# ---- field_lock_monitor ----
==> field_lock_monitor/wires.png <==
Only two layers are drawn.
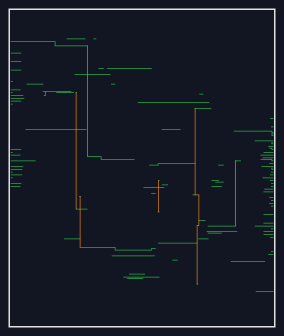

### config.mk
export PLATFORM = sky130hd
export DESIGN_NAME = field_lock_monitor
export DESIGN_NICKNAME = d
export VERILOG_FILES = /design/src/rtl/field_lock_pkg.sv /design/src/rtl/field_lock_monitor_toggle_edge_sync.sv /design/src/rtl/field_lock_monitor.sv
export SDC_FILE = /design/constraint.sdc
export NUM_CORES = 1
export LEC_CHECK = 0
export CAP_MARGIN = 20
export CORE_ASPECT_RATIO = 1.2
export CORE_UTILIZATION = 42
export DETAILED_ROUTE_END_ITERATION = 6
export PLACE_DENSITY_LB_ADDON = 0.3
export SKIP_LAST_GASP = 1
export SLEW_MARGIN = 20
export SYNTH_ARGS = -nofsm -noshare
export SYNTH_HDL_FRONTEND = slang
export SYNTH_HIERARCHICAL = 1
export SYNTH_SLANG_ARGS = --single-unit
export TNS_END_PERCENT = 1
### constraint.sdc
create_clock -name cam1_pclk -period 7.3 [get_ports cam1_pclk]
set_clock_uncertainty 0.2 [all_clocks]
set_input_delay 0.73 -clock cam1_pclk [delete_from_list [all_inputs] [get_ports cam1_pclk]]
set_output_delay 0.73 -clock cam1_pclk [all_outputs]
set_load 0.005 [all_outputs]
### src/rtl/field_lock_pkg.sv
// Shared definitions for the field/vsync lock monitor: lock-state encoding,
// the modular signed distance helper and the parameter legality check.
package field_lock_pkg;

   typedef enum logic [1:0] {
      LS_UNLOCKED = 2'd0,
      LS_ACQUIRE  = 2'd1,
      LS_LOCKED   = 2'd2,
      LS_LOST     = 2'd3
   } lock_state_t;

   // |a - b| where a, b and the difference are treated as w-bit two's
   // complement values (w <= 32); operands arrive zero-extended to 32 bits.
   function automatic logic [31:0] lock_abs_diff(input logic [31:0] a,
                                                 input logic [31:0] b,
                                                 input int unsigned w);
      logic [31:0] mask;
      logic [31:0] diff;
      mask = (w >= 32) ? 32'hFFFF_FFFF : ((32'd1 << w) - 32'd1);
      diff = (a - b) & mask;
      if (((diff >> (w - 1)) & 32'd1) != 32'd0)
         diff = ((~diff) + 32'd1) & mask;
      return diff;
   endfunction

   function automatic bit field_lock_params_ok(input int cnt_w,
                                               input int sync_stages,
                                               input int num_evt,
                                               input int lock_windows,
                                               input int slip_max,
                                               input int vs_timeout);
      return (cnt_w >= 4) && (cnt_w <= 32) &&
             (sync_stages >= 2) &&
             (num_evt >= 1) && (num_evt <= 16) &&
             (lock_windows >= 1) && (lock_windows <= 255) &&
             (slip_max >= 0) && (vs_timeout >= 1);
   endfunction

endpackage

### src/rtl/field_lock_monitor_toggle_edge_sync.sv
// Brings an asynchronous toggle into the destination clock and turns each
// toggle into a one-cycle edge pulse. The chain holds one register beyond
// the synchroniser depth; the pulse is the XOR of the last two registers.
module toggle_edge_sync
   import field_lock_pkg::*;
#(
   parameter int SYNC_STAGES = 3
) (
   input  logic i_clk,
   input  logic i_rst_n,
   input  logic i_toggle,
   output logic o_edge
);

   logic [SYNC_STAGES:0] r_sync;

   // Shift the toggle level through the synchroniser and edge-detect delay
   always_ff @(posedge i_clk or negedge i_rst_n) begin
      if (!i_rst_n) r_sync <= '0;
      else          r_sync <= {r_sync[SYNC_STAGES-1:0], i_toggle};
   end

   assign o_edge = r_sync[SYNC_STAGES] ^ r_sync[SYNC_STAGES-1];

endmodule

### src/rtl/field_lock_monitor.sv
// Input-field vs output-frame lock monitor in the camera pixel clock domain.
// Counts field and vsync edges, tracks their modular difference, latches
// per-frame event flags and runs the UNLOCKED/ACQUIRE/LOCKED/LOST machine.
module field_lock_monitor
   import field_lock_pkg::*;
#(
   parameter int CNT_W        = 16,
   parameter int SYNC_STAGES  = 3,
   parameter int NUM_EVT      = 4,
   parameter int LOCK_WINDOWS = 8,
   parameter int SLIP_MAX     = 1,
   parameter int VS_TIMEOUT   = 1_000_000
) (
   input  logic               cam1_pclk,
   input  logic               cam_resetn,
   input  logic               cam_field_toggle,
   input  logic               vsync_toggle_pix,
   input  logic [NUM_EVT-1:0] evt_in,
   input  logic               clr,
   output logic [CNT_W-1:0]   in_sof_cnt,
   output logic [CNT_W-1:0]   out_vsync_cnt,
   output logic [CNT_W-1:0]   sof_delta,
   output logic [NUM_EVT-1:0] evt_window,
   output logic [NUM_EVT-1:0] evt_sticky,
   output logic [1:0]         lock_state,
   output logic               locked,
   output logic [CNT_W-1:0]   slip_cnt
);

   localparam int TO_W = $clog2(VS_TIMEOUT + 1);

   if (!field_lock_params_ok(CNT_W, SYNC_STAGES, NUM_EVT, LOCK_WINDOWS,
                             SLIP_MAX, VS_TIMEOUT)) begin : g_param_error
      $error("field_lock_monitor: illegal parameter set");
   end

   logic               r_tog_d;
   logic [CNT_W-1:0]   r_sof, r_vs, r_delta, r_ref, r_slip;
   logic [NUM_EVT-1:0] r_acc, r_evtw, r_sticky;
   logic [7:0]         r_good;
   logic [TO_W-1:0]    r_to;
   lock_state_t        r_state, w_state_n;
   logic               r_locked;

   logic               w_fedge, w_vedge, w_good, w_to_hit;
   logic [CNT_W-1:0]   w_sof_n, w_vs_n, w_delta_n;
   logic [31:0]        w_absd;
   logic               w_ref_load, w_good_inc, w_slip_inc;

   toggle_edge_sync #(.SYNC_STAGES(SYNC_STAGES)) u_vs_sync (
      .i_clk    (cam1_pclk),
      .i_rst_n  (cam_resetn),
      .i_toggle (vsync_toggle_pix),
      .o_edge   (w_vedge)
   );

   // Post-edge counts: a field and a vsync edge in the same cycle both count
   assign w_fedge   = cam_field_toggle ^ r_tog_d;
   assign w_sof_n   = r_sof + CNT_W'(w_fedge);
   assign w_vs_n    = r_vs + CNT_W'(w_vedge);
   assign w_delta_n = w_sof_n - w_vs_n;
   assign w_absd    = lock_abs_diff(32'(w_delta_n), 32'(r_ref), CNT_W);
   assign w_good    = (w_absd <= 32'(SLIP_MAX));
   assign w_to_hit  = (r_state == LS_LOCKED) && !w_vedge &&
                      (r_to == TO_W'(VS_TIMEOUT - 1));

   // Field toggle delay; on clear it follows the input so no false edge appears
   always_ff @(posedge cam1_pclk or negedge cam_resetn) begin
      if (!cam_resetn) r_tog_d <= 1'b0;
      else             r_tog_d <= cam_field_toggle;
   end

   // Edge counters and the registered difference
   always_ff @(posedge cam1_pclk or negedge cam_resetn) begin
      if (!cam_resetn) begin
         r_sof   <= '0;
         r_vs    <= '0;
         r_delta <= '0;
      end else if (clr) begin
         r_sof   <= '0;
         r_vs    <= '0;
         r_delta <= '0;
      end else begin
         r_sof   <= w_sof_n;
         r_vs    <= w_vs_n;
         r_delta <= w_delta_n;
      end
   end

   // Event accumulation; an event in the edge cycle closes with its window
   always_ff @(posedge cam1_pclk or negedge cam_resetn) begin
      if (!cam_resetn) begin
         r_acc    <= '0;
         r_evtw   <= '0;
         r_sticky <= '0;
      end else if (clr) begin
         r_acc    <= '0;
         r_evtw   <= '0;
         r_sticky <= '0;
      end else begin
         r_sticky <= r_sticky | evt_in;
         if (w_vedge) begin
            r_evtw <= r_acc | evt_in;
            r_acc  <= '0;
         end else begin
            r_acc  <= r_acc | evt_in;
         end
      end
   end

   // Lock state register
   always_ff @(posedge cam1_pclk or negedge cam_resetn) begin
      if (!cam_resetn) begin
         r_state  <= LS_UNLOCKED;
         r_locked <= 1'b0;
      end else if (clr) begin
         r_state  <= LS_UNLOCKED;
         r_locked <= 1'b0;
      end else begin
         r_state  <= w_state_n;
         r_locked <= (w_state_n == LS_LOCKED);
      end
   end

   // Lock next-state: window decisions on vsync edges, timeout otherwise
   always_comb begin
      w_state_n = r_state;
      if (w_vedge) begin
         case (r_state)
            LS_UNLOCKED: w_state_n = LS_ACQUIRE;
            LS_ACQUIRE:  if (w_good && (r_good == 8'(LOCK_WINDOWS - 1)))
                            w_state_n = LS_LOCKED;
            LS_LOCKED:   if (!w_good) w_state_n = LS_LOST;
            LS_LOST:     w_state_n = LS_ACQUIRE;
            default:     w_state_n = LS_UNLOCKED;
         endcase
      end else if (w_to_hit) begin
         w_state_n = LS_LOST;
      end
   end

   // Lock outputs: reference reload, good-window count and slip strobes
   always_comb begin
      w_ref_load = w_vedge && ((r_state == LS_UNLOCKED) || (r_state == LS_LOST) ||
                               ((r_state == LS_ACQUIRE) && !w_good));
      w_good_inc = w_vedge && (r_state == LS_ACQUIRE) && w_good;
      w_slip_inc = (r_state == LS_LOCKED) && ((w_vedge && !w_good) || w_to_hit);
   end

   // Reference delta, good-window count and saturating slip count
   always_ff @(posedge cam1_pclk or negedge cam_resetn) begin
      if (!cam_resetn) begin
         r_ref  <= '0;
         r_good <= '0;
         r_slip <= '0;
      end else if (clr) begin
         r_ref  <= '0;
         r_good <= '0;
         r_slip <= '0;
      end else begin
         if (w_ref_load) begin
            r_ref  <= w_delta_n;
            r_good <= '0;
         end else if (w_good_inc) begin
            r_good <= r_good + 8'd1;
         end
         if (w_slip_inc && (r_slip != '1)) r_slip <= r_slip + CNT_W'(1);
      end
   end

   // Vsync-absence timer: runs only while locked, cleared by every vsync edge
   always_ff @(posedge cam1_pclk or negedge cam_resetn) begin
      if (!cam_resetn)                           r_to <= '0;
      else if (clr)                              r_to <= '0;
      else if (w_vedge || (r_state != LS_LOCKED)) r_to <= '0;
      else if (r_to != TO_W'(VS_TIMEOUT))         r_to <= r_to + TO_W'(1);
   end

   assign in_sof_cnt    = r_sof;
   assign out_vsync_cnt = r_vs;
   assign sof_delta     = r_delta;
   assign evt_window    = r_evtw;
   assign evt_sticky    = r_sticky;
   assign lock_state    = r_state;
   assign locked        = r_locked;
   assign slip_cnt      = r_slip;

endmodule

# ---- ft245_tx_packet_buffer ----
$ cat src/rtl/ft245_tx_packet_buffer.sv
// Store-and-forward Avalon-ST buffer feeding the FT245 sync FIFO bridge; releases whole packets,
// threshold-sized partial flushes, or (with FT245_TX_BUF_TIMEOUT_EN defined) idle-timeout flushes.
module ft245_tx_packet_buffer #(
  parameter int unsigned DATA_WIDTH      = 8,
  parameter int unsigned EMPTY_WIDTH     = 1,
  parameter int unsigned DEPTH           = 64,
  parameter int unsigned FLUSH_THRESHOLD = 64,
  parameter int unsigned TIMEOUT_CYCLES  = 256
) (
  input  logic                         clk,
  input  logic                         reset_n,
  input  logic [DATA_WIDTH-1:0]        sink_data,
  input  logic [EMPTY_WIDTH-1:0]       sink_empty,
  input  logic                         sink_startofpacket,
  input  logic                         sink_endofpacket,
  input  logic                         sink_valid,
  output logic                         sink_ready,
  output logic [DATA_WIDTH-1:0]        source_data,
  output logic [EMPTY_WIDTH-1:0]       source_empty,
  output logic                         source_startofpacket,
  output logic                         source_endofpacket,
  output logic                         source_valid,
  input  logic                         source_ready,
  output logic [$clog2(DEPTH+1)-1:0]   level
);

  localparam int unsigned AW      = $clog2(DEPTH);
  localparam int unsigned LW      = $clog2(DEPTH+1);
  localparam int unsigned ENTRY_W = DATA_WIDTH + EMPTY_WIDTH + 2;

  typedef enum logic [1:0] {ST_IDLE, ST_SEND, ST_FLUSH} state_t;

  state_t             st, st_next;
  logic [AW-1:0]      wr_ptr, rd_ptr;
  logic [LW-1:0]      level_q, pkt_count, flush_rem, flush_rem_next;
  logic [ENTRY_W-1:0] mem [DEPTH];
  logic               wr_en, rd_en, wr_eop, rd_eop, timeout;

  assign sink_ready = (level_q != LW'(DEPTH));
  assign wr_en      = sink_valid && sink_ready;
  assign rd_en      = source_valid && source_ready;
  assign wr_eop     = wr_en && sink_endofpacket;
  assign rd_eop     = rd_en && source_endofpacket;
  assign level      = level_q;

  assign {source_data, source_empty, source_startofpacket, source_endofpacket} = mem[rd_ptr];

  assign source_valid = ((st == ST_SEND)  && (level_q   != '0)) ||
                        ((st == ST_FLUSH) && (flush_rem != '0));

  always_ff @(posedge clk) begin
    if (wr_en) mem[wr_ptr] <= {sink_data, sink_empty, sink_startofpacket, sink_endofpacket};
  end

  always_ff @(posedge clk or negedge reset_n) begin
    if (!reset_n) begin
      wr_ptr    <= '0;
      rd_ptr    <= '0;
      level_q   <= '0;
      pkt_count <= '0;
      st        <= ST_IDLE;
      flush_rem <= '0;
    end else begin
      if (wr_en) wr_ptr <= wr_ptr + AW'(1);
      if (rd_en) rd_ptr <= rd_ptr + AW'(1);
      if (wr_en && !rd_en)      level_q <= level_q + LW'(1);
      else if (!wr_en && rd_en) level_q <= level_q - LW'(1);
      if (wr_eop && !rd_eop)      pkt_count <= pkt_count + LW'(1);
      else if (!wr_eop && rd_eop) pkt_count <= pkt_count - LW'(1);
      st        <= st_next;
      flush_rem <= flush_rem_next;
    end
  end

`ifdef FT245_TX_BUF_TIMEOUT_EN
  localparam int unsigned TW = $clog2(TIMEOUT_CYCLES);
  logic [TW-1:0] idle_timer;

  always_ff @(posedge clk or negedge reset_n) begin
    if (!reset_n) begin
      idle_timer <= '0;
    end else if (wr_en || (level_q == '0)) begin
      idle_timer <= '0;
    end else if ((st == ST_IDLE) && (idle_timer != TW'(TIMEOUT_CYCLES-1))) begin
      idle_timer <= idle_timer + TW'(1);
    end
  end

  assign timeout = (idle_timer == TW'(TIMEOUT_CYCLES-1)) && (level_q != '0);
`else
  logic unused_timeout_cfg;
  assign unused_timeout_cfg = (TIMEOUT_CYCLES != 0);
  assign timeout            = 1'b0;
`endif

  // A flush covers only the beats present when it starts; later writes wait for the next release.
  always_comb begin
    st_next        = st;
    flush_rem_next = flush_rem;
    case (st)
      ST_IDLE: begin
        if (pkt_count != '0) begin
          st_next = ST_SEND;
        end else if ((level_q >= LW'(FLUSH_THRESHOLD)) || timeout) begin
          st_next        = ST_FLUSH;
          flush_rem_next = level_q;
        end
      end
      ST_SEND: begin
        if (rd_eop) st_next = ST_IDLE;
      end
      ST_FLUSH: begin
        if (rd_en) begin
          flush_rem_next = flush_rem - LW'(1);
          if (flush_rem == LW'(1)) st_next = ST_IDLE;
        end
      end
      default: st_next = ST_IDLE;
    endcase
  end

endmodule

$ cat config.mk
export PLATFORM = sky130hd
export DESIGN_NAME = ft245_tx_packet_buffer
export DESIGN_NICKNAME = d
export VERILOG_FILES = /design/src/rtl/ft245_tx_packet_buffer.sv
export SDC_FILE = /design/constraint.sdc
export NUM_CORES = 1
export LEC_CHECK = 0
export CAP_MARGIN = 5
export CORE_MARGIN = 2
export CORE_UTILIZATION = 30
export DETAILED_ROUTE_END_ITERATION = 6
export GPL_ROUTABILITY_DRIVEN = 0
export GPL_TIMING_DRIVEN = 0
export HOLD_SLACK_MARGIN = 0.03
export PLACE_DENSITY = 0.54
export SYNTH_ARGS = -nofsm -noshare
export SYNTH_HDL_FRONTEND = slang
export SYNTH_SLANG_ARGS = --single-unit
$ cat constraint.sdc
create_clock -name clk -period 4.4 [get_ports clk]
set_clock_uncertainty 0.15 [all_clocks]
set_input_delay 0.88 -clock clk [delete_from_list [all_inputs] [get_ports clk]]
set_output_delay 0.88 -clock clk [all_outputs]
set_load 0.005 [all_outputs]
# ---- tx_pkt_encoder ----
`src/rtl/tx_pkt_encoder.sv`:
```
// Transmit packet encoder: latches the node's routing state on a start pulse,
// serialises it big-endian one byte per cycle into packet memory, then hands
// the packet to the radio with a req/ack handshake.
module tx_pkt_encoder #(
  parameter int unsigned          MEM_WIDTH    = 8,
  parameter int unsigned          MEM_DEPTH    = 2048,
  parameter int unsigned          ADDR_WIDTH   = 11,
  parameter int unsigned          WORD_WIDTH   = 16,
  parameter logic [WORD_WIDTH-1:0] BROADCAST_ID = 16'hFFFF
) (
  input  logic                  clk,
  input  logic                  nrst,
  input  logic                  en,
  input  logic [1:0]            pktType,
  input  logic [ADDR_WIDTH-1:0] baseAddr,
  input  logic [WORD_WIDTH-1:0] myNodeID,
  input  logic [WORD_WIDTH-1:0] myHops,
  input  logic [WORD_WIDTH-1:0] myQValue,
  input  logic [WORD_WIDTH-1:0] myEnergy,
  input  logic [WORD_WIDTH-1:0] hopsFromCH,
  input  logic [WORD_WIDTH-1:0] chosenCH,
  input  logic [WORD_WIDTH-1:0] chosenHop,
  input  logic                  txAck,
  output logic                  memWrEn,
  output logic [ADDR_WIDTH-1:0] memAddr,
  output logic [MEM_WIDTH-1:0]  memData,
  output logic                  txReq,
  output logic [7:0]            pktLen,
  output logic                  busy,
  output logic                  TXENC_done,
  output logic                  TXENC_err
);

  typedef enum logic [1:0] {StIdle, StWrite, StReq, StDone} state_e;

  localparam logic [1:0] TypeHb = 2'd1;
  localparam logic [1:0] TypeNu = 2'd2;

  state_e                state_q, state_d;
  logic [3:0]            cnt_q, cnt_d;
  logic [7:0]            len_q, len_d;
  logic                  err_q, err_d;
  logic                  start_ok;

  logic [1:0]            type_q;
  logic [ADDR_WIDTH-1:0] base_q;
  logic [WORD_WIDTH-1:0] dst_q, id_q, hops_q, qval_q, energy_q, hfc_q, ch_q;

  logic [3:0]            idx;
  logic [WORD_WIDTH-1:0] word_sel;
  logic [MEM_WIDTH-1:0]  byte_sel;
  logic [ADDR_WIDTH-1:0] addr_sum;
  logic                  last_byte;

  // Next-state logic and start validation.
  always_comb begin
    state_d  = state_q;
    cnt_d    = cnt_q;
    len_d    = len_q;
    err_d    = 1'b0;
    start_ok = 1'b0;
    unique case (state_q)
      StIdle: begin
        if (en) begin
          if (pktType == TypeHb || pktType == TypeNu) begin
            start_ok = 1'b1;
            state_d  = StWrite;
            cnt_d    = '0;
            len_d    = (pktType == TypeHb) ? 8'd7 : 8'd15;
          end else begin
            err_d = 1'b1;
          end
        end
      end
      StWrite: begin
        if (last_byte) begin
          state_d = StReq;
          cnt_d   = '0;
        end else begin
          cnt_d = cnt_q + 4'd1;
        end
      end
      StReq: begin
        if (txAck) state_d = StDone;
      end
      StDone: begin
        state_d = StIdle;
      end
      default: state_d = StIdle;
    endcase
  end

  // Control state register.
  always_ff @(posedge clk or negedge nrst) begin
    if (!nrst) begin
      state_q <= StIdle;
      cnt_q   <= '0;
      len_q   <= '0;
      err_q   <= 1'b0;
    end else begin
      state_q <= state_d;
      cnt_q   <= cnt_d;
      len_q   <= len_d;
      err_q   <= err_d;
    end
  end

  // Field latches; later input changes must not reach the packet.
  always_ff @(posedge clk or negedge nrst) begin
    if (!nrst) begin
      type_q   <= '0;
      base_q   <= '0;
      dst_q    <= '0;
      id_q     <= '0;
      hops_q   <= '0;
      qval_q   <= '0;
      energy_q <= '0;
      hfc_q    <= '0;
      ch_q     <= '0;
    end else if (start_ok) begin
      type_q   <= pktType;
      base_q   <= baseAddr;
      dst_q    <= (pktType == TypeHb) ? BROADCAST_ID : chosenHop;
      id_q     <= myNodeID;
      hops_q   <= myHops;
      qval_q   <= myQValue;
      energy_q <= myEnergy;
      hfc_q    <= hopsFromCH;
      ch_q     <= chosenCH;
    end
  end

  // Byte mux: offset 0 is the type, then each 16-bit field high byte first.
  always_comb begin
    idx      = cnt_q - 4'd1;
    word_sel = '0;
    byte_sel = '0;
    unique case (idx[3:1])
      3'd0:    word_sel = dst_q;
      3'd1:    word_sel = id_q;
      3'd2:    word_sel = hops_q;
      3'd3:    word_sel = qval_q;
      3'd4:    word_sel = energy_q;
      3'd5:    word_sel = hfc_q;
      3'd6:    word_sel = ch_q;
      default: word_sel = '0;
    endcase
    if (cnt_q == 4'd0) begin
      byte_sel = MEM_WIDTH'(type_q);
    end else if (idx[0]) begin
      byte_sel = word_sel[MEM_WIDTH-1:0];
    end else begin
      byte_sel = word_sel[WORD_WIDTH-1 -: MEM_WIDTH];
    end
  end

  // Outputs decoded from state; address wraps at the memory depth.
  always_comb begin
    last_byte  = ({4'd0, cnt_q} == (len_q - 8'd1));
    addr_sum   = (base_q + ADDR_WIDTH'(cnt_q)) & ADDR_WIDTH'(MEM_DEPTH - 1);
    memWrEn    = (state_q == StWrite);
    memAddr    = memWrEn ? addr_sum : '0;
    memData    = memWrEn ? byte_sel : '0;
    txReq      = (state_q == StReq);
    busy       = (state_q != StIdle);
    TXENC_done = (state_q == StDone);
    TXENC_err  = err_q;
    pktLen     = len_q;
  end

endmodule
```
`config.mk`:
```
export PLATFORM = sky130hd
export DESIGN_NAME = tx_pkt_encoder
export DESIGN_NICKNAME = d
export VERILOG_FILES = /design/src/rtl/tx_pkt_encoder.sv
export SDC_FILE = /design/constraint.sdc
export NUM_CORES = 1
export LEC_CHECK = 0
export CAP_MARGIN = 10
export CELL_PAD_IN_SITES_DETAIL_PLACEMENT = 0
export CELL_PAD_IN_SITES_GLOBAL_PLACEMENT = 2
export CORE_MARGIN = 2
export CORE_UTILIZATION = 25
export DETAILED_ROUTE_END_ITERATION = 6
export GPL_TIMING_DRIVEN = 0
export PLACE_DENSITY = 0.69
export SLEW_MARGIN = 20
export SYNTH_ARGS = -nofsm -noshare
export SYNTH_HDL_FRONTEND = slang
export SYNTH_SLANG_ARGS = --single-unit
```
`constraint.sdc`:
```
create_clock -name clk -period 3 [get_ports clk]
set_input_delay 0.6 -clock clk [delete_from_list [all_inputs] [get_ports clk]]
set_output_delay 0.6 -clock clk [all_outputs]
set_load 0.05 [all_outputs]
```
# ---- keypad_scan_ctrl ----
**src/rtl/keypad_scan_ctrl.sv**
```systemverilog
// Matrix keypad scanner: exact-rate column strobe, frame debounce and single-key
// reporting with multi-key rejection, all on clk.
//
// state     | meaning
// S_IDLE    | stable state has no key pressed
// S_PRESSED | stable state has exactly one key; key_code holds it
// S_MULTI   | two or more keys seen; held until everything is released
module keypad_scan_ctrl #(
   parameter int CLK_HZ   = 100_000_000,
   parameter int SCAN_HZ  = 1000,
   parameter int ROWS     = 4,
   parameter int COLS     = 4,
   parameter int DEBOUNCE = 4,
   localparam int KW      = $clog2(ROWS*COLS)
) (
   input  logic            clk,
   input  logic            rst,
   input  logic [ROWS-1:0] row_in,
   output logic [COLS-1:0] col_out,
   output logic            scan_tick,
   output logic            key_valid,
   output logic [KW-1:0]   key_code,
   output logic            key_held,
   output logic            multi_key
);

   localparam int DIV = CLK_HZ / SCAN_HZ;
   localparam int NK  = ROWS * COLS;
   localparam int DW  = $clog2(DIV);
   localparam int CW  = $clog2(COLS);
   localparam int BW  = (DEBOUNCE > 1) ? $clog2(DEBOUNCE) : 1;

   typedef enum logic [1:0] {S_IDLE, S_PRESSED, S_MULTI} state_t;

   state_t          state;
   logic [DW-1:0]   div_cnt;
   logic [CW-1:0]   col_idx;
   logic [CW-1:0]   col_nxt;
   logic [NK-1:0]   frame_buf;
   logic [NK-1:0]   frame_next;
   logic [NK-1:0]   prev_snap;
   logic [NK-1:0]   stable;
   logic [BW-1:0]   deb_cnt;
   logic [BW-1:0]   deb_next;
   logic            frame_end;
   logic            accept;
   logic [1:0]      n_keys;
   logic [KW-1:0]   low_idx;

   assign scan_tick = (div_cnt == DW'(DIV - 1));
   assign frame_end = scan_tick && (col_idx == CW'(COLS - 1));
   assign col_nxt   = (col_idx == CW'(COLS - 1)) ? '0 : col_idx + CW'(1);

   // Current column's rows merged into the frame; on frame end this is the snapshot.
   always_comb begin
      frame_next = frame_buf;
      for (int r = 0; r < ROWS; r++) begin
         for (int c = 0; c < COLS; c++) begin
            if (col_idx == CW'(c)) frame_next[r*COLS + c] = ~row_in[r];
         end
      end
   end

   always_comb begin
      deb_next = '0;
      if (frame_next == prev_snap) begin
         deb_next = (deb_cnt == BW'(DEBOUNCE - 1)) ? deb_cnt : deb_cnt + BW'(1);
      end
   end

   assign accept = frame_end && (deb_next == BW'(DEBOUNCE - 1));

   // Key count saturates at 2; scanning downward leaves the lowest index.
   always_comb begin
      n_keys  = 2'd0;
      low_idx = '0;
      for (int i = NK - 1; i >= 0; i--) begin
         if (frame_next[i]) begin
            low_idx = KW'(i);
            if (n_keys != 2'd2) n_keys = n_keys + 2'd1;
         end
      end
   end

   always_ff @(posedge clk) begin
      if (rst) begin
         state     <= S_IDLE;
         div_cnt   <= '0;
         col_idx   <= '0;
         col_out   <= ~COLS'(1);
         frame_buf <= '0;
         prev_snap <= '0;
         stable    <= '0;
         deb_cnt   <= '0;
         key_valid <= 1'b0;
         key_code  <= '0;
         key_held  <= 1'b0;
         multi_key <= 1'b0;
      end else begin
         key_valid <= 1'b0;
         div_cnt   <= scan_tick ? '0 : div_cnt + DW'(1);
         if (scan_tick) begin
            frame_buf <= frame_next;
            col_idx   <= col_nxt;
            col_out   <= ~(COLS'(1) << col_nxt);
         end
         if (frame_end) begin
            prev_snap <= frame_next;
            deb_cnt   <= deb_next;
         end
         if (accept) begin
            stable <= frame_next;
            case (state)
               S_IDLE: begin
                  if (n_keys == 2'd1) begin
                     state     <= S_PRESSED;
                     key_valid <= 1'b1;
                     key_code  <= low_idx;
                     key_held  <= 1'b1;
                  end else if (n_keys == 2'd2) begin
                     state     <= S_MULTI;
                     multi_key <= 1'b1;
                  end
               end
               S_PRESSED: begin
                  if (n_keys == 2'd0) begin
                     state    <= S_IDLE;
                     key_held <= 1'b0;
                  end else if (n_keys == 2'd2) begin
                     state     <= S_MULTI;
                     key_held  <= 1'b0;
                     multi_key <= 1'b1;
                  end else if (low_idx != key_code) begin
                     key_valid <= 1'b1;
                     key_code  <= low_idx;
                  end
               end
               S_MULTI: begin
                  if (n_keys == 2'd0) begin
                     state     <= S_IDLE;
                     multi_key <= 1'b0;
                  end
               end
               default: begin
                  state     <= S_IDLE;
                  key_held  <= 1'b0;
                  multi_key <= 1'b0;
               end
            endcase
         end
      end
   end

endmodule

```
**config.mk**
```make
export PLATFORM = sky130hd
export DESIGN_NAME = keypad_scan_ctrl
export DESIGN_NICKNAME = d
export VERILOG_FILES = /design/src/rtl/keypad_scan_ctrl.sv
export SDC_FILE = /design/constraint.sdc
export NUM_CORES = 1
export LEC_CHECK = 0
export ABC_AREA = 1
export CELL_PAD_IN_SITES_DETAIL_PLACEMENT = 1
export CELL_PAD_IN_SITES_GLOBAL_PLACEMENT = 1
export CORE_AREA = 2 2 114 116
export DETAILED_ROUTE_END_ITERATION = 8
export DIE_AREA = 0 0 116 118
export GPL_TIMING_DRIVEN = 0
export HOLD_SLACK_MARGIN = 0.06
export PLACE_DENSITY = 0.78
export SYNTH_ARGS = -nofsm -noshare
export SYNTH_HDL_FRONTEND = slang
export SYNTH_SLANG_ARGS = --single-unit
```
**constraint.sdc**
```tcl
create_clock -name clk -period 5.3 [get_ports clk]
set_input_delay 0.795 -clock clk [delete_from_list [all_inputs] [get_ports clk]]
set_output_delay 0.795 -clock clk [all_outputs]
set_load 0.01 [all_outputs]
```
==> ft245_tx_packet_buffer/placement_by_type.png <==
The bar under the picture is 100 um long.
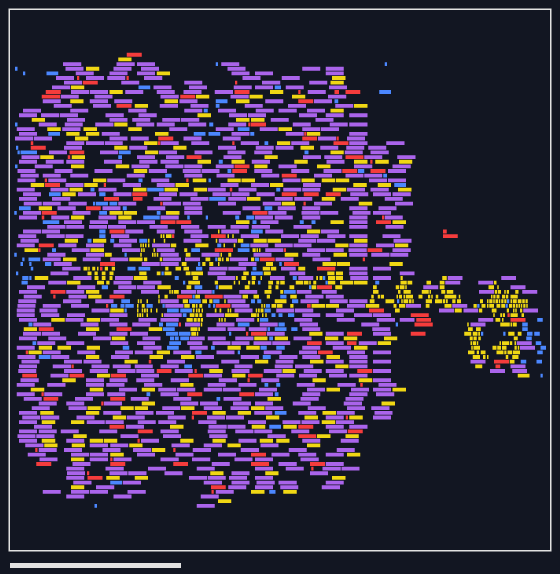
yellow -> combinational and other logic  # cells 535
red -> clock drivers and dummy loads  # cells 141
blue -> remaining buffers and delay cells  # cells 187
purple -> sequential cells  # cells 739

==> ft245_tx_packet_buffer/power_grid.png <==
The bar under the picture is 100 um long. Pins as bars on the die edge.
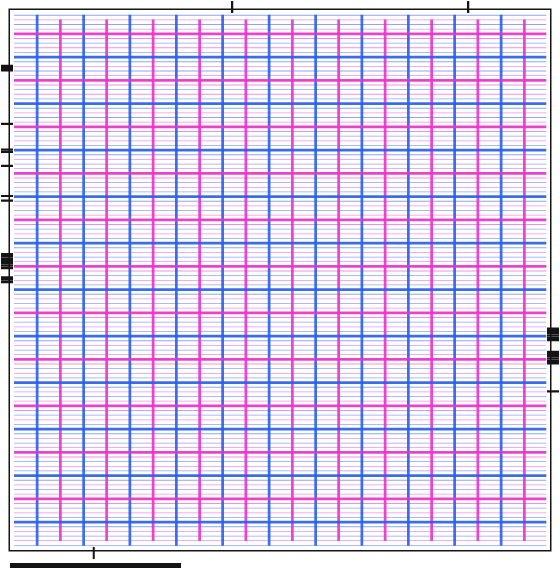
magenta -> VDD
blue -> VSS
met4 straps = 22
signal pins = 35
met1 rails = 115
met5 straps = 22
rows = 114

==> results.txt, ft245_tx_packet_buffer <==
impl run done, here's what came out: CP cell instances=buf_12, buf_12, buf_12, buf_12, mux4_2, mux4_2, a22oi_2, nand2_1, buf_2, Top delay family on crit path=multiplexers, Die W=315.9 um, global route total overflow=0, logic share of the area=19.65%, GRT busiest layer=met2, drt first pass iters=5, crit start category=register, Post-Synth Adder-Cell Area=0.8234%, sequential power share=36.4%, status=finished with violations, setup ws final=-0.05928 ns, Commonest Layout Cell=edfxtp_1, Cell Type Count=55, slew of the pin with the lowest slew margin=1.345 ns, DRT iter0 DRCs=1,458, Peak Freq=224.3 MHz, met1 usage=20.57%, combinational group share of total power=35.4%, cts repair resizes=195, slowest CP cell=mux4_2, endpoints failing setup=6, logic area=6892 um^2, Sw Pwr=7.177 mW, antenna violations before repair=1, Filler cells=8,843, Chip Area=99,770 um^2, Worst Path Buf+Inv=5, Main logic family=multiplexers, failing checks=setup timing
==> keypad_scan_ctrl/power_grid.png <==
The bar under the picture is 20 um long. Pins as bars on the die edge.
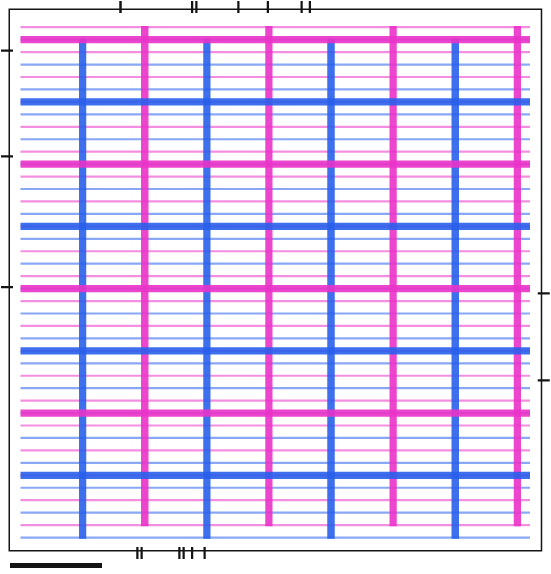
magenta -> VDD
blue -> VSS
signal pins = 18
met4 straps = 8
rows = 41
met5 straps = 8

==> results.txt, keypad_scan_ctrl <==
impl run done, here's what came out: Cell area leaders=dfxtp_1 27%, nand2_1 18%, nand3_1 7.2%, nor2_1 6.0%, inv_1 5.9%, syn avg cell area=6.238 um^2, slew of the pin with the lowest slew margin=0.8023 ns, slowest CP cell=dfxtp_4, status=finished with violations, Post-Route Utilization=55.52%, met1 wire length=7443 um, Clock H-tree levels=3, Worst Skew=0.01203 ns, crit-path max FO=6, setup ws final=-0.3277 ns, failing checks=setup timing, switching part of the total power=27.60%, register area=1329 um^2, Max Cap Violations=0, Worst slew margin=46.16%, Final Cell Area=6893 um^2, logic share of the area=58.61%, endpoints failing setup=9, CP Depth=46, Chip Area=13,690 um^2
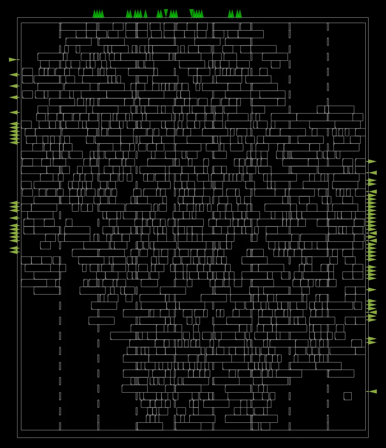
(field_lock_monitor/placement.png)
# Taps: 224
area of the core: 18,240 um^2

## Picture notes: field_lock_monitor/wires.png
green -> metal 3  # wire length 685 um
orange -> metal 4  # wire length 267 um

==> results.txt, field_lock_monitor <==
impl run done, here's what came out: status=completed, slew of the pin with the lowest slew margin=0.8762 ns, Post-Route Utilization=52.82%, Peak Freq=146.0 MHz, Min-Delay Path Depth=0, first-pass GRT wire length=29,440 um, sequential share of cell area=33.24%, register area=3203 um^2, crit start category=input port, XORs/XNORs by Area=9.960%, pre-CTS WS=-0.1255 ns, cells on worst reg2reg path=30, Leakage=4.116 nW, Peak VDD IR=0.2461 mV, setup ws final=0.4514 ns, Filler cells=1,683, clk ins delay skew pair=0.42 ns, commonest non-fill, non-tap cells in the layout=128 x dfrtp_1, 116 x nor2_1, 81 x clkdlybuf4s50_1, Yosys reg bits=128, slowest CP cell=clkdlybuf4s50_1, largest power group=combinational logic, vias in the first global route=6,080, clock sinks=128, Clock H-tree levels=4, clock root buffer=clkbuf_16, crit-path max FO=8, dpl hpwl=12,530 um, final number of max-transition violations=0, global route total overflow=0, Post-synth ARST share=100.0%, met3 usage=3.511%, mux frac, synth=2.846%, pwr dens=352.3 nW/um^2, Cell Type Count=78, fin cells=1,182, slowest stage delay, CP=0.48 ns, Synth Warn #=6, AO/OA Area Share=12.76%, P_seq=0.807 mW, CTS max path bufs=2, Tot GR Track Use=19.20%, Max Cap Violations=0
==> tx_pkt_encoder/wires.png <==
Only two layers are drawn.
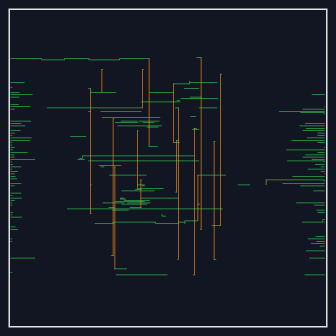
orange -> metal 4  # wire length 848 um
green -> metal 3  # wire length 1,610 um

==> tx_pkt_encoder/power_grid.png <==
The bar under the picture is 50 um long. Pins as bars on the die edge.
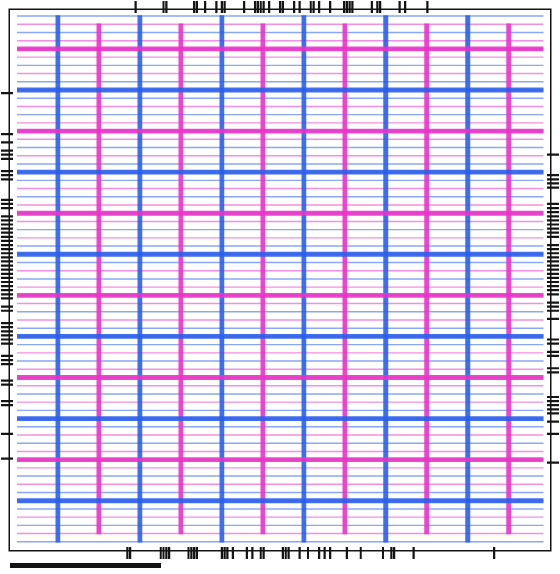
magenta -> VDD
blue -> VSS
rows = 64
met5 straps = 12
signal pins = 161
met4 straps = 12
met1 rails = 65

==> results.txt, tx_pkt_encoder <==
impl run done, here's what came out: status=finished with violations, failing checks=setup timing, post-placement cell count=1,249, HP Class=in2async, pre-CTS WS=-1.293 ns, CP Depth=14, Post-Route Utilization=37.74%, Placement Cell Area=9838 um^2, Yosys reg bits=134, largest power group=combinational logic, drt first pass iters=4, commonest cells in the netlist=134 x dfrtp_1, 115 x mux2_2, 49 x nand2_1, 35 x nor2_1, 33 x mux2i_1, clock-cell share of area=5.298%, setup ws final=-0.4816 ns, Worst Path Buf+Inv=7, Cell Type Count=79, EDFF count, synth=0, endpoints failing setup=15, met3 wire len=1614 um, clk pwr=2.19 mW, Top delay family on crit path=buffers and inverters, met1 wire length=13,040 um, Worst Skew=0.01645 ns, Sw Pwr=5.470 mW, clock sinks=134, dpl hpwl=20,940 um, AO/OA Area Share=14.02%, RD Place Congestion=0.8773, r2r setup slk=0.72 ns, Residual DRC=0, CTS buffer count=17, mux frac, synth=22.16%, n_diodes=0

==> screenshots <==
Clock wires, drivers and flops.
image #1
The bar under the picture is 20 um long.
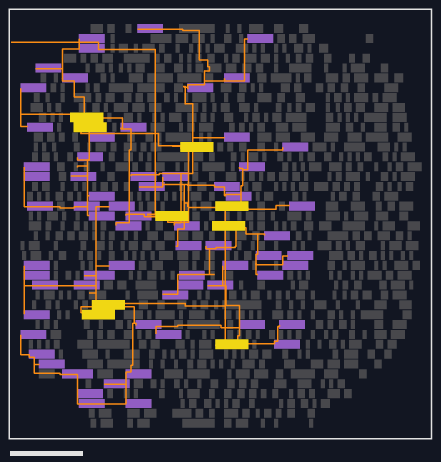
image #2
The bar under the picture is 50 um long.
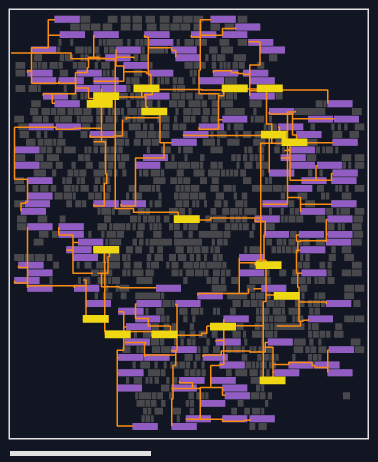
image #3
The bar under the picture is 100 um long.
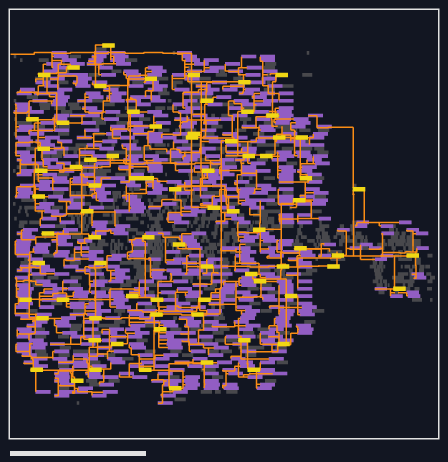
image #4
The bar under the picture is 50 um long.
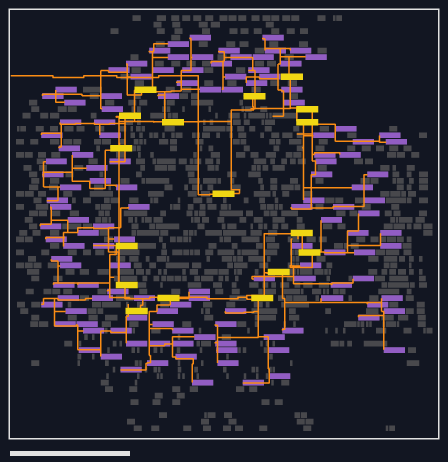
The one with the fewest sequential cells is image #1.
The one with the smallest die is image #1.
image #3 -> ft245_tx_packet_buffer
image #2 -> field_lock_monitor
image #1 -> keypad_scan_ctrl
image #4 -> tx_pkt_encoder


# ---- imem_loader ----
==> imem_loader/clk_routes.png <==
The bar under the picture is 20 um long.
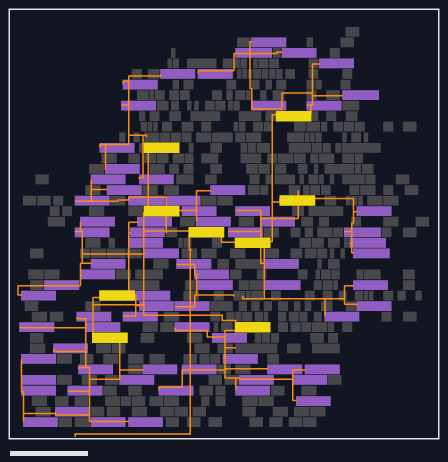

--- config.mk ---
export PLATFORM = sky130hd
export DESIGN_NAME = imem_loader
export DESIGN_NICKNAME = d
export VERILOG_FILES = /design/src/rtl/mips_pkg.sv /design/src/rtl/imem_loader_word_assembler.sv /design/src/rtl/imem_loader.sv
export SDC_FILE = /design/constraint.sdc
export NUM_CORES = 1
export LEC_CHECK = 0
export CORE_MARGIN = 2
export CORE_UTILIZATION = 35
export CTS_CLUSTER_SIZE = 20
export DETAILED_ROUTE_END_ITERATION = 16
export SLEW_MARGIN = 40
export SYNTH_ARGS = -nofsm -noshare
export SYNTH_HDL_FRONTEND = slang
export SYNTH_SLANG_ARGS = --single-unit
--- constraint.sdc ---
create_clock -name i_clock -period 1.9 [get_ports i_clock]
set_input_delay 0.38 -clock i_clock [delete_from_list [all_inputs] [get_ports i_clock]]
set_output_delay 0.38 -clock i_clock [all_outputs]
set_load 0.01 [all_outputs]
--- src/rtl/mips_pkg.sv ---
// rtl/mips_pkg.sv - shared instruction-memory geometry and loader state encoding
package mips_pkg;

    localparam int WORD_W      = 32;
    localparam int IMEM_ADDR_W = 8;
    localparam int IMEM_DEPTH  = 256;

    typedef enum logic [2:0] {
        S_IDLE   = 3'd0,
        S_LEN_HI = 3'd1,
        S_LEN_LO = 3'd2,
        S_DATA   = 3'd3,
        S_WRITE  = 3'd4,
        S_CHK    = 3'd5,
        S_DONE   = 3'd6,
        S_ERR    = 3'd7
    } loader_state_t;

endpackage

--- src/rtl/imem_loader_word_assembler.sv ---
// rtl/imem_loader_word_assembler.sv - packs bytes MSB-first into a 32-bit word
// o_word_full flags the shift that completes a word (4th byte).
module imem_loader_word_assembler
    import mips_pkg::*;
(
    input  logic              i_clock,
    input  logic              i_reset_n,
    input  logic              i_clear,
    input  logic              i_shift,
    input  logic [7:0]        i_byte,
    output logic [WORD_W-1:0] o_word,
    output logic              o_word_full
);

    logic [1:0]        r_index;
    logic [WORD_W-1:0] r_word;

    always_ff @(posedge i_clock or negedge i_reset_n) begin
        if (!i_reset_n) begin
            r_index <= '0;
            r_word  <= '0;
        end else if (i_clear) begin
            r_index <= '0;
        end else if (i_shift) begin
            r_word  <= {r_word[WORD_W-9:0], i_byte};
            r_index <= r_index + 2'd1;
        end
    end

    assign o_word      = r_word;
    assign o_word_full = i_shift && (r_index == 2'd3);

endmodule

--- src/rtl/imem_loader.sv ---
// rtl/imem_loader.sv - byte-stream instruction memory loader, holds the core until loaded
// Optional trailing XOR checksum byte: IMEM_LOADER_CHECKSUM_EN.
module imem_loader
    import mips_pkg::*;
#(
    parameter int ADDR_W = IMEM_ADDR_W,
    parameter int DEPTH  = IMEM_DEPTH
) (
    input  logic              i_clock,
    input  logic              i_reset_n,
    input  logic              i_start,
    input  logic              i_byte_valid,
    input  logic [7:0]        i_byte_data,
    output logic              o_byte_ready,
    output logic              o_imem_we,
    output logic [ADDR_W-1:0] o_imem_addr,
    output logic [WORD_W-1:0] o_imem_wdata,
    output logic              o_core_hold,
    output logic              o_done,
    output logic              o_error
);

    localparam logic [16:0] DEPTH_L = 17'(DEPTH);

`ifdef IMEM_LOADER_CHECKSUM_EN
    localparam loader_state_t S_AFTER_LAST = S_CHK;
`else
    localparam loader_state_t S_AFTER_LAST = S_DONE;
`endif

    loader_state_t     r_state;
    loader_state_t     w_next;
    logic [7:0]        r_len_hi;
    logic [15:0]       r_len;
    logic [15:0]       r_count;
    logic [15:0]       w_len;
    logic              w_xfer;
    logic              w_start_ok;
    logic              w_word_full;
    logic              w_count_last;
    logic              w_len_zero;
    logic              w_len_over;
    logic              w_csum_ok;
    logic [WORD_W-1:0] w_word;

    assign w_len        = {r_len_hi, i_byte_data};
    assign w_len_zero   = (w_len == 16'd0);
    assign w_len_over   = ({1'b0, w_len} > DEPTH_L);
    assign w_count_last = ((r_count + 16'd1) == r_len);
    assign w_start_ok   = i_start && ((r_state == S_IDLE) || (r_state == S_DONE) ||
                                      (r_state == S_ERR));
    assign w_xfer       = i_byte_valid && o_byte_ready;

`ifdef IMEM_LOADER_CHECKSUM_EN
    logic [7:0] r_csum;

    always_ff @(posedge i_clock or negedge i_reset_n) begin
        if (!i_reset_n) begin
            r_csum <= '0;
        end else if (w_start_ok) begin
            r_csum <= '0;
        end else if ((r_state == S_DATA) && w_xfer) begin
            r_csum <= r_csum ^ i_byte_data;
        end
    end

    assign w_csum_ok = (i_byte_data == r_csum);
`else
    assign w_csum_ok = 1'b0;
`endif

    imem_loader_word_assembler u_word_assembler (
        .i_clock     (i_clock),
        .i_reset_n   (i_reset_n),
        .i_clear     (w_start_ok),
        .i_shift     ((r_state == S_DATA) && w_xfer),
        .i_byte      (i_byte_data),
        .o_word      (w_word),
        .o_word_full (w_word_full)
    );

    always_ff @(posedge i_clock or negedge i_reset_n) begin
        if (!i_reset_n) begin
            r_state <= S_IDLE;
        end else begin
            r_state <= w_next;
        end
    end

    always_ff @(posedge i_clock or negedge i_reset_n) begin
        if (!i_reset_n) begin
            r_len_hi <= '0;
            r_len    <= '0;
            r_count  <= '0;
        end else begin
            if (w_start_ok) begin
                r_count <= '0;
            end else if (r_state == S_WRITE) begin
                r_count <= r_count + 16'd1;
            end
            if ((r_state == S_LEN_HI) && w_xfer) begin
                r_len_hi <= i_byte_data;
            end
            if ((r_state == S_LEN_LO) && w_xfer) begin
                r_len <= w_len;
            end
        end
    end

    always_comb begin
        w_next = r_state;
        case (r_state)
            S_IDLE, S_DONE, S_ERR: begin
                if (w_start_ok) begin
                    w_next = S_LEN_HI;
                end
            end
            S_LEN_HI: begin
                if (w_xfer) begin
                    w_next = S_LEN_LO;
                end
            end
            S_LEN_LO: begin
                if (w_xfer) begin
                    if (w_len_zero) begin
                        w_next = S_AFTER_LAST;
                    end else if (w_len_over) begin
                        w_next = S_ERR;
                    end else begin
                        w_next = S_DATA;
                    end
                end
            end
            S_DATA: begin
                if (w_word_full) begin
                    w_next = S_WRITE;
                end
            end
            S_WRITE: begin
                w_next = w_count_last ? S_AFTER_LAST : S_DATA;
            end
            S_CHK: begin
                if (w_xfer) begin
                    w_next = w_csum_ok ? S_DONE : S_ERR;
                end
            end
            default: w_next = S_IDLE;
        endcase
    end

    // core_hold drops only in DONE and rises again combinationally with an accepted start
    always_comb begin
        o_byte_ready = (r_state == S_LEN_HI) || (r_state == S_LEN_LO) ||
                       (r_state == S_DATA)   || (r_state == S_CHK);
        o_imem_we    = (r_state == S_WRITE);
        o_imem_addr  = r_count[ADDR_W-1:0];
        o_imem_wdata = w_word;
        o_done       = (r_state == S_DONE);
        o_error      = (r_state == S_ERR);
        o_core_hold  = !((r_state == S_DONE) && !i_start);
    end

endmodule
# ---- fish_spawn_ctrl ----
===== config.mk =====
export PLATFORM = sky130hd
export DESIGN_NAME = fish_spawn_ctrl
export DESIGN_NICKNAME = d
export VERILOG_FILES = /design/src/rtl/fish_spawn_ctrl.sv
export SDC_FILE = /design/constraint.sdc
export NUM_CORES = 1
export LEC_CHECK = 0
export ABC_AREA = 1
export CAP_MARGIN = 5
export CORE_MARGIN = 5
export CORE_UTILIZATION = 55
export CTS_BUF_LIST = sky130_fd_sc_hd__clkbuf_16
export DETAILED_ROUTE_END_ITERATION = 8
export GPL_ROUTABILITY_DRIVEN = 0
export HOLD_SLACK_MARGIN = 0.1
export PLACE_DENSITY = 0.84
export SLEW_MARGIN = 10
export SYNTH_ARGS = -nofsm -noshare
export SYNTH_HDL_FRONTEND = slang
export SYNTH_SLANG_ARGS = --single-unit

===== constraint.sdc =====
create_clock -name clk -period 5.6 [get_ports clk]
set_input_delay 1.12 -clock clk [delete_from_list [all_inputs] [get_ports clk]]
set_output_delay 1.12 -clock clk [all_outputs]
set_load 0.005 [all_outputs]

===== src/rtl/fish_spawn_ctrl.sv =====
// Fish slot spawn scheduler: per-slot IDLE/ACTIVE/COOLDOWN FSMs, gap timer with pending spawn, catch counter.
// Optional FISH_SPAWN_RANDOM_EN: way/movetype come from a 16-bit Galois LFSR instead of the spawn count.
module fish_spawn_ctrl #(
  parameter int unsigned NUM_FISH       = 4,
  parameter int unsigned SPAWN_GAP      = 6,
  parameter int unsigned COOLDOWN_TICKS = 3
) (
  input  logic                    clk,
  input  logic                    rst,
  input  logic                    game_en,
  input  logic                    tick,
  input  logic [NUM_FISH-1:0]     caught,
  input  logic [NUM_FISH-1:0]     offscreen,
  output logic [NUM_FISH-1:0]     appear,
  output logic [2*NUM_FISH-1:0]   way,
  output logic [3*NUM_FISH-1:0]   movetype,
  output logic                    spawn_pulse,
  output logic [7:0]              catch_cnt
);

  localparam int unsigned TW = (SPAWN_GAP > 1) ? $clog2(SPAWN_GAP) : 1;
  localparam int unsigned CW = $clog2(COOLDOWN_TICKS + 1);
  localparam int unsigned IW = (NUM_FISH > 1) ? $clog2(NUM_FISH) : 1;

  typedef enum logic [1:0] {
    S_IDLE,
    S_ACTIVE,
    S_COOLDOWN
  } slot_state_t;

  slot_state_t     state_q [NUM_FISH];
  slot_state_t     state_d [NUM_FISH];
  logic [CW-1:0]   cd_q    [NUM_FISH];
  logic [CW-1:0]   cd_d    [NUM_FISH];

  logic [TW-1:0]   timer_q, timer_d;
  logic            pending_q, pending_d;
  logic [15:0]     spawn_cnt_q;
  logic [7:0]      catch_d;
  logic [8:0]      catch_sum;
  logic            any_idle;
  logic [IW-1:0]   spawn_idx;
  logic            timer_at_end;
  logic            do_spawn;
  logic [1:0]      new_way;
  logic [2:0]      new_mt;

`ifdef FISH_SPAWN_RANDOM_EN
  logic [15:0]     lfsr_q;

  always_ff @(posedge clk) begin
    if (rst) begin
      lfsr_q <= 16'hACE1;
    end else begin
      lfsr_q <= {1'b0, lfsr_q[15:1]} ^ (lfsr_q[0] ? 16'hB400 : 16'h0000);
    end
  end

  always_comb begin
    new_way = (lfsr_q[1:0] == 2'd3) ? 2'd0 : lfsr_q[1:0];
    new_mt  = lfsr_q[4:2];
  end
`else
  always_comb begin
    new_way = 2'(spawn_cnt_q % 16'd3);
    new_mt  = spawn_cnt_q[2:0];
  end
`endif

  // Lowest-index IDLE slot, judged on registered state only
  always_comb begin
    any_idle  = 1'b0;
    spawn_idx = '0;
    for (int unsigned i = 0; i < NUM_FISH; i++) begin
      if (!any_idle && state_q[i] == S_IDLE) begin
        any_idle  = 1'b1;
        spawn_idx = IW'(i);
      end
    end
  end

  assign timer_at_end = (timer_q == TW'(SPAWN_GAP - 1));
  assign do_spawn     = game_en && any_idle && (pending_q || (tick && timer_at_end));

  always_comb begin
    timer_d   = timer_q;
    pending_d = pending_q;
    if (!game_en) begin
      timer_d   = '0;
      pending_d = 1'b0;
    end else if (do_spawn) begin
      timer_d   = '0;
      pending_d = 1'b0;
    end else if (tick && !pending_q) begin
      if (timer_at_end) begin
        pending_d = 1'b1;
      end else begin
        timer_d = timer_q + TW'(1);
      end
    end
  end

  always_comb begin
    for (int unsigned i = 0; i < NUM_FISH; i++) begin
      state_d[i] = state_q[i];
      cd_d[i]    = cd_q[i];
      if (!game_en) begin
        state_d[i] = S_IDLE;
        cd_d[i]    = '0;
      end else begin
        case (state_q[i])
          S_IDLE: begin
            if (do_spawn && spawn_idx == IW'(i)) state_d[i] = S_ACTIVE;
          end
          S_ACTIVE: begin
            if (caught[i] || offscreen[i]) begin
              state_d[i] = S_COOLDOWN;
              cd_d[i]    = CW'(COOLDOWN_TICKS);
            end
          end
          S_COOLDOWN: begin
            if (tick) begin
              if (cd_q[i] == CW'(1)) begin
                state_d[i] = S_IDLE;
                cd_d[i]    = '0;
              end else begin
                cd_d[i] = cd_q[i] - CW'(1);
              end
            end
          end
          default: begin
            state_d[i] = S_IDLE;
            cd_d[i]    = '0;
          end
        endcase
      end
    end
  end

  // Several slots may be caught in one cycle; sum them before saturating
  always_comb begin
    catch_sum = {1'b0, catch_cnt};
    for (int unsigned i = 0; i < NUM_FISH; i++) begin
      if (game_en && state_q[i] == S_ACTIVE && caught[i]) catch_sum = catch_sum + 9'd1;
    end
    catch_d = catch_sum[8] ? 8'hFF : catch_sum[7:0];
  end

  always_comb begin
    for (int unsigned i = 0; i < NUM_FISH; i++) begin
      appear[i] = (state_q[i] == S_ACTIVE);
    end
  end

  always_ff @(posedge clk) begin
    if (rst) begin
      for (int unsigned i = 0; i < NUM_FISH; i++) begin
        state_q[i] <= S_IDLE;
        cd_q[i]    <= '0;
      end
      timer_q     <= '0;
      pending_q   <= 1'b0;
      spawn_cnt_q <= '0;
      catch_cnt   <= '0;
      spawn_pulse <= 1'b0;
      way         <= '0;
      movetype    <= '0;
    end else begin
      for (int unsigned i = 0; i < NUM_FISH; i++) begin
        state_q[i] <= state_d[i];
        cd_q[i]    <= cd_d[i];
        if (do_spawn && spawn_idx == IW'(i)) begin
          way[2*i +: 2]      <= new_way;
          movetype[3*i +: 3] <= new_mt;
        end
      end
      timer_q     <= timer_d;
      pending_q   <= pending_d;
      spawn_pulse <= do_spawn;
      if (do_spawn) spawn_cnt_q <= spawn_cnt_q + 16'd1;
      catch_cnt   <= catch_d;
    end
  end

endmodule


# ---- lif_param_loader ----
`src/rtl/lif_pkg.sv`:
```
// Shared definitions for the LIF neuron parameter loader.
// Holds the loader FSM states, the frame length and the parameter field widths.
package lif_pkg;

    typedef enum logic [1:0] {
        StIdle,
        StLoad,
        StReady,
        StError
    } lif_state_e;

    localparam int unsigned FRAME_BYTES   = 5;
    localparam int unsigned W_WEIGHT      = 3;
    localparam int unsigned W_LEAK_RATE   = 8;
    localparam int unsigned W_THRESHOLD   = 8;
    localparam int unsigned W_LEAK_CYCLES = 4;

endpackage

```
`src/rtl/lif_timeout_ctr.sv`:
```
// Idle-cycle counter for the parameter loader.
// expired fires on the counted cycle that brings the idle count up to LIMIT.
module lif_timeout_ctr #(
    parameter int unsigned LIMIT = 255
) (
    input  logic clk,
    input  logic reset,
    input  logic clear,
    input  logic count_en,
    output logic expired
);

    logic [7:0] count_q;

    assign expired = count_en && !clear && (count_q == 8'(LIMIT - 1));

    always_ff @(posedge clk) begin
        if (reset || clear) begin
            count_q <= '0;
        end else if (count_en) begin
            count_q <= count_q + 8'd1;
        end
    end

endmodule

```
`src/rtl/lif_param_loader.sv`:
```
// Serial loader for LIF neuron parameters: a 5-byte frame with an XOR checksum
// is staged byte by byte and committed to the outputs only when the checksum matches.
module lif_param_loader
    import lif_pkg::*;
#(
    parameter int unsigned                TIMEOUT_CYCLES  = 255,
    parameter logic [W_WEIGHT-1:0]        DEF_WEIGHT      = 3'd1,
    parameter logic [W_LEAK_RATE-1:0]     DEF_LEAK_RATE   = 8'd1,
    parameter logic [W_THRESHOLD-1:0]     DEF_THRESHOLD   = 8'd64,
    parameter logic [W_LEAK_CYCLES-1:0]   DEF_LEAK_CYCLES = 4'd3
) (
    input  logic                     clk,
    input  logic                     reset,
    input  logic                     load_start,
    input  logic [7:0]               data_in,
    input  logic                     data_valid,
    output logic [W_WEIGHT-1:0]      weight_a,
    output logic [W_LEAK_RATE-1:0]   leak_rate,
    output logic [W_THRESHOLD-1:0]   threshold,
    output logic [W_LEAK_CYCLES-1:0] leak_cycles,
    output logic                     params_ready,
    output logic                     busy,
    output logic                     load_error
);

    localparam logic [2:0] LAST_IDX = 3'(FRAME_BYTES - 1);

    lif_state_e state_q, state_d;

    logic [2:0]               idx_q;
    logic [7:0]               xor_q;
    logic [W_WEIGHT-1:0]      stage_w_q;
    logic [W_LEAK_RATE-1:0]   stage_lr_q;
    logic [W_THRESHOLD-1:0]   stage_th_q;
    logic [W_LEAK_CYCLES-1:0] stage_lc_q;

    logic accept, last_byte, commit;
    logic tmo_clear, tmo_en, tmo_expired;
    logic busy_d, params_ready_d, load_error_d;

    // load_start always wins over a byte arriving on the same cycle.
    assign accept    = (state_q == StLoad) && data_valid && !load_start;
    assign last_byte = accept && (idx_q == LAST_IDX);
    assign commit    = last_byte && (data_in == xor_q);

    assign tmo_clear = load_start || data_valid || (state_q != StLoad);
    assign tmo_en    = (state_q == StLoad) && !data_valid && !load_start;

    lif_timeout_ctr #(
        .LIMIT (TIMEOUT_CYCLES)
    ) u_timeout_ctr (
        .clk      (clk),
        .reset    (reset),
        .clear    (tmo_clear),
        .count_en (tmo_en),
        .expired  (tmo_expired)
    );

    always_ff @(posedge clk) begin
        if (reset) begin
            state_q <= StIdle;
        end else begin
            state_q <= state_d;
        end
    end

    always_comb begin
        state_d = state_q;
        if (load_start) begin
            state_d = StLoad;
        end else if (state_q == StLoad) begin
            if (last_byte) begin
                state_d = commit ? StReady : StError;
            end else if (tmo_expired) begin
                state_d = StError;
            end
        end
    end

    always_comb begin
        busy_d         = (state_d == StLoad);
        params_ready_d = (state_d == StReady);
        load_error_d   = (state_d == StError);
    end

    always_ff @(posedge clk) begin
        if (reset) begin
            busy         <= 1'b0;
            params_ready <= 1'b0;
            load_error   <= 1'b0;
        end else begin
            busy         <= busy_d;
            params_ready <= params_ready_d;
            load_error   <= load_error_d;
        end
    end

    always_ff @(posedge clk) begin
        if (reset) begin
            idx_q      <= '0;
            xor_q      <= '0;
            stage_w_q  <= '0;
            stage_lr_q <= '0;
            stage_th_q <= '0;
            stage_lc_q <= '0;
        end else if (load_start) begin
            idx_q <= '0;
            xor_q <= '0;
        end else if (accept && !last_byte) begin
            idx_q <= idx_q + 3'd1;
            xor_q <= xor_q ^ data_in;
            case (idx_q)
                3'd0:    stage_w_q  <= data_in[W_WEIGHT-1:0];
                3'd1:    stage_lr_q <= data_in;
                3'd2:    stage_th_q <= data_in;
                default: stage_lc_q <= data_in[W_LEAK_CYCLES-1:0];
            endcase
        end
    end

    always_ff @(posedge clk) begin
        if (reset) begin
            weight_a    <= DEF_WEIGHT;
            leak_rate   <= DEF_LEAK_RATE;
            threshold   <= DEF_THRESHOLD;
            leak_cycles <= DEF_LEAK_CYCLES;
        end else if (commit) begin
            weight_a    <= stage_w_q;
            leak_rate   <= stage_lr_q;
            threshold   <= stage_th_q;
            leak_cycles <= stage_lc_q;
        end
    end

endmodule

```
`config.mk`:
```
export PLATFORM = sky130hd
export DESIGN_NAME = lif_param_loader
export DESIGN_NICKNAME = d
export VERILOG_FILES = /design/src/rtl/lif_pkg.sv /design/src/rtl/lif_timeout_ctr.sv /design/src/rtl/lif_param_loader.sv
export SDC_FILE = /design/constraint.sdc
export NUM_CORES = 1
export LEC_CHECK = 0
export CAP_MARGIN = 10
export CORE_UTILIZATION = 33
export CTS_CLUSTER_SIZE = 10
export DETAILED_ROUTE_END_ITERATION = 8
export GPL_TIMING_DRIVEN = 0
export HOLD_SLACK_MARGIN = 0.12
export SLEW_MARGIN = 40
export SYNTH_ARGS = -nofsm -noshare
export SYNTH_HDL_FRONTEND = slang
export SYNTH_SLANG_ARGS = --single-unit
export TNS_END_PERCENT = 100
```
`constraint.sdc`:
```
create_clock -name clk -period 1.7 [get_ports clk]
set_input_delay 0.51 -clock clk [delete_from_list [all_inputs] [get_ports clk]]
set_output_delay 0.51 -clock clk [all_outputs]
set_load 0.005 [all_outputs]
```
# ---- systolic_result_drain_flat ----
[config.mk]
export PLATFORM = sky130hd
export DESIGN_NAME = systolic_result_drain_flat
export DESIGN_NICKNAME = d
export VERILOG_FILES = /design/src/rtl/systolic_pkg.sv /design/src/rtl/systolic_result_drain_if.sv /design/src/rtl/res_sat.sv /design/src/rtl/systolic_result_drain.sv /design/src/flat_wrapper.sv
export SDC_FILE = /design/constraint.sdc
export NUM_CORES = 1
export LEC_CHECK = 0
export ABC_AREA = 1
export CAP_MARGIN = 15
export CORE_ASPECT_RATIO = 0.7
export CORE_MARGIN = 3
export CORE_UTILIZATION = 39
export DETAILED_ROUTE_END_ITERATION = 12
export PLACE_DENSITY = 0.66
export SLEW_MARGIN = 0
export SYNTH_ARGS = -nofsm -noshare
export SYNTH_HDL_FRONTEND = slang
export SYNTH_SLANG_ARGS = --single-unit
[constraint.sdc]
create_clock -name clk -period 21.3 [get_ports clk]
set_clock_uncertainty 0.15 [all_clocks]
set_input_delay 3.195 -clock clk [delete_from_list [all_inputs] [get_ports clk]]
set_output_delay 3.195 -clock clk [all_outputs]
set_load 0.05 [all_outputs]
[src/rtl/systolic_pkg.sv]
// Shared types and helpers for the systolic array result path.
package systolic_pkg;

    // Drain controller states.
    typedef enum logic {
        IDLE,
        STREAM
    } drain_state_e;

    // Widest accumulator value the saturation helper accepts.
    localparam int SAT_MAX_W = 64;

    // Default PE accumulator width: full product plus growth for N additions.
    function automatic int default_dw_out(input int dw_in, input int n);
        return 2 * dw_in + $clog2(n);
    endfunction

    // Clamp a sign-extended value to the signed range of 'width' bits.
    // The caller takes the low 'width' bits of the result.
    function automatic logic signed [SAT_MAX_W-1:0] sat_narrow(
        input logic signed [SAT_MAX_W-1:0] value,
        input int                          width
    );
        logic signed [SAT_MAX_W-1:0] max_v;
        logic signed [SAT_MAX_W-1:0] min_v;
        max_v = (64'sd1 <<< (width - 1)) - 64'sd1;
        min_v = -(64'sd1 <<< (width - 1));
        if (value > max_v) begin
            return max_v;
        end else if (value < min_v) begin
            return min_v;
        end
        return value;
    endfunction

endpackage

[src/rtl/systolic_result_drain_if.sv]
// Result stream from the drain to the sink: row-major elements over valid/ready.
interface systolic_result_drain_if
    import systolic_pkg::*;
#(
    parameter int ARRAY_SIZE = 4,
    parameter int RES_W      = default_dw_out(8, 4)
);
    localparam int RC_W = $clog2(ARRAY_SIZE);

    logic signed [RES_W-1:0] res_data_o;
    logic [RC_W-1:0]         res_row_o;
    logic [RC_W-1:0]         res_col_o;
    logic                    res_valid_o;
    logic                    res_ready_i;

    // The drain produces elements.
    modport master (
        output res_data_o, res_row_o, res_col_o, res_valid_o,
        input  res_ready_i
    );

    // The sink consumes elements.
    modport slave (
        input  res_data_o, res_row_o, res_col_o, res_valid_o,
        output res_ready_i
    );

endinterface

[src/rtl/res_sat.sv]
// Narrows one accumulator value to the result width.
// Build option DRAIN_SAT_EN: signed saturation instead of two's-complement
// truncation when RES_W < DW_OUT. Equal widths pass through unchanged.
module res_sat
    import systolic_pkg::*;
#(
    parameter int DW_OUT = 18,
    parameter int RES_W  = 18
) (
    input  logic signed [DW_OUT-1:0] din,
    output logic signed [RES_W-1:0]  dout
);

    generate
        if (RES_W < DW_OUT) begin : g_narrow
`ifdef DRAIN_SAT_EN
            logic signed [SAT_MAX_W-1:0] wide;
            // Sign-extend, clamp to the target range, keep the low bits.
            assign wide = {{(SAT_MAX_W - DW_OUT){din[DW_OUT-1]}}, din};
            assign dout = RES_W'(sat_narrow(wide, RES_W));
`else
            // Two's-complement truncation: keep the low RES_W bits.
            assign dout = RES_W'(din);
`endif
        end else begin : g_pass
            // Full width: value passes through untouched.
            assign dout = RES_W'(din);
        end
    endgenerate

endmodule

[src/rtl/systolic_result_drain.sv]
// Snapshots the PE accumulator grid on done_i, pulses a clear to the array,
// then streams the N*N results row-major over valid/ready.
// Build option DRAIN_SAT_EN selects saturating narrowing (see res_sat).
module systolic_result_drain
    import systolic_pkg::*;
#(
    parameter int ARRAY_SIZE = 4,
    parameter int DW_IN      = 8,
    parameter int DW_OUT     = default_dw_out(DW_IN, ARRAY_SIZE),
    parameter int RES_W      = DW_OUT
) (
    input  logic                                        clk,
    input  logic                                        rst,
    input  logic                                        done_i,
    input  logic [ARRAY_SIZE*ARRAY_SIZE*DW_OUT-1:0]     p_flat_i,
    output logic                                        acc_clr_o,
    output logic                                        busy_o,
    output logic                                        ovf_o,
    systolic_result_drain_if.master                     res
);

    localparam int NN    = ARRAY_SIZE * ARRAY_SIZE;
    localparam int IDX_W = $clog2(NN);
    localparam int RC_W  = $clog2(ARRAY_SIZE);

    localparam logic [RC_W-1:0]  LAST_RC  = RC_W'(ARRAY_SIZE - 1);
    localparam logic [IDX_W-1:0] LAST_IDX = IDX_W'(NN - 1);

    logic signed [DW_OUT-1:0] snap [NN];
    drain_state_e             state;
    logic [IDX_W-1:0]         idx;
    logic [RC_W-1:0]          row;
    logic [RC_W-1:0]          col;
    logic                     valid;
    logic                     busy;
    logic                     acc_clr;
    logic                     ovf;
    logic                     xfer;
    logic signed [RES_W-1:0]  narrow;

    assign xfer = valid && res.res_ready_i;

    // Capture the whole grid in one cycle when a tile completes while idle.
    // NOTE: the snapshot buffer has no reset; its contents are never read
    // before a capture, and leaving it out keeps it a plain register file.
    always_ff @(posedge clk) begin
        if (state == IDLE && done_i) begin
            for (int i = 0; i < NN; i++) begin
                snap[i] <= p_flat_i[i*DW_OUT +: DW_OUT];
            end
        end
    end

    // Drain FSM: registered valid/busy/clear, row/col counters, sticky overflow.
    // NOTE: all state here uses non-blocking assignments so every register
    // samples pre-edge values, independent of statement order.
    always_ff @(posedge clk) begin
        if (rst) begin
            state   <= IDLE;
            idx     <= '0;
            row     <= '0;
            col     <= '0;
            valid   <= 1'b0;
            busy    <= 1'b0;
            acc_clr <= 1'b0;
            ovf     <= 1'b0;
        end else begin
            acc_clr <= 1'b0;
            // A tile finishing while one is still held is dropped and flagged.
            if (done_i && state == STREAM) begin
                ovf <= 1'b1;
            end
            case (state)
                IDLE: begin
                    if (done_i) begin
                        state   <= STREAM;
                        idx     <= '0;
                        row     <= '0;
                        col     <= '0;
                        valid   <= 1'b1;
                        busy    <= 1'b1;
                        acc_clr <= 1'b1;
                    end
                end
                STREAM: begin
                    if (xfer) begin
                        if (idx == LAST_IDX) begin
                            state <= IDLE;
                            idx   <= '0;
                            row   <= '0;
                            col   <= '0;
                            valid <= 1'b0;
                            busy  <= 1'b0;
                        end else begin
                            idx <= idx + 1'b1;
                            if (col == LAST_RC) begin
                                col <= '0;
                                row <= row + 1'b1;
                            end else begin
                                col <= col + 1'b1;
                            end
                        end
                    end
                end
                default: state <= IDLE;
            endcase
        end
    end

    res_sat #(
        .DW_OUT (DW_OUT),
        .RES_W  (RES_W)
    ) u_res_sat (
        .din  (snap[idx]),
        .dout (narrow)
    );

    // Data reads zero whenever no element is offered.
    assign res.res_data_o  = valid ? narrow : '0;
    assign res.res_row_o   = row;
    assign res.res_col_o   = col;
    assign res.res_valid_o = valid;
    assign acc_clr_o       = acc_clr;
    assign busy_o          = busy;
    assign ovf_o           = ovf;

endmodule

[src/flat_wrapper.sv]
// flat-port wrapper written by rule: the top's interface ports become plain ports
module systolic_result_drain_flat import systolic_pkg::*;
#(
    parameter int ARRAY_SIZE = 4,
    parameter int DW_IN      = 8,
    parameter int DW_OUT     = default_dw_out(DW_IN, ARRAY_SIZE),
    parameter int RES_W      = DW_OUT
)
  (clk, rst, done_i, p_flat_i, acc_clr_o, busy_o, ovf_o, res_res_data_o, res_res_row_o, res_res_col_o, res_res_valid_o, res_res_ready_i);
  systolic_result_drain_if #(.ARRAY_SIZE(ARRAY_SIZE), .RES_W(RES_W)) res_i ();
  input  logic clk;
  input  logic rst;
  input  logic done_i;
  input  logic [ARRAY_SIZE*ARRAY_SIZE*DW_OUT-1:0] p_flat_i;
  output logic acc_clr_o;
  output logic busy_o;
  output logic ovf_o;
  output wire logic [$bits(res_i.res_data_o)-1:0] res_res_data_o;
  output wire logic [$bits(res_i.res_row_o)-1:0] res_res_row_o;
  output wire logic [$bits(res_i.res_col_o)-1:0] res_res_col_o;
  output wire logic [$bits(res_i.res_valid_o)-1:0] res_res_valid_o;
  input wire logic [$bits(res_i.res_ready_i)-1:0] res_res_ready_i;
  assign res_res_data_o = res_i.res_data_o;
  assign res_res_row_o = res_i.res_row_o;
  assign res_res_col_o = res_i.res_col_o;
  assign res_res_valid_o = res_i.res_valid_o;
  assign res_i.res_ready_i = res_res_ready_i;
  systolic_result_drain #(.ARRAY_SIZE(ARRAY_SIZE), .DW_IN(DW_IN), .DW_OUT(DW_OUT), .RES_W(RES_W)) u_core (.clk(clk), .rst(rst), .done_i(done_i), .p_flat_i(p_flat_i), .acc_clr_o(acc_clr_o), .busy_o(busy_o), .ovf_o(ovf_o), .res(res_i));
endmodule

## Gallery

Floorplan with the power grid.
(a)
The bar under the picture is 20 um long. Pins as bars on the die edge.
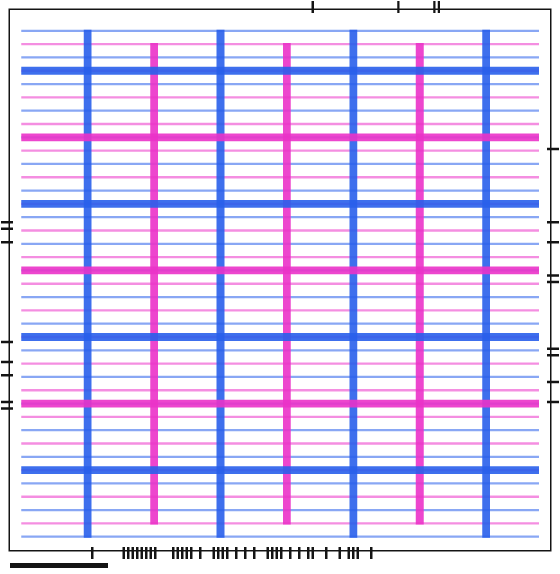
(b)
The bar under the picture is 50 um long. Pins as bars on the die edge.
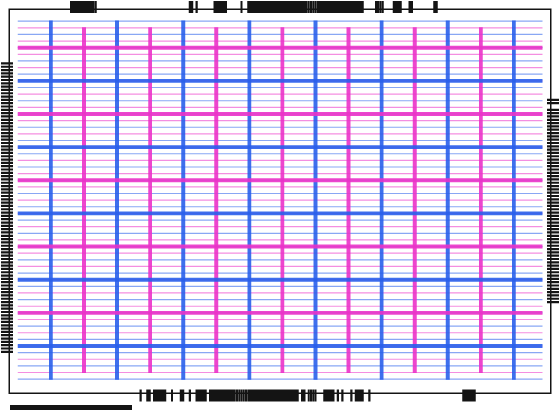
(c)
The bar under the picture is 20 um long. Pins as bars on the die edge.
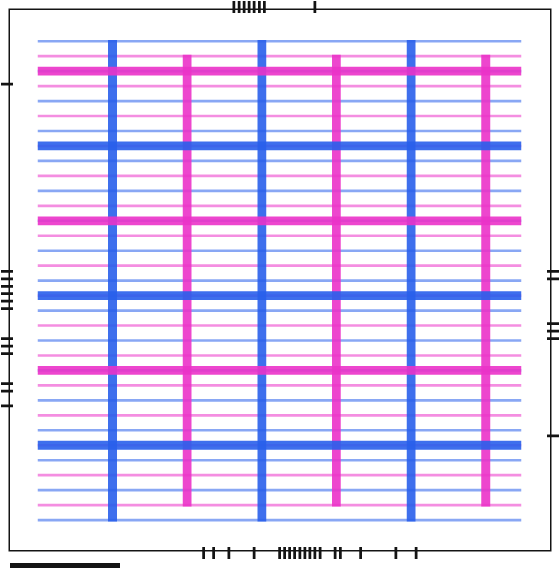
(d)
The bar under the picture is 20 um long. Pins as bars on the die edge.
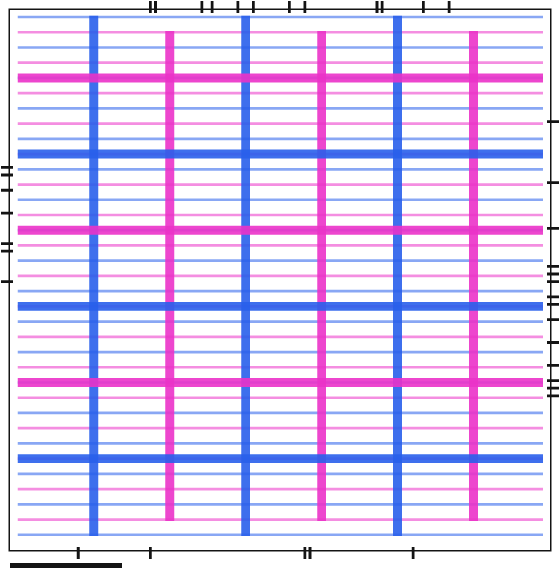
(b): systolic_result_drain_flat
(c): fish_spawn_ctrl
(a): imem_loader
(d): lif_param_loader

==> systolic_result_drain_flat/placement.png <==
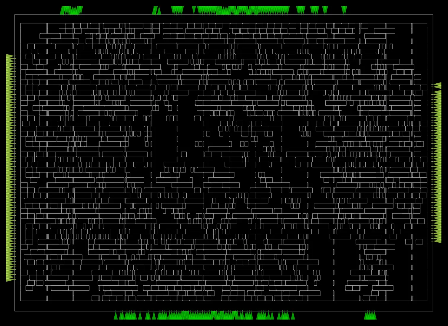
site row count: 54
# Taps: 420
Filler cells: 2,755
sequential share of cell area: 52.26%
area of the core: 31,620 um^2

==> systolic_result_drain_flat/wires.png <==
Only two layers are drawn.
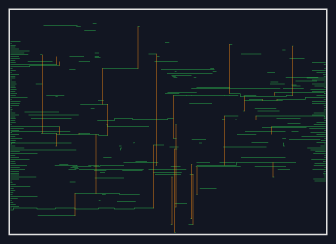
orange -> metal 4  # wire length 743 um
green -> metal 3  # wire length 2,920 um
drt total wl: 38,760 um
total vias in the final route: 9,510

==> results.txt, systolic_result_drain_flat <==
impl run done, here's what came out: status=completed, met2 Use GR=34.36%, DRT iter0 DRCs=1,041, critical path arrival=4.31 ns, clock sinks=304, registers=304, commonest non-fill, non-tap cells in the layout=445 x nand2_1, 317 x clkdlybuf4s50_1, 288 x edfxtp_1, internal power=1.049 mW, crit start category=register, Commonest Layout Cell=nand2_1, fin cells=1,937, clock root buffer=clkbuf_16, AO/OA Area Share=1.351%, Yosys reg bits=304, hold_sp=u_core.res.res_row_o[1], Clock buffer cells=41, met3 usage=4.959%, Tot Pwr=1.357 mW, mux frac, synth=0%, Plain + repair buffers=325, met1 usage=30.33%, stage-log warning count=28, first-pass GRT wire length=56,120 um, Post-synth ARST share=0%, Cell area leaders=edfxtp_1 68%, nand2_1 13%, nand3_1 7.3%, inv_1 4.5%, dfxtp_1 2.5%, post-layout min period=7.658 ns, post-placement cell count=1,881, Post-Synth Adder-Cell Area=0.1972%, TritonCTS clock tree=done, slew of the pin with the lowest slew margin=1.076 ns, CTS buffer count=30, Yosys top cell by area=edfxtp_1, XORs/XNORs by Area=0%, Leakage=6.985 nW, most used flip-flop cell after synthesis=edfxtp_1, final hold vios=0, Post-Syn Instances=1,195, cts repair resizes=0, clk pwr=0.523 mW, area share, top type=68.17%, count leader, synth=nand2_1, met3 wire len=2921 um, Tcrit/Tclk final=35.95%, vias in the first global route=9,268, comb_multi_in=674
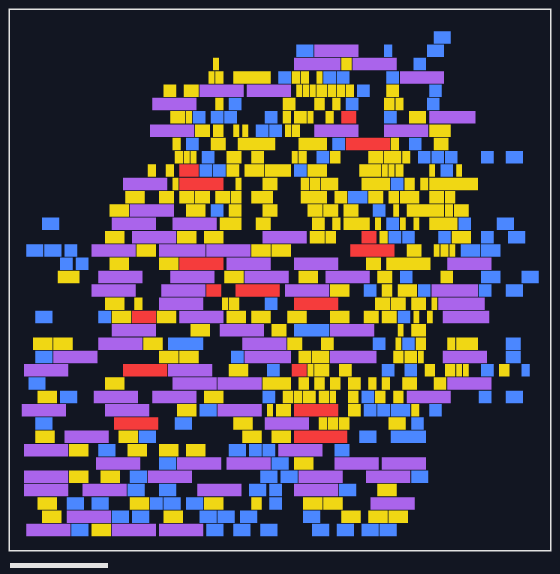
(imem_loader/placement_by_type.png)
The bar under the picture is 20 um long.
red -> clock drivers and dummy loads  # cells 16
yellow -> combinational and other logic  # cells 238
blue -> remaining buffers and delay cells  # cells 132
purple -> sequential cells  # cells 77

==> imem_loader/wires.png <==
Only two layers are drawn.
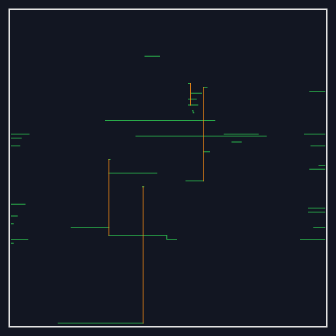
orange -> metal 4  # wire length 114 um
green -> metal 3  # wire length 285 um

About imem_loader/clk_routes.png:
orange -> clock wires  # length 959 um
purple -> flip-flops  # count 77
yellow -> clock drivers  # count 9
routed clock nets = 10

==> results.txt, imem_loader <==
impl run done, here's what came out: Post-synth ARST share=100.0%, Clock H-tree levels=3, Post-Route Utilization=51.00%, setup ws final=-0.1273 ns, status=finished with violations, Peak VDD IR=0.8874 mV, Cell area leaders=dfrtp_1 49%, mux2_2 16%, xnor2_1 4.0%, o21ai_0 2.7%, buf_4 2.1%, XORs/XNORs by Area=5.533%, met1 usage=22.28%, r2r endpoint=r_state[2], endpoints failing setup=2, max reg flops=32, Top delay family on crit path=simple AND/OR/NAND/NOR gates, area share, top type=48.69%, internal power=5.635 mW, reg2reg start=r_count[0], failing checks=setup timing, clk ins delay skew pair=0.33 ns, hold-fix buffers at CTS=1, met2 Use GR=27.48%, met3 usage=2.469%, total vias in the final route=3,048
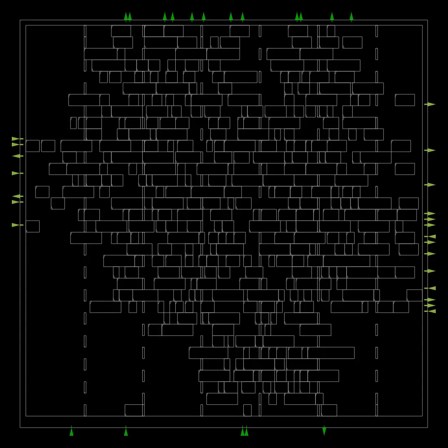
(lif_param_loader/placement.png)
fin cells: 480
Post-Route Utilization: 45.67%

==> results.txt, lif_param_loader <==
impl run done, here's what came out: status=completed, and+or+nand+nor area frac=18.10%, TritonCTS clock tree=done, antenna violations before repair=0, Sum Neg Setup Slack=0 ns, Ports=38, largest power group=sequential cells, clk pwr=1.44 mW, max layer used=met4, post-placement cell count=460, CTS buffer count=9, Tot GR Track Use=16.90%, met1 wire length=3406 um, count leader, synth=dfxtp_1, RD Place Congestion=0.7312, register area=1421 um^2, commonest non-fill, non-tap cells in the layout=54 x dfxtp_1, 43 x nor2_1, 23 x mux2i_1, logic area=1531 um^2, drt total wl=7338 um, P_seq=1.66 mW, Filler cells=850, slowest CP cell=nor4_1, pwr dens=825.1 nW/um^2, Leakage=1.793 nW, area delta synth->final=34.64%, CP Depth=7, clock sinks=70, area share of buffers outside the clock network=16.32%, share of layout cells above drive strength 1=23.92%, most used cell, CP=buf_4, Worst Path Buf+Inv=3, hold_sp=threshold[1], Peak VDD IR=0.3269 mV, combinational group share of total power=5.2%, sequential share of cell area=35.86%, Plain + repair buffers=69, CP cell instances=clkdlybuf4s15_2, xnor2_2, nand4_1, buf_4, buf_4, nor4_1, o21ai_0, Tot Pwr=3.270 mW, most used flip-flop cell after synthesis=dfxtp_1, clk ins delay skew pair=0.34 ns, pre-CTS WS=-0.9333 ns
==> fish_spawn_ctrl/wires.png <==
Only two layers are drawn.
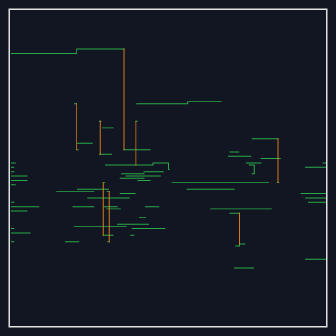
green -> metal 3  # wire length 422 um
orange -> metal 4  # wire length 124 um

==> results.txt, fish_spawn_ctrl <==
impl run done, here's what came out: CTS buffer count=9, CP Depth=39, max layer used=met4, met2 Use GR=39.16%, drt first pass iters=5, site row count=32, slew of the pin with the lowest slew margin=0.8300 ns, Peak Freq=201.8 MHz, cells on worst reg2reg path=39, GRT busiest layer=met2, mux frac, synth=0%, drt total wl=9988 um, registers=65, Sum Neg Setup Slack=0 ns, AO/OA Area Share=14.84%, area share, top type=30.44%, Worst Path Buf+Inv=4, status=completed, n_diodes=0, pin count of the biggest net entering global routing=29, antenna violations before repair=0, Tot Pwr=1.076 mW, met3 wire len=421 um

# ---- seq_divider_param ----
==> seq_divider_param/placement_by_type.png <==
The bar under the picture is 20 um long.
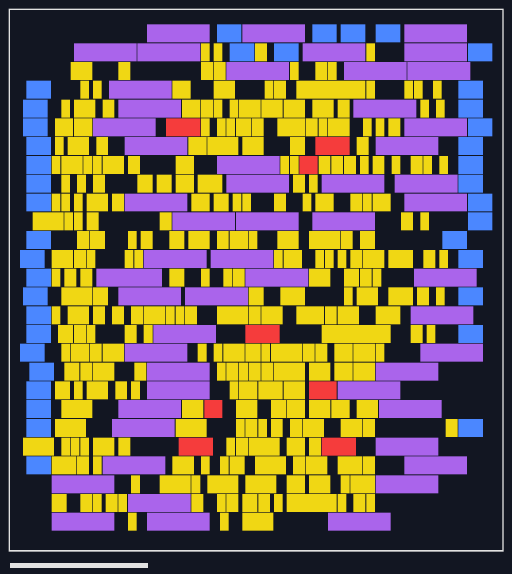

`src/rtl/seq_divider_param.sv`:
```
// Multi-cycle restoring shift-subtract divider, one quotient bit per clock.
// Handles signed or unsigned operands per operation and flags divide-by-zero and signed overflow.
module seq_divider_param #(
    parameter int WIDTH = 8
) (
    input  logic             clk,
    input  logic             rst,
    input  logic             start,
    input  logic             signed_mode,
    input  logic [WIDTH-1:0] dividend,
    input  logic [WIDTH-1:0] divisor,
    output logic             ready,
    output logic             done,
    output logic [WIDTH-1:0] quotient,
    output logic [WIDTH-1:0] remainder,
    output logic             div_by_zero,
    output logic             overflow
);

    localparam int CW = (WIDTH > 2) ? $clog2(WIDTH) : 1;
    localparam logic [CW-1:0]    CNT_LAST = CW'(WIDTH - 1);
    localparam logic [WIDTH-1:0] MOST_NEG = {1'b1, {(WIDTH-1){1'b0}}};

    typedef enum logic [1:0] {
        S_IDLE,
        S_CALC,
        S_FIN
    } state_t;

    state_t           r_state;
    logic [CW-1:0]    r_cnt;
    logic [WIDTH-1:0] r_q;
    logic [WIDTH-1:0] r_rem;
    logic [WIDTH-1:0] r_dvs;
    logic             r_neg_q;
    logic             r_neg_r;
    logic             r_dbz;
    logic             r_ovf;
    logic             r_ready;
    logic             r_done;
    logic [WIDTH-1:0] r_quotient;
    logic [WIDTH-1:0] r_remainder;
    logic             r_div_by_zero;
    logic             r_overflow;

    logic             w_dvd_neg;
    logic             w_dvs_neg;
    logic [WIDTH-1:0] w_dvd_mag;
    logic [WIDTH-1:0] w_dvs_mag;
    logic             w_dvs_zero;
    logic             w_ovf;
    logic [WIDTH:0]   w_trial;
    logic             w_ge;
    logic [WIDTH-1:0] w_diff;
    logic [WIDTH-1:0] w_q_fix;
    logic [WIDTH-1:0] w_r_fix;

    // Negating the most-negative value yields 100..0, which read as unsigned is exactly 2^(WIDTH-1).
    assign w_dvd_neg  = signed_mode & dividend[WIDTH-1];
    assign w_dvs_neg  = signed_mode & divisor[WIDTH-1];
    assign w_dvd_mag  = w_dvd_neg ? -dividend : dividend;
    assign w_dvs_mag  = w_dvs_neg ? -divisor : divisor;
    assign w_dvs_zero = (divisor == '0);
    assign w_ovf      = signed_mode && (dividend == MOST_NEG) && (divisor == '1);

    // r_q starts as the dividend magnitude; its MSB feeds the remainder while quotient bits enter at the LSB.
    assign w_trial = {r_rem, r_q[WIDTH-1]};
    assign w_ge    = (w_trial >= {1'b0, r_dvs});
    assign w_diff  = w_trial[WIDTH-1:0] - r_dvs;

    assign w_q_fix = r_neg_q ? -r_q : r_q;
    assign w_r_fix = r_neg_r ? -r_rem : r_rem;

    always_ff @(posedge clk or posedge rst) begin
        if (rst) begin
            r_state       <= S_IDLE;
            r_cnt         <= '0;
            r_q           <= '0;
            r_rem         <= '0;
            r_dvs         <= '0;
            r_neg_q       <= 1'b0;
            r_neg_r       <= 1'b0;
            r_dbz         <= 1'b0;
            r_ovf         <= 1'b0;
            r_ready       <= 1'b1;
            r_done        <= 1'b0;
            r_quotient    <= '0;
            r_remainder   <= '0;
            r_div_by_zero <= 1'b0;
            r_overflow    <= 1'b0;
        end else begin
            r_done <= 1'b0;
            case (r_state)
                S_IDLE: begin
                    if (start && r_ready) begin
                        r_neg_q <= w_dvd_neg ^ w_dvs_neg;
                        r_neg_r <= w_dvd_neg;
                        r_dbz   <= w_dvs_zero;
                        r_ovf   <= w_ovf;
                        r_dvs   <= w_dvs_mag;
                        r_rem   <= '0;
                        r_cnt   <= '0;
                        r_ready <= 1'b0;
                        // Divide-by-zero skips the iterations and keeps the raw dividend for the remainder.
                        if (w_dvs_zero) begin
                            r_q     <= dividend;
                            r_state <= S_FIN;
                        end else begin
                            r_q     <= w_dvd_mag;
                            r_state <= S_CALC;
                        end
                    end
                end
                S_CALC: begin
                    r_rem <= w_ge ? w_diff : w_trial[WIDTH-1:0];
                    r_q   <= {r_q[WIDTH-2:0], w_ge};
                    r_cnt <= r_cnt + 1'b1;
                    if (r_cnt == CNT_LAST) begin
                        r_state <= S_FIN;
                    end
                end
                S_FIN: begin
                    r_done        <= 1'b1;
                    r_ready       <= 1'b1;
                    r_state       <= S_IDLE;
                    r_div_by_zero <= r_dbz;
                    r_overflow    <= r_ovf;
                    if (r_dbz) begin
                        r_quotient  <= '1;
                        r_remainder <= r_q;
                    end else begin
                        r_quotient  <= w_q_fix;
                        r_remainder <= w_r_fix;
                    end
                end
                default: begin
                    r_state <= S_IDLE;
                    r_ready <= 1'b1;
                end
            endcase
        end
    end

    assign ready       = r_ready;
    assign done        = r_done;
    assign quotient    = r_quotient;
    assign remainder   = r_remainder;
    assign div_by_zero = r_div_by_zero;
    assign overflow    = r_overflow;

endmodule

```
`config.mk`:
```
export PLATFORM = sky130hd
export DESIGN_NAME = seq_divider_param
export DESIGN_NICKNAME = d
export VERILOG_FILES = /design/src/rtl/seq_divider_param.sv
export SDC_FILE = /design/constraint.sdc
export NUM_CORES = 1
export LEC_CHECK = 0
export ABC_AREA = 0
export CAP_MARGIN = 15
export CORE_ASPECT_RATIO = 1.1
export CORE_UTILIZATION = 60
export DETAILED_ROUTE_END_ITERATION = 16
export PLACE_DENSITY = 0.84
export SLEW_MARGIN = 20
export SYNTH_ARGS = -nofsm -noshare
export SYNTH_HDL_FRONTEND = slang
export SYNTH_SLANG_ARGS = --single-unit
export TNS_END_PERCENT = 10
```
`constraint.sdc`:
```
create_clock -name clk -period 5.5 [get_ports clk]
set_input_delay 0.825 -clock clk [delete_from_list [all_inputs] [get_ports clk]]
set_output_delay 0.825 -clock clk [all_outputs]
set_load 0.005 [all_outputs]
```
# ---- cla_seq_ctrl ----
[config.mk]
export PLATFORM = sky130hd
export DESIGN_NAME = cla_seq_ctrl
export DESIGN_NICKNAME = d
export VERILOG_FILES = /design/src/rtl/cla_seq_pkg.sv /design/src/rtl/cla_seq_ctrl.sv
export SDC_FILE = /design/constraint.sdc
export NUM_CORES = 1
export LEC_CHECK = 0
export CAP_MARGIN = 30
export CORE_MARGIN = 3
export CORE_UTILIZATION = 42
export CTS_BUF_LIST = sky130_fd_sc_hd__clkbuf_16
export CTS_CLUSTER_DIAMETER = 80
export CTS_CLUSTER_SIZE = 8
export DETAILED_ROUTE_END_ITERATION = 12
export PLACE_DENSITY = 0.76
export SLEW_MARGIN = 5
export SYNTH_ARGS = -nofsm -noshare
export SYNTH_HDL_FRONTEND = slang
export SYNTH_SLANG_ARGS = --single-unit
[constraint.sdc]
create_clock -name clk -period 1.45 [get_ports clk]
set_input_delay 0.2175 -clock clk [delete_from_list [all_inputs] [get_ports clk]]
set_output_delay 0.2175 -clock clk [all_outputs]
set_load 0.03 [all_outputs]
[src/rtl/cla_seq_pkg.sv]
// Shared definitions for the nibble-serial adder sequencer: slice width,
// controller states and the index-width helper.
package cla_seq_pkg;

  localparam int NIBBLE_W = 4;

  typedef enum logic [1:0] {
    IDLE = 2'd0,
    RUN  = 2'd1,
    DONE = 2'd2
  } cla_seq_state_e;

  // Width of the nibble index; a single-nibble operand still needs one bit.
  function automatic int idx_width(input int n);
    return (n <= 1) ? 1 : $clog2(n);
  endfunction

endpackage

[src/rtl/cla_seq_ctrl.sv]
// Time-multiplexes one external 4-bit carry-lookahead cell to add two
// 4*NIBBLES-bit operands, one nibble per cycle, LSB nibble first.
module cla_seq_ctrl
  import cla_seq_pkg::*;
#(
  parameter int NIBBLES = 4
) (
  input  logic                       clk,
  input  logic                       rst,
  input  logic                       req_valid,
  output logic                       req_ready,
  input  logic [NIBBLE_W*NIBBLES-1:0] req_a,
  input  logic [NIBBLE_W*NIBBLES-1:0] req_b,
  input  logic                       req_cin,
  output logic                       rsp_valid,
  input  logic                       rsp_ready,
  output logic [NIBBLE_W*NIBBLES-1:0] rsp_sum,
  output logic                       rsp_cout,
  output logic                       rsp_ovf,
  output logic                       busy,
  output logic [NIBBLE_W-1:0]        cla_a,
  output logic [NIBBLE_W-1:0]        cla_b,
  output logic                       cla_cin,
  input  logic [NIBBLE_W-1:0]        cla_s,
  input  logic                       cla_cout
);

  localparam int W  = NIBBLE_W * NIBBLES;
  localparam int IW = idx_width(NIBBLES);
  localparam logic [IW-1:0] LAST_IDX = IW'(NIBBLES - 1);

  localparam logic [1:0] ST_IDLE = IDLE;
  localparam logic [1:0] ST_RUN  = RUN;
  localparam logic [1:0] ST_DONE = DONE;

  logic [1:0]    state;
  logic [W-1:0]  a_reg;
  logic [W-1:0]  b_reg;
  logic [W-1:0]  sum_reg;
  logic          carry_reg;
  logic [IW-1:0] idx;

  assign req_ready = (state == ST_IDLE);
  assign busy      = (state != ST_IDLE);
  assign rsp_valid = (state == ST_DONE);
  assign rsp_sum   = sum_reg;

  // Operand slice steering to the shared cell; quiet outside RUN.
  always_comb begin
    cla_a   = '0;
    cla_b   = '0;
    cla_cin = 1'b0;
    if (state == ST_RUN) begin
      cla_cin = carry_reg;
      for (int i = 0; i < NIBBLES; i++) begin
        if (idx == IW'(i)) begin
          cla_a = a_reg[NIBBLE_W*i +: NIBBLE_W];
          cla_b = b_reg[NIBBLE_W*i +: NIBBLE_W];
        end
      end
    end
  end

  always_ff @(posedge clk) begin
    if (rst) begin
      state     <= ST_IDLE;
      a_reg     <= '0;
      b_reg     <= '0;
      sum_reg   <= '0;
      carry_reg <= 1'b0;
      idx       <= '0;
      rsp_cout  <= 1'b0;
      rsp_ovf   <= 1'b0;
    end else begin
      case (state)
        ST_IDLE: begin
          if (req_valid) begin
            a_reg     <= req_a;
            b_reg     <= req_b;
            carry_reg <= req_cin;
            idx       <= '0;
            state     <= ST_RUN;
          end
        end
        ST_RUN: begin
          for (int i = 0; i < NIBBLES; i++) begin
            if (idx == IW'(i)) sum_reg[NIBBLE_W*i +: NIBBLE_W] <= cla_s;
          end
          carry_reg <= cla_cout;
          // Index wraps to 0 on the last slice so it never passes NIBBLES-1.
          if (idx == LAST_IDX) begin
            idx      <= '0;
            rsp_cout <= cla_cout;
            rsp_ovf  <= (a_reg[W-1] == b_reg[W-1]) && (cla_s[NIBBLE_W-1] != a_reg[W-1]);
            state    <= ST_DONE;
          end else begin
            idx <= idx + 1'b1;
          end
        end
        ST_DONE: begin
          if (rsp_ready) state <= ST_IDLE;
        end
        default: state <= ST_IDLE;
      endcase
    end
  end

endmodule

# ---- mem_port_arbiter ----
[config.mk]
export PLATFORM = sky130hd
export DESIGN_NAME = mem_port_arbiter
export DESIGN_NICKNAME = d
export VERILOG_FILES = /design/src/rtl/mem_port_arbiter.sv
export SDC_FILE = /design/constraint.sdc
export NUM_CORES = 1
export LEC_CHECK = 0
export CAP_MARGIN = 0
export CORE_MARGIN = 10
export CORE_UTILIZATION = 35
export CTS_CLUSTER_DIAMETER = 80
export DETAILED_ROUTE_END_ITERATION = 8
export PLACE_DENSITY_LB_ADDON = 0.1
export SYNTH_ARGS = -nofsm -noshare
export SYNTH_HDL_FRONTEND = slang
export SYNTH_SLANG_ARGS = --single-unit
export TNS_END_PERCENT = 30
[constraint.sdc]
create_clock -name clk -period 2.2 [get_ports clk]
set_input_delay 0.22 -clock clk [delete_from_list [all_inputs] [get_ports clk]]
set_output_delay 0.22 -clock clk [all_outputs]
set_load 0.05 [all_outputs]
[src/rtl/mem_port_arbiter.sv]
// ---------------------------------------------------------------------------
// MemPortArbiter (module mem_port_arbiter)
//
// Shares one synchronous single-port memory between NUM_CLIENTS requesters.
// Writes are posted (no response); reads go through a small FSM that issues
// the access, waits for the registered memory data and holds the response
// until the consumer takes it. At most one read is in flight at a time.
//
// Arbitration:
//   MEM_PORT_ARBITER_RR_EN defined   : round-robin. The search starts at a
//                                      pointer that moves to (winner + 1) mod
//                                      NUM_CLIENTS after every grant.
//   MEM_PORT_ARBITER_RR_EN undefined : fixed priority. The lowest eligible
//                                      index wins and there is no pointer.
//
// Ports:
//   clk, rst_n               clock (rising edge), async active-low reset
//   req_valid/req_we         per-client request valid / write(1) or read(0)
//   req_addr/req_wdata       packed per-client address / write data
//   req_ready                one-hot grant, combinational
//   mem_we/mem_re            registered memory write / read enables
//   mem_addr/mem_wdata       registered memory address / write data
//   mem_rdata                registered read data from the memory
//   rsp_valid/rsp_ready      read response handshake
//   rsp_data/rsp_id          read data and the client it belongs to
// ---------------------------------------------------------------------------
module mem_port_arbiter #(
   parameter int NUM_CLIENTS = 4,
   parameter int DATA_WIDTH  = 8,
   parameter int ADDR_WIDTH  = 4
) (
   input  logic                              clk,
   input  logic                              rst_n,
   input  logic [NUM_CLIENTS-1:0]            req_valid,
   input  logic [NUM_CLIENTS-1:0]            req_we,
   input  logic [NUM_CLIENTS*ADDR_WIDTH-1:0] req_addr,
   input  logic [NUM_CLIENTS*DATA_WIDTH-1:0] req_wdata,
   output logic [NUM_CLIENTS-1:0]            req_ready,
   output logic                              mem_we,
   output logic                              mem_re,
   output logic [ADDR_WIDTH-1:0]             mem_addr,
   output logic [DATA_WIDTH-1:0]             mem_wdata,
   input  logic [DATA_WIDTH-1:0]             mem_rdata,
   output logic                              rsp_valid,
   input  logic                              rsp_ready,
   output logic [DATA_WIDTH-1:0]             rsp_data,
   output logic [$clog2(NUM_CLIENTS)-1:0]    rsp_id
);

   localparam int ID_W = $clog2(NUM_CLIENTS);

   typedef enum logic [1:0] {
      IDLE,
      RD_ISSUE,
      RD_WAIT,
      RSP_HOLD
   } rdState_e;

   rdState_e              state_q;
   logic [ID_W-1:0]       pendId_q;
   logic                  rspValid_q;
   logic [DATA_WIDTH-1:0] rspData_q;
   logic [ID_W-1:0]       rspId_q;

   logic                  memWe_q;
   logic                  memRe_q;
   logic [ADDR_WIDTH-1:0] memAddr_q;
   logic [DATA_WIDTH-1:0] memWdata_q;

   logic                   readEligible;
   logic [NUM_CLIENTS-1:0] eligible;
   logic                   grantValid;
   logic [ID_W-1:0]        grantIdx;
   logic                   grantWe;
   logic [ADDR_WIDTH-1:0]  grantAddr;
   logic [DATA_WIDTH-1:0]  grantWdata;
   logic                   readAccept;

   // A read may only start when nothing is outstanding, or when the held
   // response leaves at this very edge, so the read path never overlaps.
   // Writes need no response and are always eligible.
   always_comb begin
      readEligible = (state_q == IDLE) || ((state_q == RSP_HOLD) && rsp_ready);
      eligible     = req_valid & (req_we | {NUM_CLIENTS{readEligible}});
   end

`ifdef MEM_PORT_ARBITER_RR_EN
   logic [ID_W-1:0] ptr_q;
   logic [ID_W-1:0] ptr_d;

   // Round-robin search starting at the pointer. The candidate index wraps
   // explicitly so that non-power-of-two client counts stay in range.
   // Ineligible reads are simply skipped, so they never block a write.
   always_comb begin
      logic [ID_W-1:0] cand;
      grantValid = 1'b0;
      grantIdx   = '0;
      ptr_d      = ptr_q;
      cand       = ptr_q;
      for (int k = 0; k < NUM_CLIENTS; k++) begin
         if (!grantValid && eligible[cand]) begin
            grantValid = 1'b1;
            grantIdx   = cand;
            ptr_d      = (cand == ID_W'(NUM_CLIENTS - 1)) ? '0 : cand + ID_W'(1);
         end
         cand = (cand == ID_W'(NUM_CLIENTS - 1)) ? '0 : cand + ID_W'(1);
      end
   end

   // The pointer only moves when somebody was actually granted.
   always_ff @(posedge clk or negedge rst_n) begin
      if (!rst_n) begin
         ptr_q <= '0;
      end else if (grantValid) begin
         ptr_q <= ptr_d;
      end
   end
`else
   // Fixed priority: scanning from the top down leaves the lowest eligible
   // index as the final winner.
   always_comb begin
      grantValid = 1'b0;
      grantIdx   = '0;
      for (int k = NUM_CLIENTS - 1; k >= 0; k--) begin
         if (eligible[k]) begin
            grantValid = 1'b1;
            grantIdx   = ID_W'(k);
         end
      end
   end
`endif

   // Pick out the winner's request fields and build the one-hot ready.
   // Ready is forced low while reset is asserted.
   always_comb begin
      grantWe    = 1'b0;
      grantAddr  = '0;
      grantWdata = '0;
      req_ready  = '0;
      for (int k = 0; k < NUM_CLIENTS; k++) begin
         if (grantIdx == ID_W'(k)) begin
            grantWe      = req_we[k];
            grantAddr    = req_addr[k*ADDR_WIDTH +: ADDR_WIDTH];
            grantWdata   = req_wdata[k*DATA_WIDTH +: DATA_WIDTH];
            req_ready[k] = rst_n && grantValid;
         end
      end
      readAccept = grantValid && !grantWe;
   end

   // The accepted request drives the memory port for exactly one cycle.
   // Address and data hold their last value; only the enables matter.
   always_ff @(posedge clk or negedge rst_n) begin
      if (!rst_n) begin
         memWe_q    <= 1'b0;
         memRe_q    <= 1'b0;
         memAddr_q  <= '0;
         memWdata_q <= '0;
      end else begin
         memWe_q <= grantValid && grantWe;
         memRe_q <= readAccept;
         if (grantValid) begin
            memAddr_q  <= grantAddr;
            memWdata_q <= grantWdata;
         end
      end
   end

   // Read FSM. RD_ISSUE is the cycle mem_re is on the port, RD_WAIT is the
   // cycle the memory's registered data becomes visible, and RSP_HOLD keeps
   // the captured response stable until the consumer accepts it. A new read
   // accepted on the handshake edge goes straight back to RD_ISSUE.
   always_ff @(posedge clk or negedge rst_n) begin
      if (!rst_n) begin
         state_q    <= IDLE;
         pendId_q   <= '0;
         rspValid_q <= 1'b0;
         rspData_q  <= '0;
         rspId_q    <= '0;
      end else begin
         case (state_q)
            IDLE: begin
               if (readAccept) begin
                  state_q  <= RD_ISSUE;
                  pendId_q <= grantIdx;
               end
            end
            RD_ISSUE: begin
               state_q <= RD_WAIT;
            end
            RD_WAIT: begin
               state_q    <= RSP_HOLD;
               rspValid_q <= 1'b1;
               rspData_q  <= mem_rdata;
               rspId_q    <= pendId_q;
            end
            RSP_HOLD: begin
               if (rsp_ready) begin
                  rspValid_q <= 1'b0;
                  if (readAccept) begin
                     state_q  <= RD_ISSUE;
                     pendId_q <= grantIdx;
                  end else begin
                     state_q <= IDLE;
                  end
               end
            end
            default: begin
               state_q <= IDLE;
            end
         endcase
      end
   end

   assign mem_we    = memWe_q;
   assign mem_re    = memRe_q;
   assign mem_addr  = memAddr_q;
   assign mem_wdata = memWdata_q;
   assign rsp_valid = rspValid_q;
   assign rsp_data  = rspData_q;
   assign rsp_id    = rspId_q;

endmodule

# ---- fp8_mac_pe_v2 ----
<file path="src/rtl/fp8_mac_pe_v2.sv">
// FP8 (E4M3/E5M2) multiply-accumulate processing element for an output-stationary systolic
// array: 2-stage product pipeline, saturating fixed-point accumulator, drain shift chain.
module fp8_mac_pe_v2 #(
    parameter int ACC_W     = 24,
    parameter int FRAC_BITS = 8
) (
    input  logic             clk,
    input  logic             rst,
    input  logic             clear,
    input  logic             fmt_sel,
    input  logic             in_valid,
    input  logic [7:0]       a_in,
    input  logic [7:0]       b_in,
    output logic [7:0]       a_out,
    output logic [7:0]       b_out,
    output logic             out_valid,
    input  logic             drain_en,
    input  logic [ACC_W-1:0] drain_in,
    output logic [ACC_W-1:0] acc_out,
    output logic             ovf,
    output logic             nan_flag
);
    localparam int WIDE_W = ACC_W + 8;
    localparam logic [ACC_W-1:0] ACC_MAX = {1'b0, {(ACC_W-1){1'b1}}};
    localparam logic [ACC_W-1:0] ACC_MIN = {1'b1, {(ACC_W-1){1'b0}}};

    function automatic logic fp8_special(input logic [7:0] v, input logic fmt);
        logic sp;
        if (fmt == 1'b0) sp = (v[6:3] == 4'hF) && (v[2:0] == 3'h7);
        else             sp = (v[6:2] == 5'h1F);
        return sp;
    endfunction

    // Significand with hidden bit; denormals (exp field 0) get a hidden 0.
    function automatic logic [3:0] fp8_sig(input logic [7:0] v, input logic fmt);
        logic [3:0] s;
        if (fmt == 1'b0) s = {(v[6:3] != 4'h0), v[2:0]};
        else             s = {1'b0, (v[6:2] != 5'h00), v[1:0]};
        return s;
    endfunction

    function automatic logic signed [5:0] fp8_exp(input logic [7:0] v, input logic fmt);
        logic signed [5:0] e;
        if (fmt == 1'b0) begin
            if (v[6:3] == 4'h0) e = -6'sd6;
            else                e = $signed({2'b00, v[6:3]}) - 6'sd7;
        end else begin
            if (v[6:2] == 5'h00) e = -6'sd14;
            else                 e = $signed({1'b0, v[6:2]}) - 6'sd15;
        end
        return e;
    endfunction

    logic [7:0]        a_r, b_r;
    logic              valid_r;
    logic [3:0]        sig_a_s, sig_b_s;
    logic signed [5:0] exp_a_s, exp_b_s;
    logic              special_s, nan_seen_s;
    logic [7:0]        mprod_s;
    logic signed [6:0] exp_sum_s;

    logic              p1_valid_r, p1_sign_r, p1_fmt_r;
    logic [7:0]        p1_mprod_r;
    logic signed [6:0] p1_exp_r;

    int                shift_s;
    logic [WIDE_W-1:0] wide_s;
    logic              big_s, mag_ovf_s, acc_sat_s;
    logic [ACC_W-1:0]  mag_s, acc_next_s;
    logic [ACC_W:0]    sum_s;
    logic [ACC_W-1:0]  acc_r;
    logic              ovf_r, nan_r;

    // Stage-1 operand decode and significand multiply.
    always_comb begin
        sig_a_s    = fp8_sig(a_in, fmt_sel);
        sig_b_s    = fp8_sig(b_in, fmt_sel);
        exp_a_s    = fp8_exp(a_in, fmt_sel);
        exp_b_s    = fp8_exp(b_in, fmt_sel);
        special_s  = fp8_special(a_in, fmt_sel) | fp8_special(b_in, fmt_sel);
        nan_seen_s = in_valid & special_s;
        mprod_s    = {4'h0, sig_a_s} * {4'h0, sig_b_s};
        exp_sum_s  = {exp_a_s[5], exp_a_s} + {exp_b_s[5], exp_b_s};
    end

    // Neighbour forwarding, independent of clear and drain.
    always_ff @(posedge clk or posedge rst) begin
        if (rst) begin
            a_r     <= 8'h00;
            b_r     <= 8'h00;
            valid_r <= 1'b0;
        end else begin
            a_r     <= a_in;
            b_r     <= b_in;
            valid_r <= in_valid;
        end
    end

    // Stage-1 pipeline register; format is captured so later fmt_sel changes cannot alter it.
    always_ff @(posedge clk or posedge rst) begin
        if (rst) begin
            p1_valid_r <= 1'b0;
            p1_sign_r  <= 1'b0;
            p1_fmt_r   <= 1'b0;
            p1_mprod_r <= 8'h00;
            p1_exp_r   <= 7'sd0;
        end else begin
            p1_valid_r <= in_valid & ~special_s;
            p1_sign_r  <= a_in[7] ^ b_in[7];
            p1_fmt_r   <= fmt_sel;
            p1_mprod_r <= mprod_s;
            p1_exp_r   <= exp_sum_s;
        end
    end

    // Stage-2 alignment to the accumulator fixed point, then saturating add/subtract.
    always_comb begin
        shift_s = int'(p1_exp_r) + FRAC_BITS - (p1_fmt_r ? 32'sd4 : 32'sd6);
        wide_s  = '0;
        big_s   = 1'b0;
        if (shift_s >= ACC_W) begin
            big_s = (p1_mprod_r != 8'h00);
        end else if (shift_s >= 32'sd0) begin
            wide_s = {{ACC_W{1'b0}}, p1_mprod_r} << shift_s;
        end else if (shift_s > -32'sd8) begin
            wide_s = {{ACC_W{1'b0}}, p1_mprod_r} >> (-shift_s);
        end else begin
            wide_s = '0;
        end
        mag_ovf_s = big_s || (wide_s > {8'h00, ACC_MAX});
        if (mag_ovf_s) mag_s = ACC_MAX;
        else           mag_s = wide_s[ACC_W-1:0];
        if (p1_sign_r) sum_s = {acc_r[ACC_W-1], acc_r} - {1'b0, mag_s};
        else           sum_s = {acc_r[ACC_W-1], acc_r} + {1'b0, mag_s};
        acc_sat_s = (sum_s[ACC_W] != sum_s[ACC_W-1]);
        if (!acc_sat_s)        acc_next_s = sum_s[ACC_W-1:0];
        else if (sum_s[ACC_W]) acc_next_s = ACC_MIN;
        else                   acc_next_s = ACC_MAX;
    end

    // Accumulator and sticky flags: clear beats drain beats accumulate.
    always_ff @(posedge clk or posedge rst) begin
        if (rst) begin
            acc_r <= '0;
            ovf_r <= 1'b0;
            nan_r <= 1'b0;
        end else if (clear) begin
            acc_r <= '0;
            ovf_r <= 1'b0;
            nan_r <= 1'b0;
        end else begin
            if (drain_en) begin
                acc_r <= drain_in;
            end else if (p1_valid_r) begin
                acc_r <= acc_next_s;
                if (mag_ovf_s || acc_sat_s) ovf_r <= 1'b1;
            end else begin
                acc_r <= acc_r;
            end
            if (nan_seen_s) nan_r <= 1'b1;
        end
    end

    assign a_out     = a_r;
    assign b_out     = b_r;
    assign out_valid = valid_r;
    assign acc_out   = acc_r;
    assign ovf       = ovf_r;
    assign nan_flag  = nan_r;

endmodule

</file>
<file path="config.mk">
export PLATFORM = sky130hd
export DESIGN_NAME = fp8_mac_pe_v2
export DESIGN_NICKNAME = d
export VERILOG_FILES = /design/src/rtl/fp8_mac_pe_v2.sv
export SDC_FILE = /design/constraint.sdc
export NUM_CORES = 1
export LEC_CHECK = 0
export CAP_MARGIN = 20
export CORE_MARGIN = 2
export CORE_UTILIZATION = 55
export DETAILED_ROUTE_END_ITERATION = 12
export PLACE_DENSITY = 0.79
export SYNTH_ARGS = -nofsm -noshare
export SYNTH_HDL_FRONTEND = slang
export SYNTH_SLANG_ARGS = --single-unit
</file>
<file path="constraint.sdc">
create_clock -name clk -period 23.6 [get_ports clk]
set_clock_uncertainty 0.1 [all_clocks]
set_input_delay 4.72 -clock clk [delete_from_list [all_inputs] [get_ports clk]]
set_output_delay 4.72 -clock clk [all_outputs]
set_load 0.02 [all_outputs]
</file>
==> fp8_mac_pe_v2/clk_routes.png <==
The bar under the picture is 20 um long.
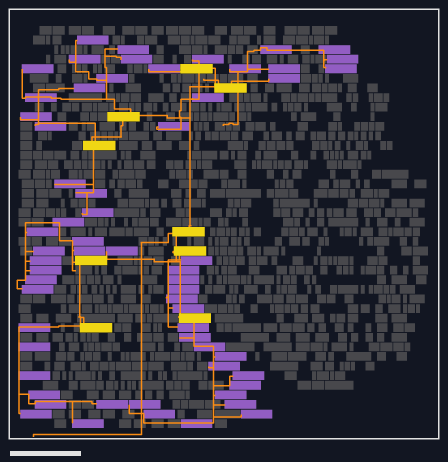
purple -> flip-flops  # count 61
yellow -> clock drivers  # count 9
orange -> clock wires  # length 892 um
routed clock nets = 10

==> fp8_mac_pe_v2/placement.png <==
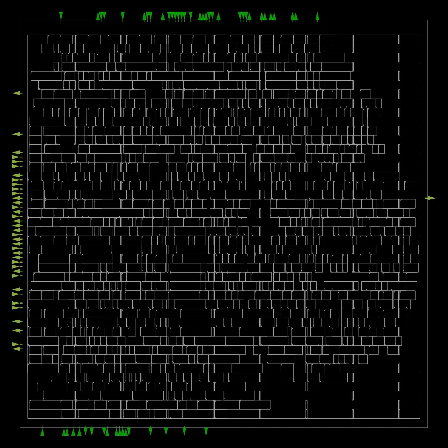
site row count: 42
sequential share of cell area: 17.37%

==> results.txt, fp8_mac_pe_v2 <==
impl run done, here's what came out: status=completed, logic share of the area=63.54%, comb_multi_in=757, met2 Use GR=44.35%, Post-Syn Area=7579 um^2, Main logic family=AND-OR/OR-AND gates, most used flip-flop cell after synthesis=dfrtp_1, crit-path max FO=25, mux frac, synth=6.224%, hold-fix buffers at CTS=0, syn avg cell area=8.220 um^2, Worst Path Buf+Inv=3, hold_sp=acc_out[11], CTS buffer count=9, dpl hpwl=16,080 um, DRT iter0 DRCs=688, RD Place Congestion=1.017, crit start category=register, metal2 WL=9280 um, max layer used=met4, n_diodes=0, ys cells=922, area share of buffers outside the clock network=10.71%, post-CTS setup repair buffer count=0, Final Cell Area=8788 um^2, Seq/Total Area, Yosys=20.14%, Vias/cell=6.388, GRT busiest layer=met2, logic area=5584 um^2, final number of max-transition violations=0, Residual DRC=0, total vias in the final route=7,416, met3 usage=4.511%, critical path arrival=10.19 ns, count leader, synth=nand2_1, XORs/XNORs by Area=5.844%, Post-Route Utilization=65.84%, Mapped Nets=1,043
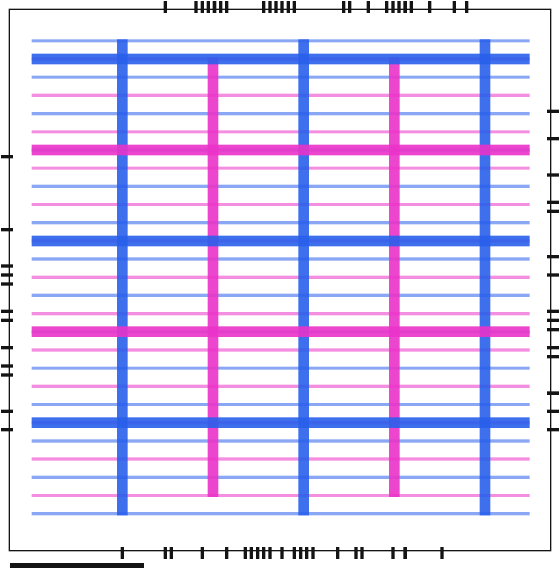
(cla_seq_ctrl/power_grid.png)
The bar under the picture is 20 um long. Pins as bars on the die edge.
blue -> VSS
magenta -> VDD
met5 straps = 5
met1 rails = 27
met4 straps = 5
rows = 26
signal pins = 72

==> results.txt, cla_seq_ctrl <==
impl run done, here's what came out: final hold vios=0, TritonCTS clock tree=done, setup ws final=-0.4702 ns, Post-Synth Adder-Cell Area=2.131%, Yosys reg bits=55, Clock buffer cells=5, status=finished with violations, Yosys top cell by area=dfxtp_1, Min-Delay Path Depth=2, Cell area leaders=dfxtp_1 47%, nand2_1 13%, a21oi_1 11%, nand3_1 4.3%, a221oi_1 3.0%, global route total overflow=0, Cell Type Count=30, drt first pass iters=4, Worst slew margin=76.59%, hold endpoint=rsp_sum[15], Setup CP Type=reg2out, area share of buffers outside the clock network=28.39%, Clock transition at path regs=0.07 ns, mux frac, synth=1.705%, Main logic family=simple AND/OR/NAND/NOR gates, comb_multi_in=212, Worst Skew=0.006945 ns, r2r endpoint=state[0], Max Cap Violations=0, max layer used=met4, DRT iter0 DRCs=141, clock-cell share of area=3.218%, met3 wire len=720 um, Clock H-tree levels=2, registers=55, EDFF count, synth=0, slowest CP cell=dfxtp_4, and+or+nand+nor area frac=22.96%, clock sinks=55, yosys synthesis chip area=2349 um^2, first-pass GRT wire length=10,920 um, hold_sp=rst, failing checks=setup timing, endpoints failing setup=51, reg2reg start=state[1], met1 wire length=3788 um
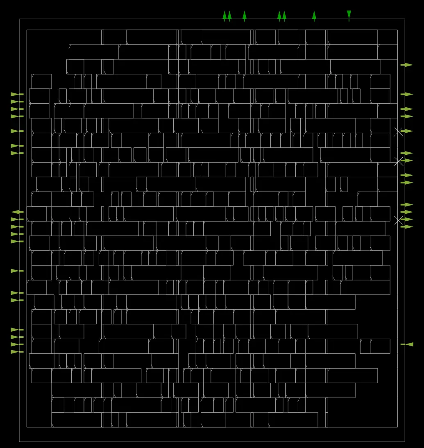
(seq_divider_param/placement.png)
site row count: 27
fin cells: 443
Post-Route Utilization: 72.78%
sequential share of cell area: 36.24%
# Taps: 58

## Picture notes: seq_divider_param/placement_by_type.png
yellow -> combinational and other logic  # cells 285
red -> clock drivers and dummy loads  # cells 8
blue -> remaining buffers and delay cells  # cells 39
purple -> sequential cells  # cells 53
Final Cell Area: 3664 um^2
area of the core: 5034 um^2

==> results.txt, seq_divider_param <==
impl run done, here's what came out: Residual DRC=3, cts repair resizes=0, Clock H-tree levels=2, CP cell instances=ha_1, a21oi_1, o221ai_1, a21oi_1, mux2i_1, o21ai_0, Post-Synth Adder-Cell Area=6.559%, Worst slew margin=29.19%, final number of max-transition violations=0, DR WL/cell=14.48 um, antenna-violating nets left=0, clock-cell share of area=2.596%, Fin Hold WS=0.4816 ns, Commonest Layout Cell=dfrtp_1, Max Cap Violations=0, Vias/cell=5.837, failing checks=DRC, clock sinks=53, port bufs=39, worst setup path start=r_rem[3], most used cell, CP=a21oi_1, drt total wl=6414 um, endpoints failing setup=0, met3 usage=4.365%, RD Place Congestion=0.8426, status=finished with violations, Sum Neg Setup Slack=0 ns, Min-Delay Path Depth=2, Ports=40, reg2reg start=r_rem[3], Clock buffer cells=5, Seq/Total Area, Yosys=41.92%, slowest stage delay, CP=0.83 ns
==> mem_port_arbiter/placement.png <==
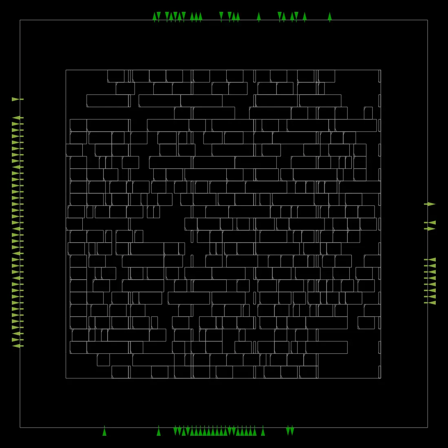
site row count: 25
# Taps: 67
Filler cells: 360
sequential share of cell area: 22.36%
fin cells: 367

==> mem_port_arbiter/placement_by_type.png <==
The bar under the picture is 20 um long.
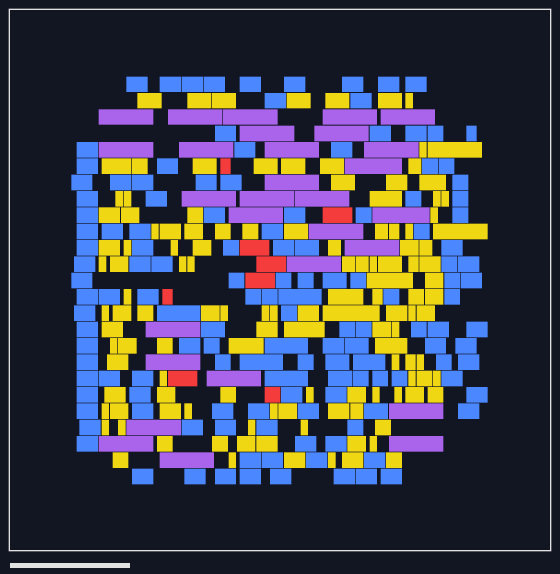
red -> clock drivers and dummy loads  # cells 8
yellow -> combinational and other logic  # cells 126
blue -> remaining buffers and delay cells  # cells 137
purple -> sequential cells  # cells 29

==> results.txt, mem_port_arbiter <==
impl run done, here's what came out: mux frac, synth=16.24%, Worst Path Buf+Inv=2, CP cell instances=ha_4, buf_4, a21o_1, o211ai_1, a311oi_2, o31ai_4, inv_2, nand2_2, mux2_2, Setup crit end kind=register, met3 usage=7.149%, logic share of the area=30.16%, Nets=369, Die W=89.91 um, clock root buffer=clkbuf_8, RD Place Congestion=0.8643, endpoints failing setup=4, Synth Warn #=0, count leader, synth=dfrtp_1, Tcrit/Tclk final=102.1%, status=finished with violations, stage-log warning count=31, Cell area leaders=dfrtp_1 42%, mux2_2 8.6%, mux2i_1 7.0%, o221ai_1 6.1%, o21a_1 5.3%, antenna violations before repair=0, metal2 WL=2926 um, area share, top type=42.43%, Main logic family=AND-OR/OR-AND gates, logic area=982.2 um^2, Clock transition at path regs=0.07 ns, Cell Type Count=34, setup ws final=-0.04644 ns, failing checks=setup timing, HP Class=in2async, CTS buffer count=5, area share of buffers outside the clock network=41.45%, and+or+nand+nor area frac=11.78%, Top delay family on crit path=AND-OR/OR-AND gates, most used flip-flop cell after synthesis=dfrtp_1, comb_multi_in=119, cells on worst reg2reg path=9


==> layout pictures side by side <==
Cell outlines without signal wires.
Plate I
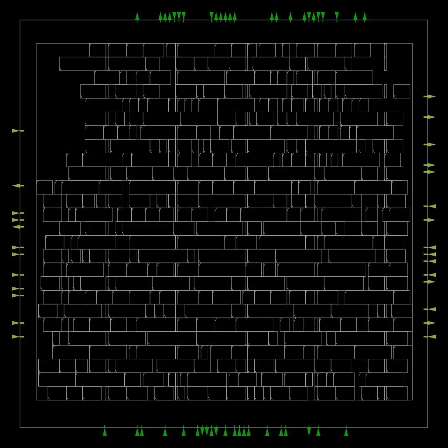
Plate II
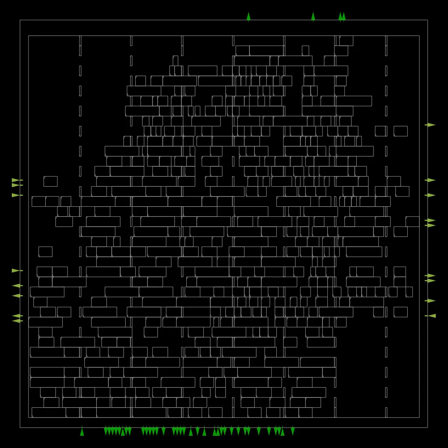
Plate III
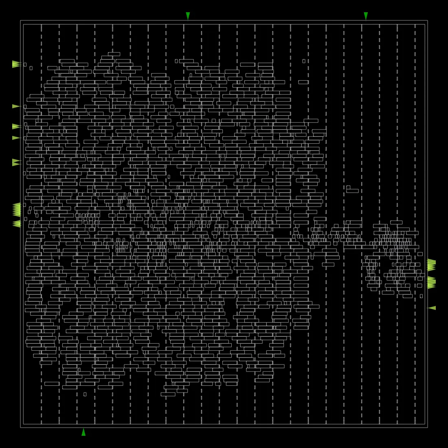
Plate IV
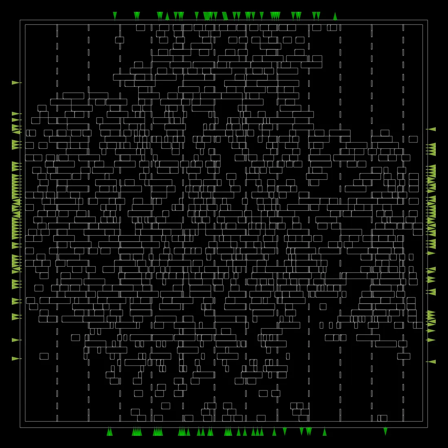
Plate V
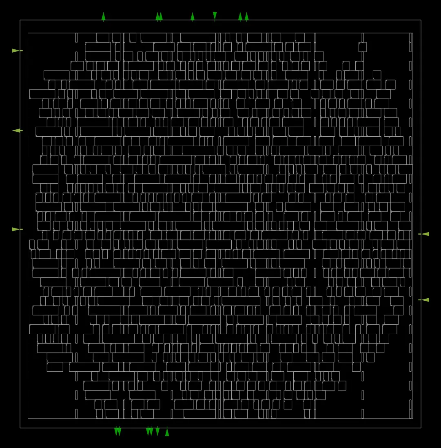
Plate VI
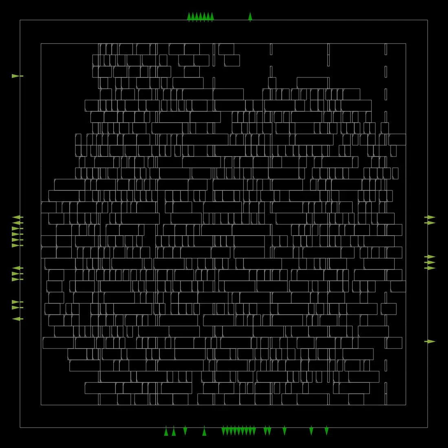
Of these, fewest cells: Plate I
Of these, highest utilization: Plate I
tx_pkt_encoder: Plate IV
keypad_scan_ctrl: Plate V
cla_seq_ctrl: Plate I
ft245_tx_packet_buffer: Plate III
fish_spawn_ctrl: Plate VI
imem_loader: Plate II


==> notes/layouts.md <==
Pictures saved along the way, in no particular order.

Floorplan with the power grid.
panel A
The bar under the picture is 20 um long. Pins as bars on the die edge.
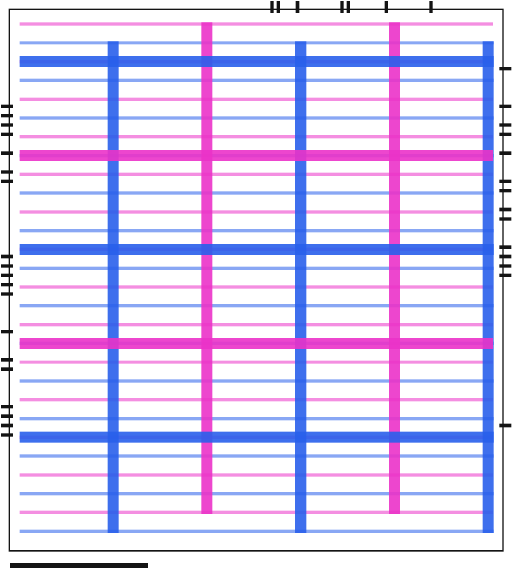
panel B
The bar under the picture is 50 um long. Pins as bars on the die edge.
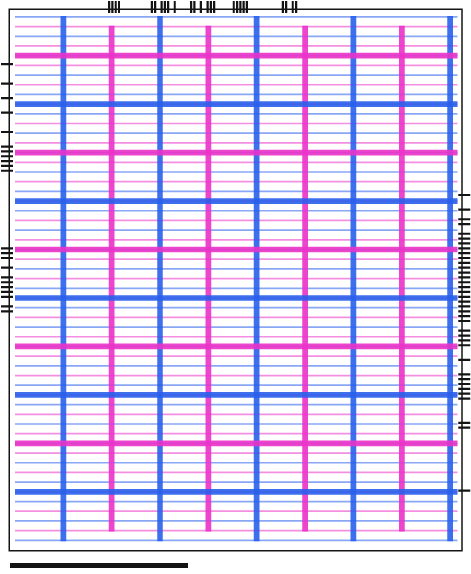
panel C
The bar under the picture is 20 um long. Pins as bars on the die edge.
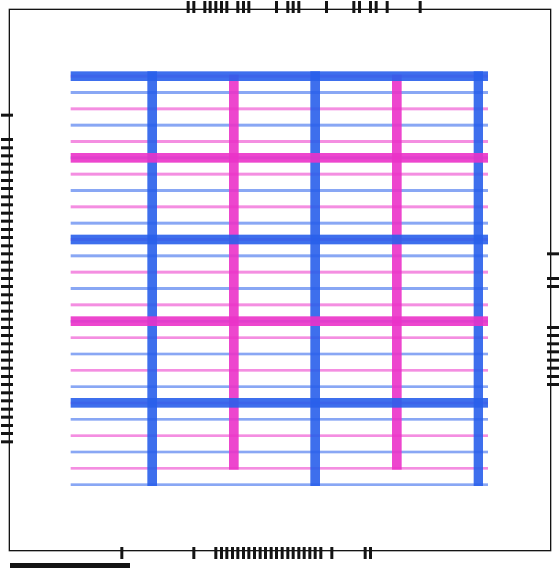
panel D
The bar under the picture is 20 um long. Pins as bars on the die edge.
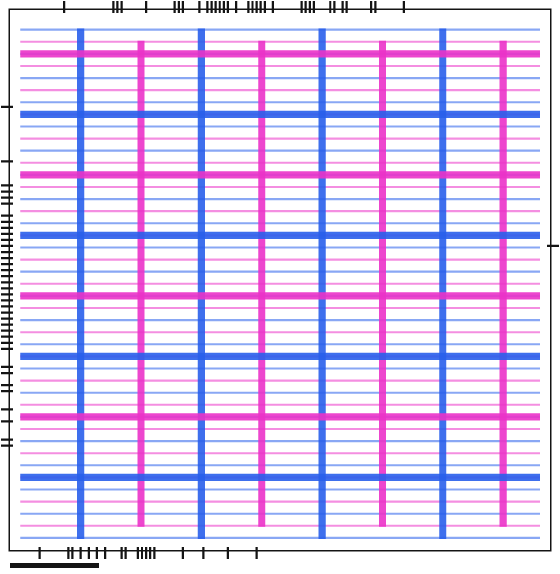
| picture | from |
|---|---|
| panel B | field_lock_monitor |
| panel D | fp8_mac_pe_v2 |
| panel C | mem_port_arbiter |
| panel A | seq_divider_param |
- smallest die: panel A
- fewest pins: panel A

Power and IR drop assume default switching activity.
